# ---- ss_store_buffer_unit ----
File: src/rtl/ss_store_buffer_unit.sv
// Store unit: translate/SS-check one staged store, buffer it speculatively,
// promote on commit and drain committed entries in order to the D$.
module ss_store_buffer_unit #(
  parameter int unsigned XLEN          = 64,
  parameter int unsigned PLEN          = 56,
  parameter int unsigned DEPTH         = 4,
  parameter int unsigned TRANS_ID_BITS = 3,
  parameter bit          SS_CHECK      = 1'b1
) (
  input  logic                     clk_i,
  input  logic                     rst_i,
  input  logic                     flush_i,
  input  logic                     valid_i,
  output logic                     ready_o,
  input  logic [XLEN-1:0]          vaddr_i,
  input  logic [XLEN-1:0]          data_i,
  input  logic [XLEN/8-1:0]        be_i,
  input  logic [1:0]               size_i,
  input  logic [TRANS_ID_BITS-1:0] trans_id_i,
  input  logic                     ss_push_i,
  output logic                     translation_req_o,
  output logic [XLEN-1:0]          vaddr_o,
  input  logic [PLEN-1:0]          paddr_i,
  input  logic                     dtlb_hit_i,
  input  logic                     ex_valid_i,
  input  logic [PLEN-1:0]          ss_base_i,
  input  logic [PLEN-1:0]          ss_limit_i,
  output logic                     valid_o,
  output logic [TRANS_ID_BITS-1:0] trans_id_o,
  output logic                     ex_valid_o,
  output logic                     ex_ss_o,
  input  logic                     commit_i,
  output logic                     commit_ready_o,
  output logic                     mem_req_o,
  input  logic                     mem_gnt_i,
  output logic [PLEN-1:0]          mem_addr_o,
  output logic [XLEN-1:0]          mem_data_o,
  output logic [XLEN/8-1:0]        mem_be_o,
  output logic [1:0]               mem_size_o,
  output logic                     mem_ss_o,
  output logic                     no_st_pending_o,
  output logic                     empty_o
);

  localparam int unsigned BE_W  = XLEN / 8;
  localparam int unsigned PTR_W = $clog2(DEPTH);
  localparam int unsigned CNT_W = PTR_W + 1;

  typedef enum logic {IDLE, TRANSLATE} state_e;

  state_e                   r_state;
  logic [XLEN-1:0]          r_st_vaddr;
  logic [XLEN-1:0]          r_st_data;
  logic [BE_W-1:0]          r_st_be;
  logic [1:0]               r_st_size;
  logic [TRANS_ID_BITS-1:0] r_st_id;
  logic                     r_st_ss;

  logic [PLEN-1:0]          r_addr [DEPTH];
  logic [XLEN-1:0]          r_data [DEPTH];
  logic [BE_W-1:0]          r_be   [DEPTH];
  logic [1:0]               r_size [DEPTH];
  logic                     r_ss   [DEPTH];

  logic [PTR_W-1:0]         r_wr_ptr;
  logic [PTR_W-1:0]         r_cmt_ptr;
  logic [PTR_W-1:0]         r_rd_ptr;
  logic [CNT_W-1:0]         r_spec_cnt;
  logic [CNT_W-1:0]         r_cmt_cnt;

  logic [CNT_W-1:0]         w_total;
  logic                     w_ready;
  logic                     w_accept;
  logic                     w_in_xlate;
  logic                     w_resolve;
  logic                     w_in_region;
  logic                     w_ss_fault;
  logic                     w_wr;
  logic                     w_commit;
  logic                     w_gnt;
  logic                     w_mem_req;

  assign w_total     = r_spec_cnt + r_cmt_cnt;
  assign w_ready     = (r_state == IDLE) && (w_total < CNT_W'(DEPTH)) && !flush_i;
  assign w_accept    = valid_i && w_ready;
  assign w_in_xlate  = (r_state == TRANSLATE);
  // A flush swallows the in-flight request: no writeback, no write.
  assign w_resolve   = w_in_xlate && (ex_valid_i || dtlb_hit_i) && !flush_i;
  assign w_in_region = (paddr_i >= ss_base_i) && (paddr_i < ss_limit_i);
  assign w_ss_fault  = SS_CHECK && r_st_ss && !w_in_region;
  assign w_wr        = w_resolve && !ex_valid_i && !w_ss_fault;
  assign w_commit    = commit_i && (r_spec_cnt != '0);
  assign w_gnt       = mem_gnt_i && (r_cmt_cnt != '0);
  assign w_mem_req   = (r_cmt_cnt != '0);

  // Request FSM and staging register
  always_ff @(posedge clk_i) begin
    if (rst_i) begin
      r_state    <= IDLE;
      r_st_vaddr <= '0;
      r_st_data  <= '0;
      r_st_be    <= '0;
      r_st_size  <= '0;
      r_st_id    <= '0;
      r_st_ss    <= 1'b0;
    end else begin
      case (r_state)
        IDLE: begin
          if (w_accept) begin
            r_st_vaddr <= vaddr_i;
            r_st_data  <= data_i;
            r_st_be    <= be_i;
            r_st_size  <= size_i;
            r_st_id    <= trans_id_i;
            r_st_ss    <= ss_push_i;
            r_state    <= TRANSLATE;
          end
        end
        TRANSLATE: begin
          if (flush_i || ex_valid_i || dtlb_hit_i) r_state <= IDLE;
        end
        default: r_state <= IDLE;
      endcase
    end
  end

  // Entry storage; validity is tracked by pointers and counters
  always_ff @(posedge clk_i) begin
    if (w_wr) begin
      r_addr[r_wr_ptr] <= paddr_i;
      r_data[r_wr_ptr] <= r_st_data;
      r_be[r_wr_ptr]   <= r_st_be;
      r_size[r_wr_ptr] <= r_st_size;
      r_ss[r_wr_ptr]   <= r_st_ss;
    end
  end

  // Pointers and occupancy; a same-cycle commit is applied before a flush
  always_ff @(posedge clk_i) begin
    if (rst_i) begin
      r_wr_ptr   <= '0;
      r_cmt_ptr  <= '0;
      r_rd_ptr   <= '0;
      r_spec_cnt <= '0;
      r_cmt_cnt  <= '0;
    end else begin
      if (w_gnt)    r_rd_ptr  <= r_rd_ptr + PTR_W'(1);
      if (w_commit) r_cmt_ptr <= r_cmt_ptr + PTR_W'(1);
      r_cmt_cnt <= r_cmt_cnt + CNT_W'(w_commit) - CNT_W'(w_gnt);
      if (flush_i) begin
        r_spec_cnt <= '0;
        r_wr_ptr   <= r_cmt_ptr + PTR_W'(w_commit);
      end else begin
        r_spec_cnt <= r_spec_cnt + CNT_W'(w_wr) - CNT_W'(w_commit);
        if (w_wr) r_wr_ptr <= r_wr_ptr + PTR_W'(1);
      end
    end
  end

  assign ready_o           = w_ready;
  assign translation_req_o = w_in_xlate;
  assign vaddr_o           = w_in_xlate ? r_st_vaddr : '0;
  assign valid_o           = w_resolve;
  assign trans_id_o        = w_resolve ? r_st_id : '0;
  assign ex_valid_o        = w_resolve && (ex_valid_i || w_ss_fault);
  assign ex_ss_o           = w_resolve && !ex_valid_i && w_ss_fault;
  assign commit_ready_o    = (r_spec_cnt != '0);
  assign mem_req_o         = w_mem_req;
  assign mem_addr_o        = w_mem_req ? r_addr[r_rd_ptr] : '0;
  assign mem_data_o        = w_mem_req ? r_data[r_rd_ptr] : '0;
  assign mem_be_o          = w_mem_req ? r_be[r_rd_ptr]   : '0;
  assign mem_size_o        = w_mem_req ? r_size[r_rd_ptr] : '0;
  assign mem_ss_o          = w_mem_req && r_ss[r_rd_ptr];
  assign no_st_pending_o   = (r_cmt_cnt == '0) && (r_state == IDLE);
  assign empty_o           = (w_total == '0);

endmodule
File: config.mk
export PLATFORM = sky130hd
export DESIGN_NAME = ss_store_buffer_unit
export DESIGN_NICKNAME = d
export VERILOG_FILES = /design/src/rtl/ss_store_buffer_unit.sv
export SDC_FILE = /design/constraint.sdc
export NUM_CORES = 1
export LEC_CHECK = 0
export CAP_MARGIN = 20
export CORE_AREA = 5 5 345 347
export CTS_CLUSTER_SIZE = 16
export DETAILED_ROUTE_END_ITERATION = 10
export DIE_AREA = 0 0 350 352
export PLACE_DENSITY = 0.47
export SYNTH_ARGS = -nofsm -noshare
export SYNTH_HDL_FRONTEND = slang
export SYNTH_SLANG_ARGS = --single-unit
File: constraint.sdc
create_clock -name clk_i -period 8.55 [get_ports clk_i]
set_input_delay 2.1375 -clock clk_i [delete_from_list [all_inputs] [get_ports clk_i]]
set_output_delay 2.1375 -clock clk_i [all_outputs]
set_load 0.01 [all_outputs]
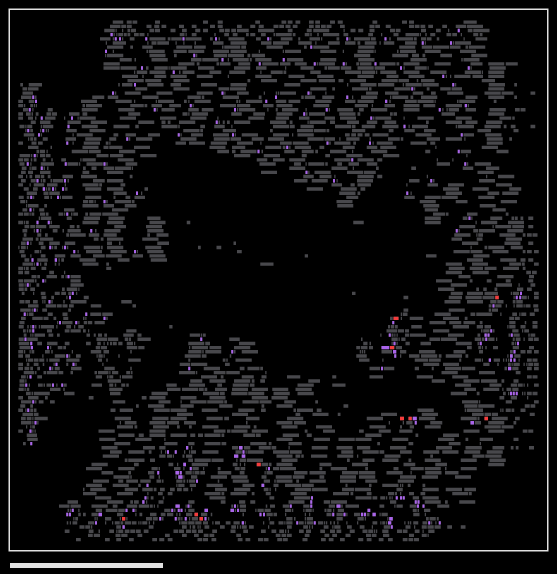
ss_store_buffer_unit: logic cells by family
Bar = 100 um.
[red] non-inverting ao/oa cells | cells: 10 | most used: a21o_1
[purple] aoi and oai cells | cells: 233 | most used: a21oi_1 | where: spread over the die

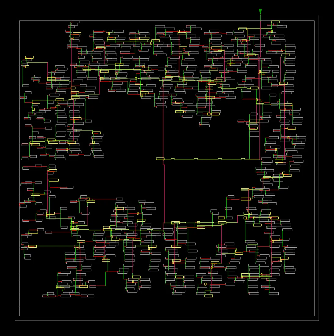
ss_store_buffer_unit: clock nets
clk latency of the worst-skew pair: 0.64 ns
worst clock skew: 0.02483 ns

==> CHANGELOG.md <==
### Changed

- Tap cell count: 1524
- Flop+latch power: 3.76 mW
- Leak: about 13 nW
- Pwr dens: around 260 nW/um2
- Hold path cells: 2
- Gpl congestion: 0.8329
- Die Height: 352 um
- Post-Syn Instances: 2023
- # diodes: 5
- Met1 usage: ~16%
- Most frequent cells after synthesis: 524 x edfxtp_1, 326 x nand2_1, 204 x and2_1
- Dpl hpwl: 55620 um
- Metal-1 WL: 34420 um
- Max reg flops: 256
- Status: complete, no violations
- Yosys cell count: 2023
- Crit. Startpoint: paddr_i[27]
- Comb gate area: 8886 um2
- First-pass GRT wire length: 127200 um
- Buffering overhead: between 10% and 20%
- Cell area leaders: edfxtp_1 55%, dfxtp_1 11%, mux4_2 10%, ha_1 5.3%, and2_1 4.5%
- Met2 usage: a little under a quarter
- Met2 Routed Length: 42850 um
- DR DRC count: 0
- Placed cell area: 35690 um2
- Cell type with the largest total area: edfxtp_1
- Total power: 9.854 mW
- Number of placed I/O pins: approximately 530

# ---- rx_sync_ctrl ----
$ cat src/rtl/rx_sync_ctrl_pkg.sv
// Shared receive-alignment constants: comma symbol, lane FSM encoding and default limits.
package rx_sync_ctrl_pkg;

    localparam logic [7:0]  COMMA_DEF     = 8'hBC;
    localparam int unsigned SYNC_CNT_DEF  = 4;
    localparam int unsigned ERR_LIMIT_DEF = 4;
    localparam int unsigned CNT_W         = 4;

    typedef enum logic [1:0] {
        ST_SEARCH = 2'd0,
        ST_ALIGN  = 2'd1,
        ST_SYNC   = 2'd2
    } lane_state_e;

    function automatic logic [CNT_W-1:0] sat_inc(input logic [CNT_W-1:0] v);
        return (v == {CNT_W{1'b1}}) ? v : v + 1'b1;
    endfunction

endpackage

$ cat src/rtl/rx_lane_sync.sv
// Per-lane comma alignment FSM with registered byte pass-through and gated valid.
// All outputs registered, 1-cycle latency; drop_o is a same-cycle SYNC->SEARCH indication.
module rx_lane_sync
    import rx_sync_ctrl_pkg::*;
#(
    parameter logic [7:0]  COMMA     = COMMA_DEF,
    parameter int unsigned SYNC_CNT  = SYNC_CNT_DEF,
    parameter int unsigned ERR_LIMIT = ERR_LIMIT_DEF
) (
    input  logic       clk,
    input  logic       reset,
    input  logic [7:0] data_in,
    input  logic       valid_in,
    output logic [7:0] data_out,
    output logic       valid_out,
    output logic       sync,
    output logic       drop_o
);

    localparam logic [CNT_W-1:0] SYNC_LIM = CNT_W'(SYNC_CNT);
    localparam logic [CNT_W-1:0] ERR_LIM  = CNT_W'(ERR_LIMIT);

    lane_state_e      state_q, state_d;
    logic [CNT_W-1:0] comma_cnt_q, comma_cnt_d;
    logic [CNT_W-1:0] err_cnt_q, err_cnt_d;
    logic [7:0]       data_q;
    logic             valid_q;
    logic             sync_q;
    logic             is_comma;

    assign is_comma = valid_in && (data_in == COMMA);

    always_comb begin
        state_d     = state_q;
        comma_cnt_d = comma_cnt_q;
        err_cnt_d   = err_cnt_q;
        unique case (state_q)
            ST_SEARCH: begin
                if (is_comma) begin
                    if (SYNC_LIM == 4'd1) begin
                        state_d     = ST_SYNC;
                        comma_cnt_d = '0;
                    end else begin
                        state_d     = ST_ALIGN;
                        comma_cnt_d = 4'd1;
                    end
                end
            end
            ST_ALIGN: begin
                if (is_comma) begin
                    comma_cnt_d = sat_inc(comma_cnt_q);
                    if (comma_cnt_d >= SYNC_LIM) begin
                        state_d     = ST_SYNC;
                        comma_cnt_d = '0;
                    end
                end else if (valid_in) begin
                    state_d     = ST_SEARCH;
                    comma_cnt_d = '0;
                end
            end
            ST_SYNC: begin
                if (valid_in) begin
                    err_cnt_d = '0;
                end else begin
                    err_cnt_d = sat_inc(err_cnt_q);
                    if (err_cnt_d >= ERR_LIM) begin
                        state_d   = ST_SEARCH;
                        err_cnt_d = '0;
                    end
                end
            end
            default: begin
                state_d     = ST_SEARCH;
                comma_cnt_d = '0;
                err_cnt_d   = '0;
            end
        endcase
    end

    // Valid is qualified by the state held before this edge, so the acquiring comma never passes.
    always_ff @(posedge clk) begin
        if (reset) begin
            state_q     <= ST_SEARCH;
            comma_cnt_q <= '0;
            err_cnt_q   <= '0;
            data_q      <= '0;
            valid_q     <= 1'b0;
            sync_q      <= 1'b0;
        end else begin
            state_q     <= state_d;
            comma_cnt_q <= comma_cnt_d;
            err_cnt_q   <= err_cnt_d;
            data_q      <= data_in;
            valid_q     <= (state_q == ST_SYNC) && valid_in && (data_in != COMMA);
            sync_q      <= (state_d == ST_SYNC);
        end
    end

    assign data_out  = data_q;
    assign valid_out = valid_q;
    assign sync      = sync_q;
    assign drop_o    = (state_q == ST_SYNC) && (state_d == ST_SEARCH);

endmodule

$ cat src/rtl/rx_sync_ctrl.sv
// Two-lane receive sync controller between deserializer and byte-to-word packer.
// 1-cycle registered outputs; link_up lags lane sync by one further cycle.
module rx_sync_ctrl
    import rx_sync_ctrl_pkg::*;
#(
    parameter logic [7:0]  COMMA     = COMMA_DEF,
    parameter int unsigned SYNC_CNT  = SYNC_CNT_DEF,
    parameter int unsigned ERR_LIMIT = ERR_LIMIT_DEF
) (
    input  logic       clk,
    input  logic       reset,
    input  logic [7:0] data_in_lane0,
    input  logic [7:0] data_in_lane1,
    input  logic       valid_in_lane0,
    input  logic       valid_in_lane1,
    output logic [7:0] data_out_lane0,
    output logic [7:0] data_out_lane1,
    output logic       valid_out_lane0,
    output logic       valid_out_lane1,
    output logic       sync_lane0,
    output logic       sync_lane1,
    output logic       link_up,
    output logic       sync_loss
);

    logic drop0, drop1;
    logic link_up_q, sync_loss_q;

    rx_lane_sync #(.COMMA(COMMA), .SYNC_CNT(SYNC_CNT), .ERR_LIMIT(ERR_LIMIT)) u_lane0 (
        .clk       (clk),
        .reset     (reset),
        .data_in   (data_in_lane0),
        .valid_in  (valid_in_lane0),
        .data_out  (data_out_lane0),
        .valid_out (valid_out_lane0),
        .sync      (sync_lane0),
        .drop_o    (drop0)
    );

    rx_lane_sync #(.COMMA(COMMA), .SYNC_CNT(SYNC_CNT), .ERR_LIMIT(ERR_LIMIT)) u_lane1 (
        .clk       (clk),
        .reset     (reset),
        .data_in   (data_in_lane1),
        .valid_in  (valid_in_lane1),
        .data_out  (data_out_lane1),
        .valid_out (valid_out_lane1),
        .sync      (sync_lane1),
        .drop_o    (drop1)
    );

    // A simultaneous drop on both lanes merges into one pulse; reset suppresses it entirely.
    always_ff @(posedge clk) begin
        if (reset) begin
            link_up_q   <= 1'b0;
            sync_loss_q <= 1'b0;
        end else begin
            link_up_q   <= sync_lane0 && sync_lane1;
            sync_loss_q <= drop0 || drop1;
        end
    end

    assign link_up   = link_up_q;
    assign sync_loss = sync_loss_q;

endmodule
$ cat config.mk
export PLATFORM = sky130hd
export DESIGN_NAME = rx_sync_ctrl
export DESIGN_NICKNAME = d
export VERILOG_FILES = /design/src/rtl/rx_sync_ctrl_pkg.sv /design/src/rtl/rx_lane_sync.sv /design/src/rtl/rx_sync_ctrl.sv
export SDC_FILE = /design/constraint.sdc
export NUM_CORES = 1
export LEC_CHECK = 0
export CAP_MARGIN = 20
export CORE_UTILIZATION = 55
export CTS_BUF_LIST = sky130_fd_sc_hd__clkbuf_8
export DETAILED_ROUTE_END_ITERATION = 10
export PLACE_DENSITY = 0.91
export SLEW_MARGIN = 20
export SYNTH_ARGS = -nofsm -noshare
export SYNTH_HDL_FRONTEND = slang
export SYNTH_SLANG_ARGS = --single-unit
$ cat constraint.sdc
create_clock -name clk -period 3.74 [get_ports clk]
set_input_delay 0.561 -clock clk [delete_from_list [all_inputs] [get_ports clk]]
set_output_delay 0.561 -clock clk [all_outputs]
set_load 0.01 [all_outputs]
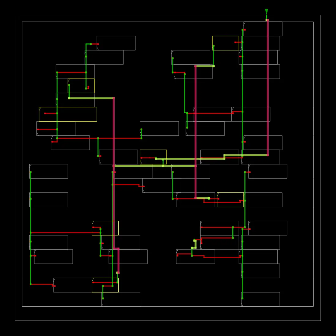
rx_sync_ctrl: clock nets
worst clock skew: 0.005717 ns
P_clk: 0.358 mW
Clock Sinks: 42

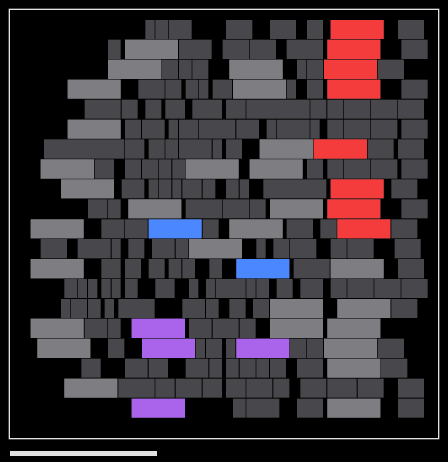
rx_sync_ctrl: where the registers sit
Bar = 20 um. Other sequential cells in the stronger gray, the rest of the logic in the fainter gray.
[blue] u_lane1.state_q | flops: 2
[purple] u_lane1.comma_cnt_q | flops: 4
[red] u_lane0.data_out | flops: 8
not colored: 28

==> CHANGELOG.md <==
### Changed

- Buffers, non-clock: 42
- Largest net degree at the start of global routing: 24
- Mux area share: 0%
- Initial DRT Pass Iterations: 4
- Vias/cell: 5.691
- Crit-path cells: clkdlybuf4s50_1, buf_4, nor4b_1, or3_1
- Status: complete, no violations
- Global route total overflow: 0
- VDD IR-drop max: 0.3296 mV
- RR Startpoint: u_lane1.comma_cnt_q[0]
- Adder share: 2.859%
- Family with the most delay on the worst path: buffers and inverters
- Prevailing post-synth register cell: dfxtp_1
- Sequential fraction of total cell area: 36.52%
- Number of placed I/O pins: roughly 42
- Worst-margin pin slew: 0.7950 ns
- Slew Limit Fails: 0
- Log Warnings: 26
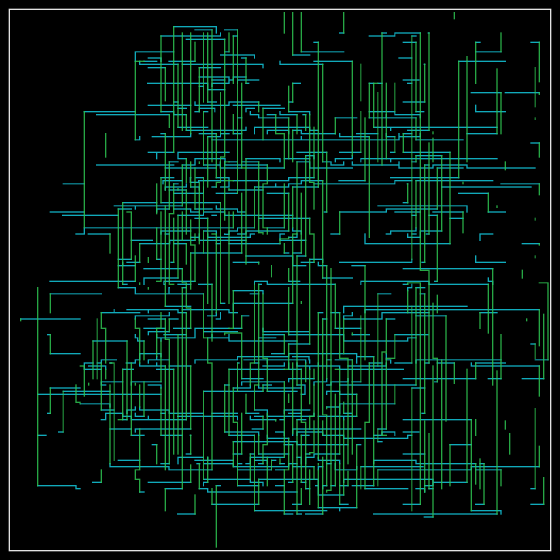
rx_sync_ctrl: routed metal, one color a layer
Two of the layers only.
[cyan] metal 1 | wire length: 1600 um
[green] metal 2 | wire length: 1910 um


# ---- dmem_arbiter_flat ----
dmem_arbiter_flat, clock nets:
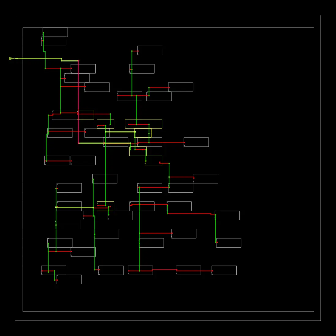
dmem_arbiter_flat, pin map:
Pins as bars across the die edge, other pins in gray.
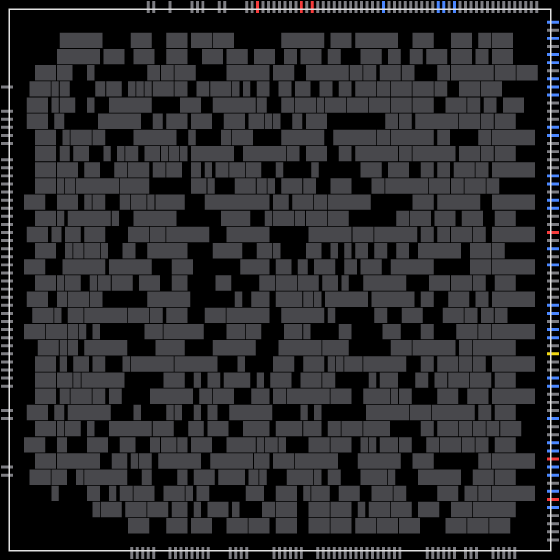
--- src/rtl/dmem_arb_pkg.sv ---
// -----------------------------------------------------------------------------
// dmem_arb_pkg
// Shared types for the data-memory arbiter.
//   arb_state_t : arbiter FSM states (IDLE between accesses, ACCESS for the
//                 single cycle in which the memory is driven).
//   req_id_t    : requester identity (CPU = port 0, maze engine = port 1).
//   NREQ        : number of requesters.
// -----------------------------------------------------------------------------
package dmem_arb_pkg;

    typedef enum logic {
        ST_IDLE   = 1'b0,
        ST_ACCESS = 1'b1
    } arb_state_t;

    typedef enum logic {
        REQ_CPU = 1'b0,
        REQ_ENG = 1'b1
    } req_id_t;

    localparam int NREQ = 2;

endpackage

--- src/rtl/dmem_arb_if.sv ---
// -----------------------------------------------------------------------------
// dmem_arb_if
// Bundles the CPU and engine req/ack ports and the dmem-side bus.
// Parameters: Nloc (memory depth), Dbits (data width); AW = $clog2(Nloc).
//   cpu_req/cpu_wr/cpu_addr/cpu_writedata : CPU request (held until cpu_ack)
//   cpu_ack/cpu_readdata                  : CPU completion pulse and read data
//   eng_req/eng_wr/eng_addr/eng_writedata : engine request
//   eng_ack/eng_readdata                  : engine completion pulse and data
//   mem_wr/mem_addr/mem_writedata         : to dmem
//   mem_readdata                          : from dmem (asynchronous read)
// Modports: slave = arbiter view, master = requesters + memory view.
// -----------------------------------------------------------------------------
interface dmem_arb_if #(
    parameter int Nloc  = 64,
    parameter int Dbits = 32
);
    localparam int AW = $clog2(Nloc);

    logic             cpu_req;
    logic             cpu_wr;
    logic [AW-1:0]    cpu_addr;
    logic [Dbits-1:0] cpu_writedata;
    logic             cpu_ack;
    logic [Dbits-1:0] cpu_readdata;

    logic             eng_req;
    logic             eng_wr;
    logic [AW-1:0]    eng_addr;
    logic [Dbits-1:0] eng_writedata;
    logic             eng_ack;
    logic [Dbits-1:0] eng_readdata;

    logic             mem_wr;
    logic [AW-1:0]    mem_addr;
    logic [Dbits-1:0] mem_writedata;
    logic [Dbits-1:0] mem_readdata;

    modport slave (
        input  cpu_req, cpu_wr, cpu_addr, cpu_writedata,
        output cpu_ack, cpu_readdata,
        input  eng_req, eng_wr, eng_addr, eng_writedata,
        output eng_ack, eng_readdata,
        output mem_wr, mem_addr, mem_writedata,
        input  mem_readdata
    );

    modport master (
        output cpu_req, cpu_wr, cpu_addr, cpu_writedata,
        input  cpu_ack, cpu_readdata,
        output eng_req, eng_wr, eng_addr, eng_writedata,
        input  eng_ack, eng_readdata,
        input  mem_wr, mem_addr, mem_writedata,
        output mem_readdata
    );

endinterface

--- src/rtl/dmem_arb_pick.sv ---
// -----------------------------------------------------------------------------
// dmem_arb_pick
// Combinational 2-way grant picker.
//   i_reqs       : request vector, bit 0 = CPU, bit 1 = engine
//   i_last_grant : requester granted most recently
//   o_gnt_vld    : at least one requester is asking
//   o_gnt_id     : chosen requester
// Default: round-robin on ties (the port not granted last wins).
// Build option DMEM_ARB_FIXED_PRIO_EN: CPU always wins ties; i_last_grant is
// then ignored.
// -----------------------------------------------------------------------------
module dmem_arb_pick
    import dmem_arb_pkg::*;
(
    input  logic [NREQ-1:0] i_reqs,
    input  req_id_t         i_last_grant,
    output logic            o_gnt_vld,
    output req_id_t         o_gnt_id
);

    logic w_cpu;
    logic w_eng;

    assign w_cpu = i_reqs[0];
    assign w_eng = i_reqs[1];

    always_comb begin
        o_gnt_vld = w_cpu | w_eng;
        o_gnt_id  = REQ_CPU;
        if (w_eng && !w_cpu) begin
            o_gnt_id = REQ_ENG;
        end else if (w_eng && w_cpu) begin
`ifdef DMEM_ARB_FIXED_PRIO_EN
            o_gnt_id = REQ_CPU;
`else
            o_gnt_id = (i_last_grant == REQ_CPU) ? REQ_ENG : REQ_CPU;
`endif
        end
    end

`ifdef DMEM_ARB_FIXED_PRIO_EN
    // History is still tracked by the caller but has no say in this build.
    logic w_unused_last;
    assign w_unused_last = (i_last_grant == REQ_ENG);
`endif

endmodule

--- src/rtl/dmem_arbiter.sv ---
// -----------------------------------------------------------------------------
// dmem_arbiter
// Shares the single-port data memory between the CPU (port 0) and the maze
// engine (port 1). A request seen in IDLE is latched and presented to dmem for
// exactly one ACCESS cycle, during which the winner's ack is high and its
// readdata carries the asynchronous memory read. Peak rate: one access every
// two cycles.
// Parameters: Nloc (memory depth), Dbits (data width).
// Ports:
//   clock  : system clock, all state on posedge
//   reset  : synchronous, active-high
//   io_bus : dmem_arb_if.slave (requester handshakes and dmem bus)
// Build option DMEM_ARB_FIXED_PRIO_EN (in dmem_arb_pick): fixed CPU priority
// instead of round-robin.
// -----------------------------------------------------------------------------
module dmem_arbiter
    import dmem_arb_pkg::*;
#(
    parameter int Nloc  = 64,
    parameter int Dbits = 32
) (
    input  logic       clock,
    input  logic       reset,
    dmem_arb_if.slave  io_bus
);

    localparam int AW = $clog2(Nloc);

    arb_state_t       r_state;
    arb_state_t       w_state_nxt;
    logic             r_wr;
    logic             w_wr_nxt;
    logic [AW-1:0]    r_addr;
    logic [AW-1:0]    w_addr_nxt;
    logic [Dbits-1:0] r_wdata;
    logic [Dbits-1:0] w_wdata_nxt;
    req_id_t          r_id;
    req_id_t          w_id_nxt;
    req_id_t          r_last_grant;
    req_id_t          w_last_nxt;

    logic [NREQ-1:0]  w_reqs;
    logic             w_gnt_vld;
    req_id_t          w_gnt_id;
    logic             w_access;

    assign w_reqs = {io_bus.eng_req, io_bus.cpu_req};

    dmem_arb_pick u_pick (
        .i_reqs       (w_reqs),
        .i_last_grant (r_last_grant),
        .o_gnt_vld    (w_gnt_vld),
        .o_gnt_id     (w_gnt_id)
    );

    always_comb begin
        w_state_nxt = r_state;
        w_wr_nxt    = r_wr;
        w_addr_nxt  = r_addr;
        w_wdata_nxt = r_wdata;
        w_id_nxt    = r_id;
        w_last_nxt  = r_last_grant;
        case (r_state)
            ST_IDLE: begin
                if (w_gnt_vld) begin
                    w_state_nxt = ST_ACCESS;
                    w_id_nxt    = w_gnt_id;
                    w_last_nxt  = w_gnt_id;
                    if (w_gnt_id == REQ_ENG) begin
                        w_wr_nxt    = io_bus.eng_wr;
                        w_addr_nxt  = io_bus.eng_addr;
                        w_wdata_nxt = io_bus.eng_writedata;
                    end else begin
                        w_wr_nxt    = io_bus.cpu_wr;
                        w_addr_nxt  = io_bus.cpu_addr;
                        w_wdata_nxt = io_bus.cpu_writedata;
                    end
                end
            end
            ST_ACCESS: begin
                // Requests are never chained here: the held req is re-arbitrated
                // in the following IDLE cycle.
                w_state_nxt = ST_IDLE;
            end
            default: begin
                w_state_nxt = ST_IDLE;
            end
        endcase
    end

    always_ff @(posedge clock) begin
        if (reset) begin
            r_state      <= ST_IDLE;
            r_wr         <= 1'b0;
            r_addr       <= '0;
            r_wdata      <= '0;
            r_id         <= REQ_CPU;
            r_last_grant <= REQ_ENG;   // CPU wins the first tie after reset
        end else begin
            r_state      <= w_state_nxt;
            r_wr         <= w_wr_nxt;
            r_addr       <= w_addr_nxt;
            r_wdata      <= w_wdata_nxt;
            r_id         <= w_id_nxt;
            r_last_grant <= w_last_nxt;
        end
    end

    // Reset gates the access so a write in flight cannot commit on the edge
    // where reset is sampled. Apart from reset, everything below is decoded
    // from registers only.
    assign w_access = (r_state == ST_ACCESS) && !reset;

    assign io_bus.mem_wr        = w_access && r_wr;
    assign io_bus.mem_addr      = w_access ? r_addr  : '0;
    assign io_bus.mem_writedata = w_access ? r_wdata : '0;
    assign io_bus.cpu_ack       = w_access && (r_id == REQ_CPU);
    assign io_bus.eng_ack       = w_access && (r_id == REQ_ENG);

    // Read data is zeroed outside the owner's ack cycle so nothing leaks.
    assign io_bus.cpu_readdata  = io_bus.cpu_ack ? io_bus.mem_readdata : '0;
    assign io_bus.eng_readdata  = io_bus.eng_ack ? io_bus.mem_readdata : '0;

endmodule

--- src/flat_wrapper.sv ---
// flat-port wrapper written by rule: the top's interface ports become plain ports
module dmem_arbiter_flat import dmem_arb_pkg::*;
#(
    parameter int Nloc  = 64,
    parameter int Dbits = 32
)
  (clock, reset, io_bus_cpu_req, io_bus_cpu_wr, io_bus_cpu_addr, io_bus_cpu_writedata, io_bus_cpu_ack, io_bus_cpu_readdata, io_bus_eng_req, io_bus_eng_wr, io_bus_eng_addr, io_bus_eng_writedata, io_bus_eng_ack, io_bus_eng_readdata, io_bus_mem_wr, io_bus_mem_addr, io_bus_mem_writedata, io_bus_mem_readdata);
  dmem_arb_if #(.Nloc(Nloc), .Dbits(Dbits)) io_bus_i ();
  input  logic clock;
  input  logic reset;
  input wire logic [$bits(io_bus_i.cpu_req)-1:0] io_bus_cpu_req;
  input wire logic [$bits(io_bus_i.cpu_wr)-1:0] io_bus_cpu_wr;
  input wire logic [$bits(io_bus_i.cpu_addr)-1:0] io_bus_cpu_addr;
  input wire logic [$bits(io_bus_i.cpu_writedata)-1:0] io_bus_cpu_writedata;
  output wire logic [$bits(io_bus_i.cpu_ack)-1:0] io_bus_cpu_ack;
  output wire logic [$bits(io_bus_i.cpu_readdata)-1:0] io_bus_cpu_readdata;
  input wire logic [$bits(io_bus_i.eng_req)-1:0] io_bus_eng_req;
  input wire logic [$bits(io_bus_i.eng_wr)-1:0] io_bus_eng_wr;
  input wire logic [$bits(io_bus_i.eng_addr)-1:0] io_bus_eng_addr;
  input wire logic [$bits(io_bus_i.eng_writedata)-1:0] io_bus_eng_writedata;
  output wire logic [$bits(io_bus_i.eng_ack)-1:0] io_bus_eng_ack;
  output wire logic [$bits(io_bus_i.eng_readdata)-1:0] io_bus_eng_readdata;
  output wire logic [$bits(io_bus_i.mem_wr)-1:0] io_bus_mem_wr;
  output wire logic [$bits(io_bus_i.mem_addr)-1:0] io_bus_mem_addr;
  output wire logic [$bits(io_bus_i.mem_writedata)-1:0] io_bus_mem_writedata;
  input wire logic [$bits(io_bus_i.mem_readdata)-1:0] io_bus_mem_readdata;
  assign io_bus_i.cpu_req = io_bus_cpu_req;
  assign io_bus_i.cpu_wr = io_bus_cpu_wr;
  assign io_bus_i.cpu_addr = io_bus_cpu_addr;
  assign io_bus_i.cpu_writedata = io_bus_cpu_writedata;
  assign io_bus_cpu_ack = io_bus_i.cpu_ack;
  assign io_bus_cpu_readdata = io_bus_i.cpu_readdata;
  assign io_bus_i.eng_req = io_bus_eng_req;
  assign io_bus_i.eng_wr = io_bus_eng_wr;
  assign io_bus_i.eng_addr = io_bus_eng_addr;
  assign io_bus_i.eng_writedata = io_bus_eng_writedata;
  assign io_bus_eng_ack = io_bus_i.eng_ack;
  assign io_bus_eng_readdata = io_bus_i.eng_readdata;
  assign io_bus_mem_wr = io_bus_i.mem_wr;
  assign io_bus_mem_addr = io_bus_i.mem_addr;
  assign io_bus_mem_writedata = io_bus_i.mem_writedata;
  assign io_bus_i.mem_readdata = io_bus_mem_readdata;
  dmem_arbiter #(.Nloc(Nloc), .Dbits(Dbits)) u_core (.clock(clock), .reset(reset), .io_bus(io_bus_i));
endmodule
--- config.mk ---
export PLATFORM = sky130hd
export DESIGN_NAME = dmem_arbiter_flat
export DESIGN_NICKNAME = d
export VERILOG_FILES = /design/src/rtl/dmem_arb_pkg.sv /design/src/rtl/dmem_arb_if.sv /design/src/rtl/dmem_arb_pick.sv /design/src/rtl/dmem_arbiter.sv /design/src/flat_wrapper.sv
export SDC_FILE = /design/constraint.sdc
export NUM_CORES = 1
export LEC_CHECK = 0
export CORE_MARGIN = 2
export CORE_UTILIZATION = 35
export CTS_CLUSTER_SIZE = 28
export DETAILED_ROUTE_END_ITERATION = 8
export PLACE_DENSITY_LB_ADDON = 0.1
export SKIP_LAST_GASP = 1
export SLEW_MARGIN = 5
export SYNTH_ARGS = -nofsm -noshare
export SYNTH_HDL_FRONTEND = slang
export SYNTH_SLANG_ARGS = --single-unit
export TNS_END_PERCENT = 100
--- constraint.sdc ---
create_clock -name clock -period 3.5 [get_ports clock]
set_input_delay 0.35 -clock clock [delete_from_list [all_inputs] [get_ports clock]]
set_output_delay 0.35 -clock clock [all_outputs]
set_load 0.05 [all_outputs]
==> CHANGELOG.md <==
### Changed

- Status: complete, no violations
- Met3 Routed Length: 821 um
- RR Startpoint: u_core.r_state
- Global route total overflow: 0
- GR Layer Usage met3: 6.845%
- Largest fanout on the critical path: 27
- Max_cap viols: 0
- Final hold vios: 0
- Post-synth EDFFs: 0
- Met2 Routed Length: between 5000 and 6000 um
- Comb power frac: 36.6%
- Buffering overhead: 48.47%
- Critical Path RT: roughly 3.2 ns
- First-pass GRT wire length: about 17000 um
- Total power: 1.483 mW
- Area growth from synthesis to layout: 99.76%
- Initial core utilization: 36.15%
- Comb/total area: 31.08%
- Unique cell types: 25
- CP Depth: 4
- Top Layout Cells: 184 x clkdlybuf4s50_1, 72 x and2_1, 42 x dfxtp_1
- Global route hottest layer: met2
Notes on 'clock nets' of dmem_arbiter_flat above:
Clock Sinks: 42
P_clk: 0.386 mW
total of clock buffers placed in the layout: 6
clk latency of the worst-skew pair: 0.28 ns
Seq cells: 42

Notes on 'pin map' of dmem_arbiter_flat above:
[yellow] io_bus_eng_ack | pins: 1 | direction: output | edge: east
[blue] io_bus_eng_readdata | pins: 32 | direction: output | edge: 28 east, 4 north
[red] io_bus_cpu_addr | pins: 6 | direction: input | edge: 3 north, 3 east
all pins by edge: 65 east, 62 north, 53 south, 39 west


# ---- f_stage ----
$ cat config.mk
export PLATFORM = sky130hd
export DESIGN_NAME = f_stage
export DESIGN_NICKNAME = d
export VERILOG_FILES = /design/src/rtl/f_stage_pkg.sv /design/src/rtl/f_stage_npc_sel.sv /design/src/rtl/f_stage.sv
export SDC_FILE = /design/constraint.sdc
export NUM_CORES = 1
export LEC_CHECK = 0
export CAP_MARGIN = 20
export CELL_PAD_IN_SITES_DETAIL_PLACEMENT = 1
export CELL_PAD_IN_SITES_GLOBAL_PLACEMENT = 1
export CORE_MARGIN = 2
export CORE_UTILIZATION = 25
export DETAILED_ROUTE_END_ITERATION = 10
export HOLD_SLACK_MARGIN = 0.03
export PLACE_DENSITY_LB_ADDON = 0.1
export SETUP_SLACK_MARGIN = 0.05
export SYNTH_ARGS = -nofsm -noshare
export SYNTH_HDL_FRONTEND = slang
export SYNTH_SLANG_ARGS = --single-unit
$ cat constraint.sdc
create_clock -name clk -period 2.2 [get_ports clk]
set_clock_uncertainty 0.2 [all_clocks]
set_input_delay 0.66 -clock clk [delete_from_list [all_inputs] [get_ports clk]]
set_output_delay 0.66 -clock clk [all_outputs]
set_load 0.02 [all_outputs]
$ cat src/rtl/f_stage_pkg.sv
// -----------------------------------------------------------------------------
// f_stage_pkg
// Shared constants for the P7 pipeline: fetch address map, exception vector
// and CP0 ExcCode values. Intended for reuse by the D/E/M stages and CP0.
// -----------------------------------------------------------------------------
package f_stage_pkg;

  // Address map
  localparam logic [31:0] RESET_PC = 32'h0000_3000;
  localparam logic [31:0] EXC_PC   = 32'h0000_4180;
  localparam logic [31:0] IM_BASE  = 32'h0000_3000;
  localparam logic [31:0] IM_TOP   = 32'h0000_6FFC;

  // CP0 ExcCode values
  localparam logic [4:0] EXC_INT  = 5'd0;
  localparam logic [4:0] EXC_ADEL = 5'd4;
  localparam logic [4:0] EXC_ADES = 5'd5;
  localparam logic [4:0] EXC_RI   = 5'd10;
  localparam logic [4:0] EXC_OV   = 5'd12;

  // True when a word access at addr is misaligned or outside [base, top].
  function automatic logic addr_bad(input logic [31:0] addr,
                                    input logic [31:0] base,
                                    input logic [31:0] top);
    return (addr[1:0] != 2'b00) || (addr < base) || (addr > top);
  endfunction

endpackage

$ cat src/rtl/f_stage_npc_sel.sv
// -----------------------------------------------------------------------------
// f_stage_npc_sel
// Combinational next-PC priority mux for the fetch stage.
// Priority: req > (hold when en=0) > eret_d > redirect_d > pc+4.
// Reset is applied by the PC register in f_stage, not here.
// Ports:
//   pc_i         current PC
//   en_i         advance enable (0 = stall)
//   req_i        exception/interrupt request
//   eret_i       eret decoded in D
//   epc_i        eret return target
//   redirect_i   taken branch/jump resolved in D
//   target_i     redirect target
//   npc_o        next PC
// -----------------------------------------------------------------------------
module f_stage_npc_sel
  import f_stage_pkg::*;
#(
  parameter logic [31:0] EXC_VECTOR = EXC_PC
) (
  input  logic [31:0] pc_i,
  input  logic        en_i,
  input  logic        req_i,
  input  logic        eret_i,
  input  logic [31:0] epc_i,
  input  logic        redirect_i,
  input  logic [31:0] target_i,
  output logic [31:0] npc_o
);

  always_comb begin
    npc_o = pc_i + 32'd4;
    // An exception request must be taken even during a stall.
    if (req_i)           npc_o = EXC_VECTOR;
    else if (!en_i)      npc_o = pc_i;
    else if (eret_i)     npc_o = epc_i;
    else if (redirect_i) npc_o = target_i;
  end

endmodule

$ cat src/rtl/f_stage.sv
// -----------------------------------------------------------------------------
// f_stage
// Instruction-fetch stage of the P7 five-stage MIPS pipeline. Holds the PC,
// selects the next PC, checks the fetch address (AdEL) and counts fetches.
// Outputs are combinational from the PC and the inputs; the F/D register
// downstream captures them.
// Ports:
//   clk, reset      clock, synchronous active-high reset
//   en              PC advance enable (0 = stall)
//   req             exception/interrupt request from CP0
//   eret_d, epc     eret in D and its return target
//   redirect_d      taken branch/jump in D, target_d its target
//   ctrl_d          D holds a branch/jump (F is its delay slot)
//   i_inst_addr     instruction-memory address (raw PC)
//   i_inst_rdata    fetched word
//   pc_f, instr_f, exc_code_f, bd_f   values for the F/D register
//   fetch_cnt       accepted-fetch counter
// -----------------------------------------------------------------------------
module f_stage #(
  parameter logic [31:0] RESET_PC = f_stage_pkg::RESET_PC,
  parameter logic [31:0] EXC_PC   = f_stage_pkg::EXC_PC,
  parameter logic [31:0] IM_BASE  = f_stage_pkg::IM_BASE,
  parameter logic [31:0] IM_TOP   = f_stage_pkg::IM_TOP,
  parameter logic [4:0]  EXC_ADEL = f_stage_pkg::EXC_ADEL
) (
  input  logic        clk,
  input  logic        reset,
  input  logic        en,
  input  logic        req,
  input  logic        eret_d,
  input  logic [31:0] epc,
  input  logic        redirect_d,
  input  logic [31:0] target_d,
  input  logic        ctrl_d,
  output logic [31:0] i_inst_addr,
  input  logic [31:0] i_inst_rdata,
  output logic [31:0] pc_f,
  output logic [31:0] instr_f,
  output logic [4:0]  exc_code_f,
  output logic        bd_f,
  output logic [31:0] fetch_cnt
);

  logic [31:0] pc_q, pc_d;
  logic [31:0] fetch_cnt_q, fetch_cnt_d;
  logic        adel;

  f_stage_npc_sel #(
    .EXC_VECTOR (EXC_PC)
  ) u_npc_sel (
    .pc_i       (pc_q),
    .en_i       (en),
    .req_i      (req),
    .eret_i     (eret_d),
    .epc_i      (epc),
    .redirect_i (redirect_d),
    .target_i   (target_d),
    .npc_o      (pc_d)
  );

  // Flushed and wrong-path fetches are counted too; only stalls and
  // exception entry suppress the count.
  assign fetch_cnt_d = (en && !req) ? fetch_cnt_q + 32'd1 : fetch_cnt_q;

  always_ff @(posedge clk) begin
    if (reset) begin
      pc_q        <= RESET_PC;
      fetch_cnt_q <= 32'd0;
    end else begin
      pc_q        <= pc_d;
      fetch_cnt_q <= fetch_cnt_d;
    end
  end

  assign adel = f_stage_pkg::addr_bad(pc_q, IM_BASE, IM_TOP);

  assign i_inst_addr = pc_q;
  assign pc_f        = pc_q;
  assign exc_code_f  = adel ? EXC_ADEL : 5'd0;
  // The word after eret is a wrong-path fetch; eret has no delay slot.
  assign instr_f     = (adel || eret_d) ? 32'd0 : i_inst_rdata;
  // Kept even on AdEL so EPC of a faulting delay slot points at the branch.
  assign bd_f        = ctrl_d;
  assign fetch_cnt   = fetch_cnt_q;

endmodule

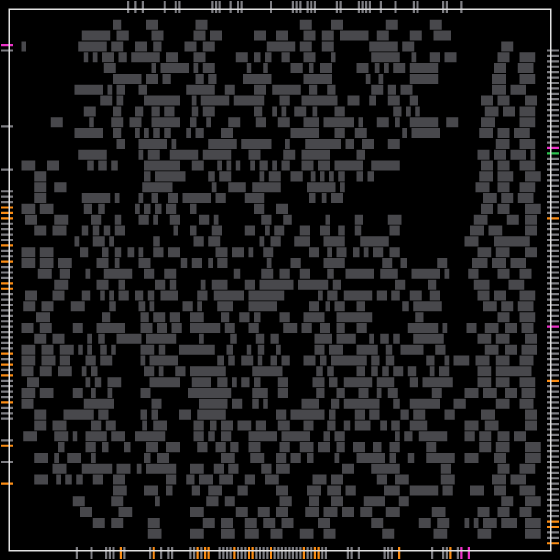
f_stage: pin map
Pins as bars across the die edge, other pins in gray.
[green] ctrl_d | pins: 1 | direction: input | edge: east
[orange] epc | pins: 32 | direction: input | edge: 14 south, 13 west, 5 east
[magenta] exc_code_f | pins: 5 | direction: output | edge: 2 east, 2 south, 1 west
all pins by edge: 92 east, 62 south, 51 west, 32 north

==> CHANGELOG.md <==
### Changed

- Max_cap viols: 0
- Startpoint types: register
- Tmin final: a little under 3 ns
- XOR/XNOR Fraction of Synth Area: 6.470%
- Critical path class: reg -> out
- Mapped cell area: about 4300 um2
- Largest stage delay, worst path: 0.33 ns
- Failing checks: negative setup slack
- Yosys chip area: roughly 4300 um2
- Status: finished with violations
- PortBufs: 230
- Setup violation total in the final timing report: 33
- Placed cell area: 7289 um2
- Adder share: 0.5777%
- Pwr dens: about 480 nW/um2
- Number of global-route vias before repair: 5313
- Log Warnings: 29
- Total number of vias: between 5000 and 6000
- DR top layer: met4
- Final setup margin: -0.7050 ns
- GR Layer Usage met3: 4.040%
- FILL cells: roughly 2000
- CTS tree: built
- Hold path cells: 2
- Total Wirelength: 19450 um
- Yosys aoi share: 19.67%
- Count leader, synth: dfxtp_1
- Comb gate area: 2778 um2
- Register share after synthesis: 29.58%
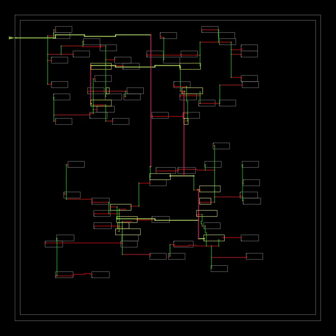
f_stage: clock nets
Seq cells: 64
total of clock buffers placed in the layout: 13
CTS Buf Count: 9
clk latency of the worst-skew pair: 0.33 ns
P_clk: 1.53 mW


# ---- peripheral_mpram_req_bridge ----
peripheral_mpram_req_bridge, routed metal, one color a layer:
Two of the layers only.
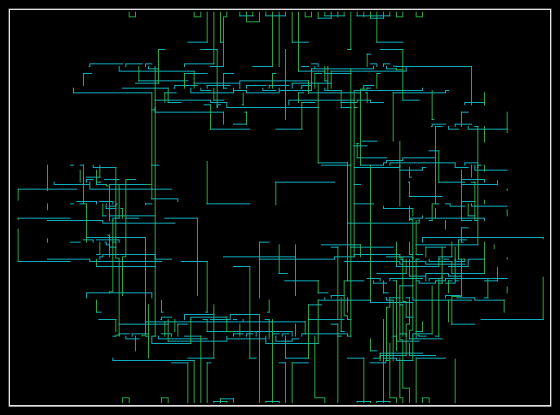
## config.mk

```make
export PLATFORM = sky130hd
export DESIGN_NAME = peripheral_mpram_req_bridge
export DESIGN_NICKNAME = d
export VERILOG_FILES = /design/src/rtl/peripheral_mpram_req_bridge.sv
export SDC_FILE = /design/constraint.sdc
export NUM_CORES = 1
export LEC_CHECK = 0
export ABC_AREA = 1
export CAP_MARGIN = 10
export CORE_ASPECT_RATIO = 0.7
export CORE_MARGIN = 4
export CORE_UTILIZATION = 34
export DETAILED_ROUTE_END_ITERATION = 16
export PLACE_DENSITY = 0.85
export SLEW_MARGIN = 5
export SYNTH_ARGS = -nofsm -noshare
export SYNTH_HDL_FRONTEND = slang
export SYNTH_SLANG_ARGS = --single-unit
```

## constraint.sdc

```tcl
create_clock -name ram_clk -period 2 [get_ports ram_clk]
set_input_delay 0.2 -clock ram_clk [delete_from_list [all_inputs] [get_ports ram_clk]]
set_output_delay 0.2 -clock ram_clk [all_outputs]
set_load 0.03 [all_outputs]
```

## src/rtl/peripheral_mpram_req_bridge.sv

```systemverilog
// Valid/ready front-end for the single-port peripheral RAM: converts requests into
// active-low RAM strobes, tracks the 1-cycle read latency and holds the response.
module peripheral_mpram_req_bridge #(
   parameter int AW       = 8,
   parameter int DW       = 16,
   parameter int MEM_SIZE = 256
) (
   input  logic          ram_clk,
   input  logic          ram_rstn,
   input  logic          req_valid,
   output logic          req_ready,
   input  logic          req_we,
   input  logic [1:0]    req_be,
   input  logic [AW-1:0] req_addr,
   input  logic [DW-1:0] req_wdata,
   output logic          rsp_valid,
   input  logic          rsp_ready,
   output logic [DW-1:0] rsp_rdata,
   output logic          rsp_err,
   output logic [AW-1:0] ram_addr,
   output logic [DW-1:0] ram_din,
   output logic          ram_cen,
   output logic [1:0]    ram_wen,
   input  logic [DW-1:0] ram_dout
);

   localparam int unsigned WORDS = MEM_SIZE / 2;

   typedef enum logic [1:0] {IDLE, RD_WAIT, RSP} state_t;

   state_t state, state_nxt, state_acc;
   logic   acc, oor;

   assign oor = (32'(req_addr) >= WORDS);
   // Only in-range reads need the latency stage; writes and errors answer directly.
   assign state_acc = (~req_we & ~oor) ? RD_WAIT : RSP;

   always_ff @(posedge ram_clk or negedge ram_rstn) begin
      if (!ram_rstn) state <= IDLE;
      else           state <= state_nxt;
   end

   always_comb begin
      state_nxt = state;
      case (state)
         IDLE:    if (acc) state_nxt = state_acc;
         RD_WAIT: state_nxt = RSP;
         RSP:     if (rsp_ready) state_nxt = acc ? state_acc : IDLE;
         default: state_nxt = IDLE;
      endcase
   end

   always_comb begin
      // Gating with reset keeps the RAM quiet while reset is held.
      req_ready = ram_rstn & ((state == IDLE) | ((state == RSP) & rsp_ready));
      acc       = req_valid & req_ready;
      rsp_valid = (state == RSP);
      ram_addr  = req_addr;
      ram_din   = req_wdata;
      ram_cen   = ~(acc & ~oor & (~req_we | (req_be != 2'b00)));
      ram_wen   = (acc & ~oor & req_we) ? ~req_be : 2'b11;
   end

   always_ff @(posedge ram_clk or negedge ram_rstn) begin
      if (!ram_rstn) begin
         rsp_rdata <= '0;
         rsp_err   <= 1'b0;
      end else if (acc) begin
         rsp_rdata <= '0;
         rsp_err   <= oor;
      end else if (state == RD_WAIT) begin
         rsp_rdata <= ram_dout;
         rsp_err   <= 1'b0;
      end
   end

endmodule

```

==> CHANGELOG.md <==
### Changed

- Clock buf/inv share: 3.077%
- Post-route ant nets: 0
- Register share after synthesis: 42.99%
- Sequential fraction of total cell area: 32.48%
- Cell type with the largest total area: dfrtp_1
- CTS hold repair buffers: 0
- Layout cells sized above 1: between 5 and 6%
- Post-CTS resize count: 2
- Leak: 0.8340 nW
- Main power group: sequential cells
- Final std cells w/o fill: 217
- Largest fanout on the critical path: 3
- Status: complete, no violations
- Top cell category: registers
- Crit-path cells: clkdlybuf4s50_1, inv_1, nor2_1, nand3_1, nor2_1, nand3_1, dlygate4sd2_1
- Fmax: around 570 MHz
- Worst hold path class: in -> async
- Clock Path Buffers: 2
- Met2 Routed Length: slightly above 1000 um
- Die X-Extent: 76.17 um
Notes on 'routed metal, one color a layer' of peripheral_mpram_req_bridge above:
[cyan] metal 1 | wire length: 1110 um
[green] metal 2 | wire length: 1040 um


# ---- psum_write_controller ----
<file path="src/rtl/psum_write_controller_pkg.sv">
// rtl/psum_write_controller_pkg.sv - shared PE psum write-back definitions
package psum_write_controller_pkg;

    localparam int ADDR_W_DEF = 4;
    localparam int PSUM_W_DEF = 16;

    typedef enum logic [2:0] {
        S_IDLE  = 3'd0,
        S_RD    = 3'd1,
        S_LATCH = 3'd2,
        S_WAIT  = 3'd3,
        S_PUSH  = 3'd4,
        S_DONE  = 3'd5
    } state_e;

endpackage

</file>
<file path="src/rtl/psum_write_controller_addr_counter.sv">
// rtl/psum_write_controller_addr_counter.sv - psum scratchpad address counter with carry-out at len-1
module psum_addr_counter
    import psum_write_controller_pkg::*;
#(
    parameter int ADDR_W = ADDR_W_DEF
) (
    input  logic              clk,
    input  logic              rst,
    input  logic              clr,
    input  logic              inc,
    input  logic [ADDR_W:0]   len_q,
    output logic [ADDR_W-1:0] addr,
    output logic              co
);

    localparam logic [ADDR_W:0] ONE_L = {{ADDR_W{1'b0}}, 1'b1};

    logic [ADDR_W-1:0] addr_q;
    logic [ADDR_W-1:0] addr_d;

    // Holding at the last entry keeps a full 2^ADDR_W pass from wrapping to 0.
    assign co   = ({1'b0, addr_q} == (len_q - ONE_L));
    assign addr = addr_q;

    always_comb begin
        addr_d = addr_q;
        if (clr) begin
            addr_d = '0;
        end else if (inc && !co) begin
            addr_d = addr_q + ADDR_W'(1);
        end
    end

    always_ff @(posedge clk) begin
        if (rst) begin
            addr_q <= '0;
        end else begin
            addr_q <= addr_d;
        end
    end

endmodule

</file>
<file path="src/rtl/psum_write_controller.sv">
// rtl/psum_write_controller.sv - drains psum scratchpad into the PE output FIFO, optionally clearing entries
module psum_write_controller
    import psum_write_controller_pkg::*;
#(
    parameter int ADDR_W        = ADDR_W_DEF,
    parameter int PSUM_W        = PSUM_W_DEF,
    parameter bit CLEAR_ON_READ = 1'b1
) (
    input  logic              clk,
    input  logic              rst,
    input  logic              start_write,
    input  logic [ADDR_W:0]   psum_len,
    input  logic [PSUM_W-1:0] spad_rdata,
    input  logic              out_full,
    output logic              spad_ren,
    output logic              spad_wen,
    output logic [ADDR_W-1:0] spad_addr,
    output logic [PSUM_W-1:0] spad_wdata,
    output logic              out_wen,
    output logic [PSUM_W-1:0] out_data,
    output logic              busy,
    output logic              finish_write
);

    localparam logic [ADDR_W:0] MAX_LEN = {1'b1, {ADDR_W{1'b0}}};

    state_e            state_q, state_d;
    logic [ADDR_W:0]   len_q, len_d;
    logic [PSUM_W-1:0] data_q, data_d;
    logic              finish_q;
    logic [ADDR_W-1:0] addr;
    logic              co;

    psum_addr_counter #(.ADDR_W(ADDR_W)) u_addr_counter (
        .clk   (clk),
        .rst   (rst),
        .clr   ((state_q == S_IDLE) && start_write),
        .inc   (state_q == S_PUSH),
        .len_q (len_q),
        .addr  (addr),
        .co    (co)
    );

    always_comb begin
        state_d = state_q;
        len_d   = len_q;
        data_d  = data_q;
        case (state_q)
            S_IDLE: begin
                if (start_write) begin
                    len_d   = (psum_len > MAX_LEN) ? MAX_LEN : psum_len;
                    state_d = (psum_len == '0) ? S_DONE : S_RD;
                end
            end
            S_RD:    state_d = S_LATCH;
            S_LATCH: begin
                data_d  = spad_rdata;
                state_d = S_WAIT;
            end
            S_WAIT:  if (!out_full) state_d = S_PUSH;
            S_PUSH:  state_d = co ? S_DONE : S_RD;
            S_DONE:  state_d = S_IDLE;
            default: state_d = S_IDLE;
        endcase
    end

    always_ff @(posedge clk) begin
        if (rst) begin
            state_q  <= S_IDLE;
            len_q    <= '0;
            data_q   <= '0;
            finish_q <= 1'b0;
        end else begin
            state_q  <= state_d;
            len_q    <= len_d;
            data_q   <= data_d;
            finish_q <= (state_q == S_DONE);
        end
    end

    // Strobes are masked by rst so a reset landing on PUSH/LATCH issues nothing.
    assign spad_ren     = !rst && (state_q == S_RD);
    assign spad_wen     = CLEAR_ON_READ && !rst && (state_q == S_LATCH);
    assign out_wen      = !rst && (state_q == S_PUSH);
    assign busy         = !rst && (state_q != S_IDLE);
    assign finish_write = !rst && finish_q;
    assign spad_addr    = addr;
    assign spad_wdata   = '0;
    assign out_data     = data_q;

endmodule

</file>
<file path="config.mk">
export PLATFORM = sky130hd
export DESIGN_NAME = psum_write_controller
export DESIGN_NICKNAME = d
export VERILOG_FILES = /design/src/rtl/psum_write_controller_pkg.sv /design/src/rtl/psum_write_controller_addr_counter.sv /design/src/rtl/psum_write_controller.sv
export SDC_FILE = /design/constraint.sdc
export NUM_CORES = 1
export LEC_CHECK = 0
export CAP_MARGIN = 20
export CELL_PAD_IN_SITES_DETAIL_PLACEMENT = 0
export CELL_PAD_IN_SITES_GLOBAL_PLACEMENT = 1
export CORE_ASPECT_RATIO = 0.6
export CORE_MARGIN = 2
export CORE_UTILIZATION = 30
export DETAILED_ROUTE_END_ITERATION = 10
export GPL_TIMING_DRIVEN = 0
export PLACE_DENSITY = 0.77
export REMOVE_ABC_BUFFERS = 1
export SKIP_LAST_GASP = 1
export SYNTH_ARGS = -nofsm -noshare
export SYNTH_HDL_FRONTEND = slang
export SYNTH_HIERARCHICAL = 1
export SYNTH_SLANG_ARGS = --single-unit
</file>
<file path="constraint.sdc">
create_clock -name clk -period 2.1 [get_ports clk]
set_input_delay 0.315 -clock clk [delete_from_list [all_inputs] [get_ports clk]]
set_output_delay 0.315 -clock clk [all_outputs]
set_load 0.03 [all_outputs]
</file>
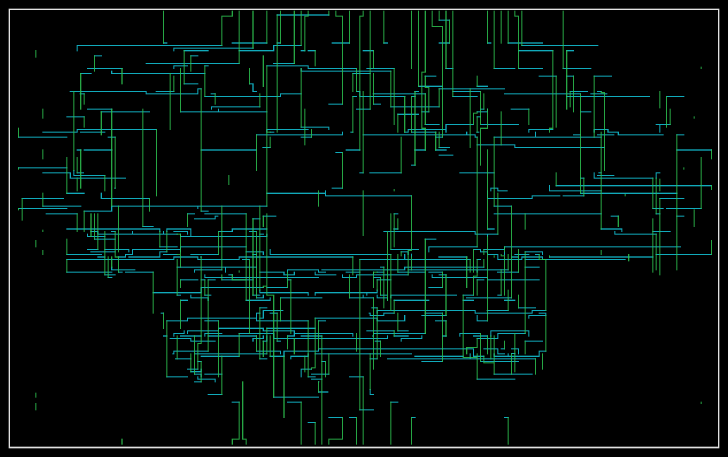
psum_write_controller: routed metal, one color a layer
Two of the layers only.
[green] metal 2 | wire length: 1400 um
[cyan] metal 1 | wire length: 1640 um

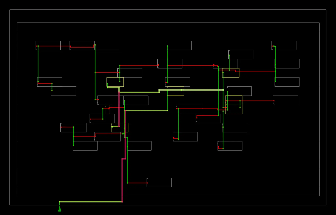
psum_write_controller: clock nets
CTS Buf Count: 5
P_clk: 0.451 mW
Seq cells: 29
clk latency of the worst-skew pair: 0.27 ns

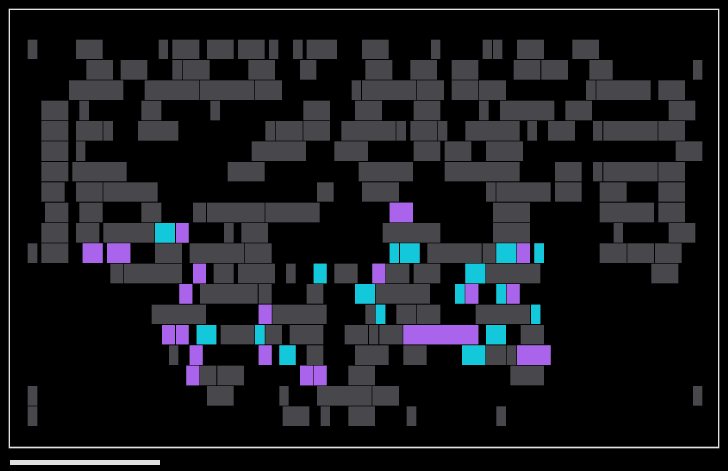
psum_write_controller: logic cells by family
Bar = 20 um.
[purple] aoi and oai cells | cells: 20 | most used: a21oi_1
[cyan] nand cells | cells: 17

==> CHANGELOG.md <==
### Changed

- Critical path class: reg -> out
- Die Height: 58.30 um
- Critical Path RT: about 1.8 ns
- Pre-CTS setup slack: -0.4502 ns
- Register share after synthesis: 39.39%
- Comb gate area: 765.7 um2
- Crit path DAT: 1.66 ns
- Status: complete, no violations
- Nets: around 240
- Startpoint types: register
- Worst clock skew: around 0.0020 ns
- Mux area share: a little over a tenth
- Pwr dens: 652.9 nW/um2
- DR DRC count: 0
- Met2 usage: 16.53%
- NetSw: 0.3882 mW
- GR Layer Usage met3: 3.841%
- Row Count: 19
- Util after Layout: approximately 45%
- Yosys chip area: 1474 um2
- XOR/XNOR Fraction of Synth Area: 2.971%
- Met2 Routed Length: 1400 um
- Clock buf/inv share: 4.122%

# ---- router_fsm_flat ----
router_fsm_flat, pin map:
Pins as bars across the die edge, other pins in gray.
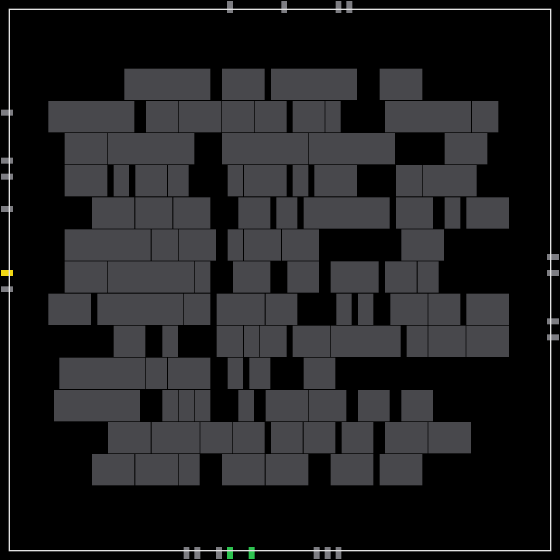
router_fsm_flat, clock nets:
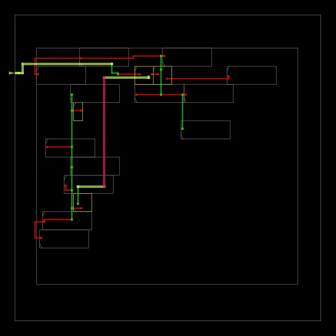
==> src/rtl/router_fsm_if.sv <==
// router_fsm_if
//   Bundles the handshake and status signals that run between the packet
//   source, the synchronizer, the register block and the router controller.
//   Clock and reset are not part of the bundle; they are plain ports on the
//   controller.
//
//   slave  : the router_fsm side (status inputs, strobe outputs)
//   master : the environment side (drives the status, observes the strobes)
//
//   Status (master -> slave):
//     pkt_valid            source is presenting packet bytes
//     data_in[1:0]         header address field (3 is invalid)
//     fifo_full            full flag of the currently addressed FIFO
//     fifo_empty_0..2      per-port FIFO empty flags
//     soft_reset_0..2      per-port read-timeout soft resets
//     parity_done          register block has written the parity byte
//     low_pkt_valid        pkt_valid dropped while the FIFO was full
//   Strobes (slave -> master):
//     detect_add, lfd_state, ld_state, laf_state, full_state,
//     write_enb_reg, rst_int_reg, busy
interface router_fsm_if;
    logic       pkt_valid;
    logic [1:0] data_in;
    logic       fifo_full;
    logic       fifo_empty_0;
    logic       fifo_empty_1;
    logic       fifo_empty_2;
    logic       soft_reset_0;
    logic       soft_reset_1;
    logic       soft_reset_2;
    logic       parity_done;
    logic       low_pkt_valid;

    logic       detect_add;
    logic       lfd_state;
    logic       ld_state;
    logic       laf_state;
    logic       full_state;
    logic       write_enb_reg;
    logic       rst_int_reg;
    logic       busy;

    modport slave (
        input  pkt_valid, data_in, fifo_full,
               fifo_empty_0, fifo_empty_1, fifo_empty_2,
               soft_reset_0, soft_reset_1, soft_reset_2,
               parity_done, low_pkt_valid,
        output detect_add, lfd_state, ld_state, laf_state, full_state,
               write_enb_reg, rst_int_reg, busy
    );

    modport master (
        output pkt_valid, data_in, fifo_full,
               fifo_empty_0, fifo_empty_1, fifo_empty_2,
               soft_reset_0, soft_reset_1, soft_reset_2,
               parity_done, low_pkt_valid,
        input  detect_add, lfd_state, ld_state, laf_state, full_state,
               write_enb_reg, rst_int_reg, busy
    );
endinterface

==> src/rtl/router_fsm.sv <==
// router_fsm
//   Controller for the 1x3 packet router. Walks each packet through header
//   decode, first-byte load, payload load, parity load and parity check,
//   stalling the source while the target FIFO is full or still draining and
//   abandoning the packet on the addressed port's soft reset.
//
//   Ports:
//     clock   rising-edge clock
//     resetn  synchronous, active-low reset
//     bus     router_fsm_if.slave (status in, state strobes out)
//
//   state              | meaning
//   -------------------+-------------------------------------------------
//   DECODE_ADDRESS     | idle; waiting for a header with a valid address
//   WAIT_TILL_EMPTY    | target FIFO still holds the previous packet
//   LOAD_FIRST_DATA    | header byte written to the FIFO
//   LOAD_DATA          | payload bytes being written
//   FIFO_FULL_STATE    | target FIFO full; source held
//   LOAD_AFTER_FULL    | FIFO drained; write the held byte and decide
//   LOAD_PARITY        | parity byte written
//   CHECK_PARITY_ERROR | parity compared; internal parity regs cleared
module router_fsm (
    input  logic              clock,
    input  logic              resetn,
    router_fsm_if.slave       bus
);

    typedef enum logic [2:0] {
        DECODE_ADDRESS     = 3'd0,
        WAIT_TILL_EMPTY    = 3'd1,
        LOAD_FIRST_DATA    = 3'd2,
        LOAD_DATA          = 3'd3,
        FIFO_FULL_STATE    = 3'd4,
        LOAD_AFTER_FULL    = 3'd5,
        LOAD_PARITY        = 3'd6,
        CHECK_PARITY_ERROR = 3'd7
    } state_t;

    state_t     state;
    state_t     nxt;
    logic [1:0] addr;

    logic       hdr_ok;
    logic       empty_hdr;
    logic       empty_addr;
    logic       soft_rst_addr;

    assign hdr_ok = bus.pkt_valid && (bus.data_in != 2'd3);

    // Header decode looks at the live address; later states use the
    // captured one, since data_in carries payload by then.
    always_comb begin
        empty_hdr     = 1'b0;
        empty_addr    = 1'b0;
        soft_rst_addr = 1'b0;
        case (bus.data_in)
            2'd0:    empty_hdr = bus.fifo_empty_0;
            2'd1:    empty_hdr = bus.fifo_empty_1;
            2'd2:    empty_hdr = bus.fifo_empty_2;
            default: empty_hdr = 1'b0;
        endcase
        case (addr)
            2'd0: begin
                empty_addr    = bus.fifo_empty_0;
                soft_rst_addr = bus.soft_reset_0;
            end
            2'd1: begin
                empty_addr    = bus.fifo_empty_1;
                soft_rst_addr = bus.soft_reset_1;
            end
            2'd2: begin
                empty_addr    = bus.fifo_empty_2;
                soft_rst_addr = bus.soft_reset_2;
            end
            default: begin
                empty_addr    = 1'b0;
                soft_rst_addr = 1'b0;
            end
        endcase
    end

    always_comb begin
        nxt = DECODE_ADDRESS;
        case (state)
            DECODE_ADDRESS: begin
                if (hdr_ok)
                    nxt = empty_hdr ? LOAD_FIRST_DATA : WAIT_TILL_EMPTY;
                else
                    nxt = DECODE_ADDRESS;
            end
            WAIT_TILL_EMPTY:
                nxt = empty_addr ? LOAD_FIRST_DATA : WAIT_TILL_EMPTY;
            LOAD_FIRST_DATA:
                nxt = LOAD_DATA;
            LOAD_DATA: begin
                if (bus.fifo_full)
                    nxt = FIFO_FULL_STATE;
                else if (!bus.pkt_valid)
                    nxt = LOAD_PARITY;
                else
                    nxt = LOAD_DATA;
            end
            FIFO_FULL_STATE:
                nxt = bus.fifo_full ? FIFO_FULL_STATE : LOAD_AFTER_FULL;
            LOAD_AFTER_FULL: begin
                if (bus.parity_done)
                    nxt = DECODE_ADDRESS;
                else if (bus.low_pkt_valid)
                    nxt = LOAD_PARITY;
                else
                    nxt = LOAD_DATA;
            end
            LOAD_PARITY:
                nxt = CHECK_PARITY_ERROR;
            CHECK_PARITY_ERROR:
                nxt = bus.fifo_full ? FIFO_FULL_STATE : DECODE_ADDRESS;
            default:
                nxt = DECODE_ADDRESS;
        endcase
        // The addressed port's timeout abandons the packet from any state.
        if ((state != DECODE_ADDRESS) && soft_rst_addr)
            nxt = DECODE_ADDRESS;
    end

    // Strobes are registered from the next state so they line up with the
    // state register and never see the inputs combinationally.
    always_ff @(posedge clock) begin
        if (!resetn) begin
            state             <= DECODE_ADDRESS;
            addr              <= 2'd0;
            bus.detect_add    <= 1'b1;
            bus.lfd_state     <= 1'b0;
            bus.ld_state      <= 1'b0;
            bus.laf_state     <= 1'b0;
            bus.full_state    <= 1'b0;
            bus.write_enb_reg <= 1'b0;
            bus.rst_int_reg   <= 1'b0;
            bus.busy          <= 1'b0;
        end else begin
            state <= nxt;
            if ((state == DECODE_ADDRESS) && hdr_ok)
                addr <= bus.data_in;
            bus.detect_add    <= (nxt == DECODE_ADDRESS);
            bus.lfd_state     <= (nxt == LOAD_FIRST_DATA);
            bus.ld_state      <= (nxt == LOAD_DATA);
            bus.laf_state     <= (nxt == LOAD_AFTER_FULL);
            bus.full_state    <= (nxt == FIFO_FULL_STATE);
            bus.write_enb_reg <= (nxt == LOAD_DATA) || (nxt == LOAD_PARITY)
                                 || (nxt == LOAD_AFTER_FULL);
            bus.rst_int_reg   <= (nxt == CHECK_PARITY_ERROR);
            bus.busy          <= (nxt != DECODE_ADDRESS) && (nxt != LOAD_DATA);
        end
    end

endmodule
==> src/flat_wrapper.sv <==
// flat-port wrapper written by rule: the top's interface ports become plain ports
module router_fsm_flat 
  (clock, resetn, bus_pkt_valid, bus_data_in, bus_fifo_full, bus_fifo_empty_0, bus_fifo_empty_1, bus_fifo_empty_2, bus_soft_reset_0, bus_soft_reset_1, bus_soft_reset_2, bus_parity_done, bus_low_pkt_valid, bus_detect_add, bus_lfd_state, bus_ld_state, bus_laf_state, bus_full_state, bus_write_enb_reg, bus_rst_int_reg, bus_busy);
  router_fsm_if bus_i ();
  input  logic clock;
  input  logic resetn;
  input wire logic [$bits(bus_i.pkt_valid)-1:0] bus_pkt_valid;
  input wire logic [$bits(bus_i.data_in)-1:0] bus_data_in;
  input wire logic [$bits(bus_i.fifo_full)-1:0] bus_fifo_full;
  input wire logic [$bits(bus_i.fifo_empty_0)-1:0] bus_fifo_empty_0;
  input wire logic [$bits(bus_i.fifo_empty_1)-1:0] bus_fifo_empty_1;
  input wire logic [$bits(bus_i.fifo_empty_2)-1:0] bus_fifo_empty_2;
  input wire logic [$bits(bus_i.soft_reset_0)-1:0] bus_soft_reset_0;
  input wire logic [$bits(bus_i.soft_reset_1)-1:0] bus_soft_reset_1;
  input wire logic [$bits(bus_i.soft_reset_2)-1:0] bus_soft_reset_2;
  input wire logic [$bits(bus_i.parity_done)-1:0] bus_parity_done;
  input wire logic [$bits(bus_i.low_pkt_valid)-1:0] bus_low_pkt_valid;
  output wire logic [$bits(bus_i.detect_add)-1:0] bus_detect_add;
  output wire logic [$bits(bus_i.lfd_state)-1:0] bus_lfd_state;
  output wire logic [$bits(bus_i.ld_state)-1:0] bus_ld_state;
  output wire logic [$bits(bus_i.laf_state)-1:0] bus_laf_state;
  output wire logic [$bits(bus_i.full_state)-1:0] bus_full_state;
  output wire logic [$bits(bus_i.write_enb_reg)-1:0] bus_write_enb_reg;
  output wire logic [$bits(bus_i.rst_int_reg)-1:0] bus_rst_int_reg;
  output wire logic [$bits(bus_i.busy)-1:0] bus_busy;
  assign bus_i.pkt_valid = bus_pkt_valid;
  assign bus_i.data_in = bus_data_in;
  assign bus_i.fifo_full = bus_fifo_full;
  assign bus_i.fifo_empty_0 = bus_fifo_empty_0;
  assign bus_i.fifo_empty_1 = bus_fifo_empty_1;
  assign bus_i.fifo_empty_2 = bus_fifo_empty_2;
  assign bus_i.soft_reset_0 = bus_soft_reset_0;
  assign bus_i.soft_reset_1 = bus_soft_reset_1;
  assign bus_i.soft_reset_2 = bus_soft_reset_2;
  assign bus_i.parity_done = bus_parity_done;
  assign bus_i.low_pkt_valid = bus_low_pkt_valid;
  assign bus_detect_add = bus_i.detect_add;
  assign bus_lfd_state = bus_i.lfd_state;
  assign bus_ld_state = bus_i.ld_state;
  assign bus_laf_state = bus_i.laf_state;
  assign bus_full_state = bus_i.full_state;
  assign bus_write_enb_reg = bus_i.write_enb_reg;
  assign bus_rst_int_reg = bus_i.rst_int_reg;
  assign bus_busy = bus_i.busy;
  router_fsm u_core (.clock(clock), .resetn(resetn), .bus(bus_i));
endmodule
==> config.mk <==
export PLATFORM = sky130hd
export DESIGN_NAME = router_fsm_flat
export DESIGN_NICKNAME = d
export VERILOG_FILES = /design/src/rtl/router_fsm_if.sv /design/src/rtl/router_fsm.sv /design/src/flat_wrapper.sv
export SDC_FILE = /design/constraint.sdc
export NUM_CORES = 1
export LEC_CHECK = 0
export ABC_AREA = 0
export CORE_MARGIN = 3
export CORE_UTILIZATION = 43
export CTS_CLUSTER_DIAMETER = 100
export DETAILED_ROUTE_END_ITERATION = 6
export PLACE_DENSITY = 0.75
export REMOVE_ABC_BUFFERS = 1
export SYNTH_ARGS = -nofsm -noshare
export SYNTH_HDL_FRONTEND = slang
export SYNTH_SLANG_ARGS = --single-unit
export TNS_END_PERCENT = 100
==> constraint.sdc <==
create_clock -name clock -period 1.95 [get_ports clock]
set_input_delay 0.39 -clock clock [delete_from_list [all_inputs] [get_ports clock]]
set_output_delay 0.39 -clock clock [all_outputs]
set_load 0.02 [all_outputs]
==> CHANGELOG.md <==
### Changed

- Status: complete, no violations
- Yosys chip area: approximately 680 um2
- Worst-margin pin slew: 0.3920 ns
- Synth async-reset ratio: 0%
- Reg2Reg Depth: 5
- DR top layer: met4
- Cell type with the largest total area: dfxtp_1
- Adder share: 0%
- Critical Path RT: between 2 and 2.5 ns
- Unique cell types: 42
- Endpoint type of the worst setup path: register
- Die X-Extent: 45.75 um
- Register share after synthesis: 38.31%
- Pwr dens: roughly 770 nW/um2
- Max_cap viols: 0
- Seq pwr share: 42.8%
- Fin crit share: 92.48%
- Basic Gates by Area: 27.44%
- Headroom to the max-slew limit: 73.77%
- Int Pwr: roughly 0.52 mW
- Largest fanout on the critical path: 7
About 'pin map' of router_fsm_flat:
[green] bus_data_in | pins: 2 | direction: input | edge: south
[yellow] bus_ld_state | pins: 1 | direction: output | edge: west

About 'clock nets' of router_fsm_flat:
CTS Buf Count: 3
Seq cells: 13
Clock Sinks: 13
clk latency of the worst-skew pair: 0.27 ns



==> layout pictures side by side <==
Pin map.
Pins as bars across the die edge, other pins in gray.
image #1
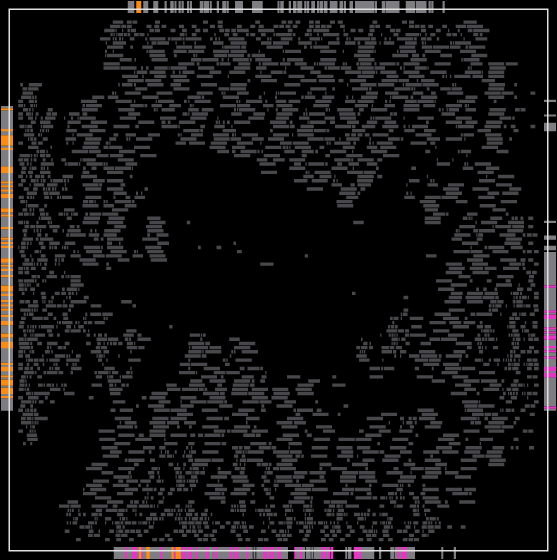
image #2
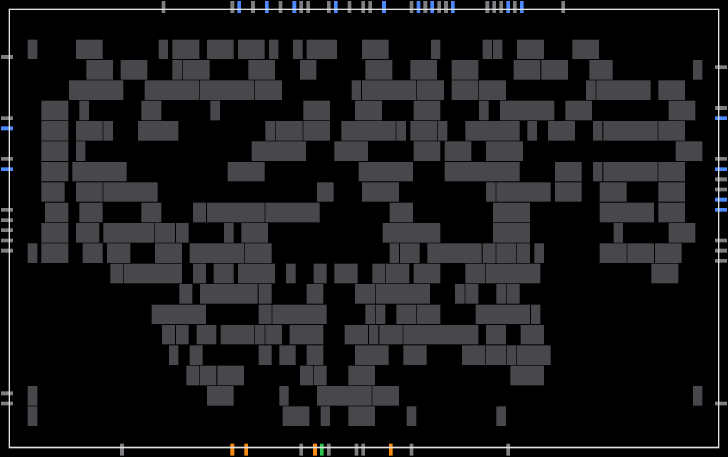
image #3
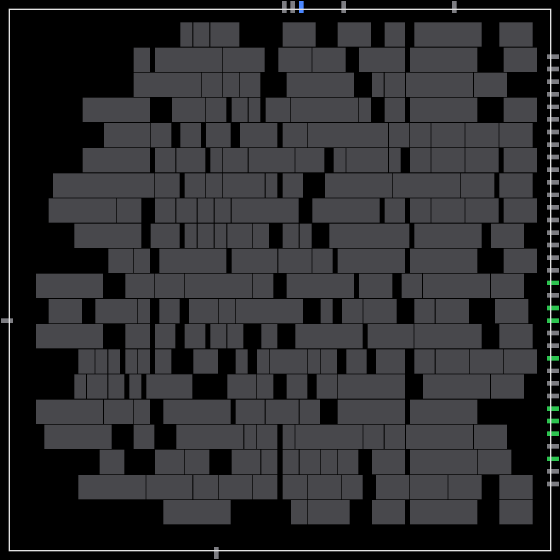
image #4
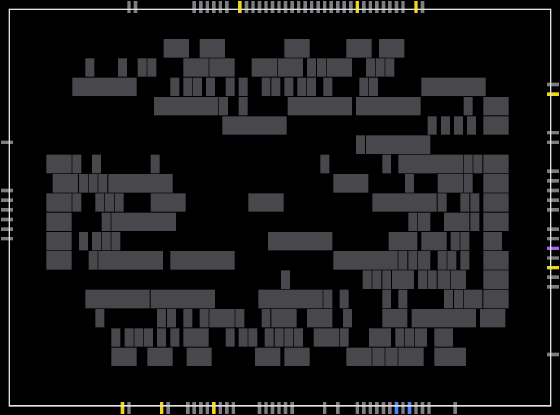
image #2: psum_write_controller
image #1: ss_store_buffer_unit
image #4: peripheral_mpram_req_bridge
image #3: rx_sync_ctrl
The one with the fewest pins is image #3.
The one with the most pins is image #1.

Key to image #3:
[green] data_out_lane1 | pins: 8 | direction: output | edge: east
[blue] sync_lane0 | pins: 1 | direction: output | edge: north
all pins by edge: 35 east, 5 north, 1 west, 1 south


## Gallery

Logic cells by family.
shot_01.png
Bar = 20 um.
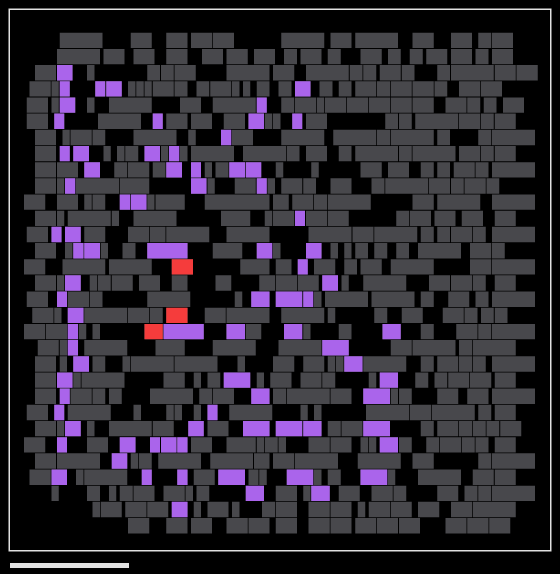
shot_02.png
Bar = 50 um.
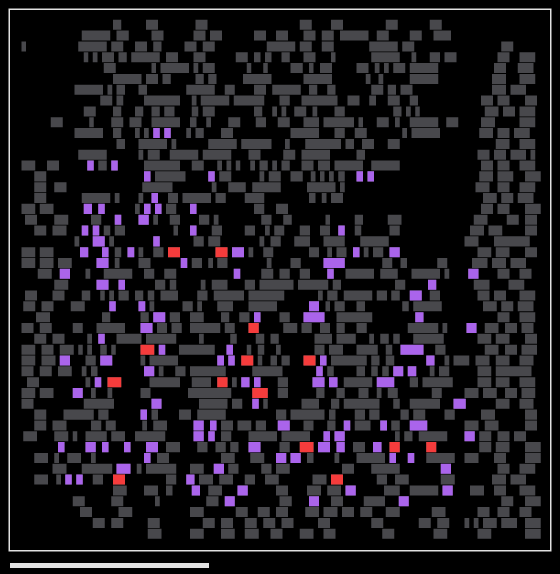
shot_03.png
Bar = 10 um.
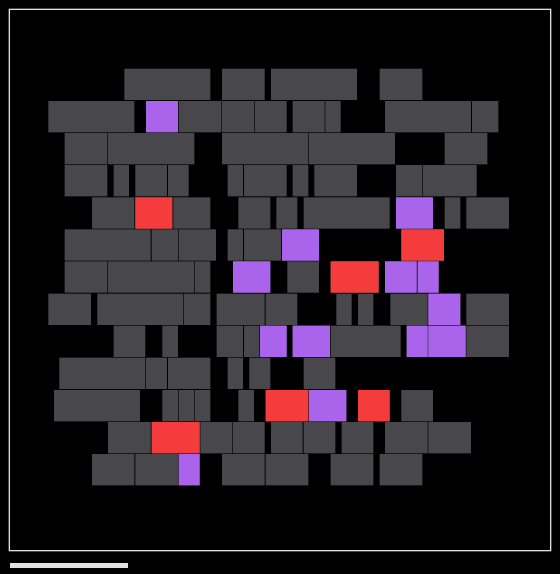
shot_04.png
Bar = 20 um.
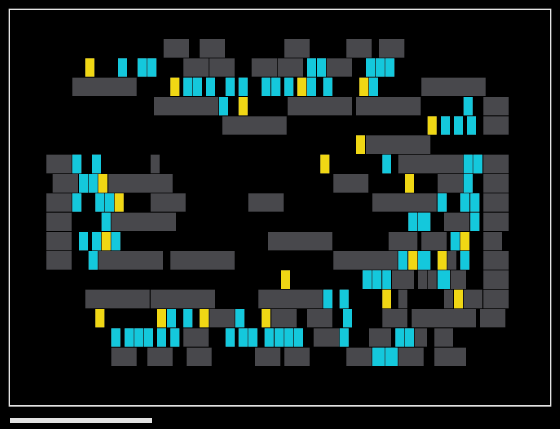
shot_05.png
Bar = 20 um.
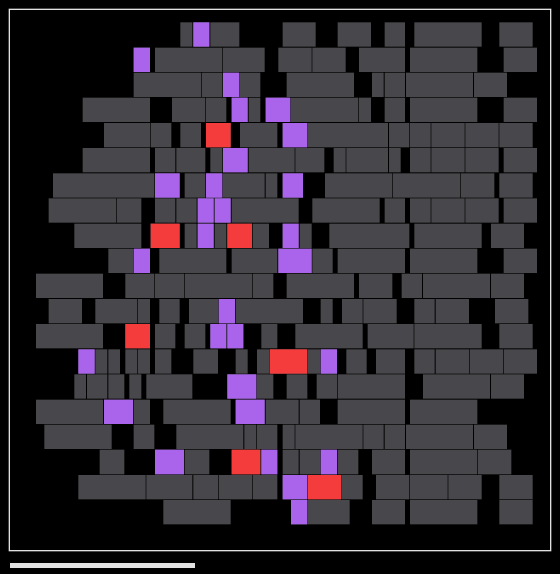
shot_03.png comes from router_fsm_flat.
shot_01.png comes from dmem_arbiter_flat.
shot_04.png comes from peripheral_mpram_req_bridge.
shot_02.png comes from f_stage.
shot_05.png comes from rx_sync_ctrl.
- smallest die: shot_03.png
- largest die: shot_02.png

Power figures rest on the tool's default switching activity, not on a simulated workload.
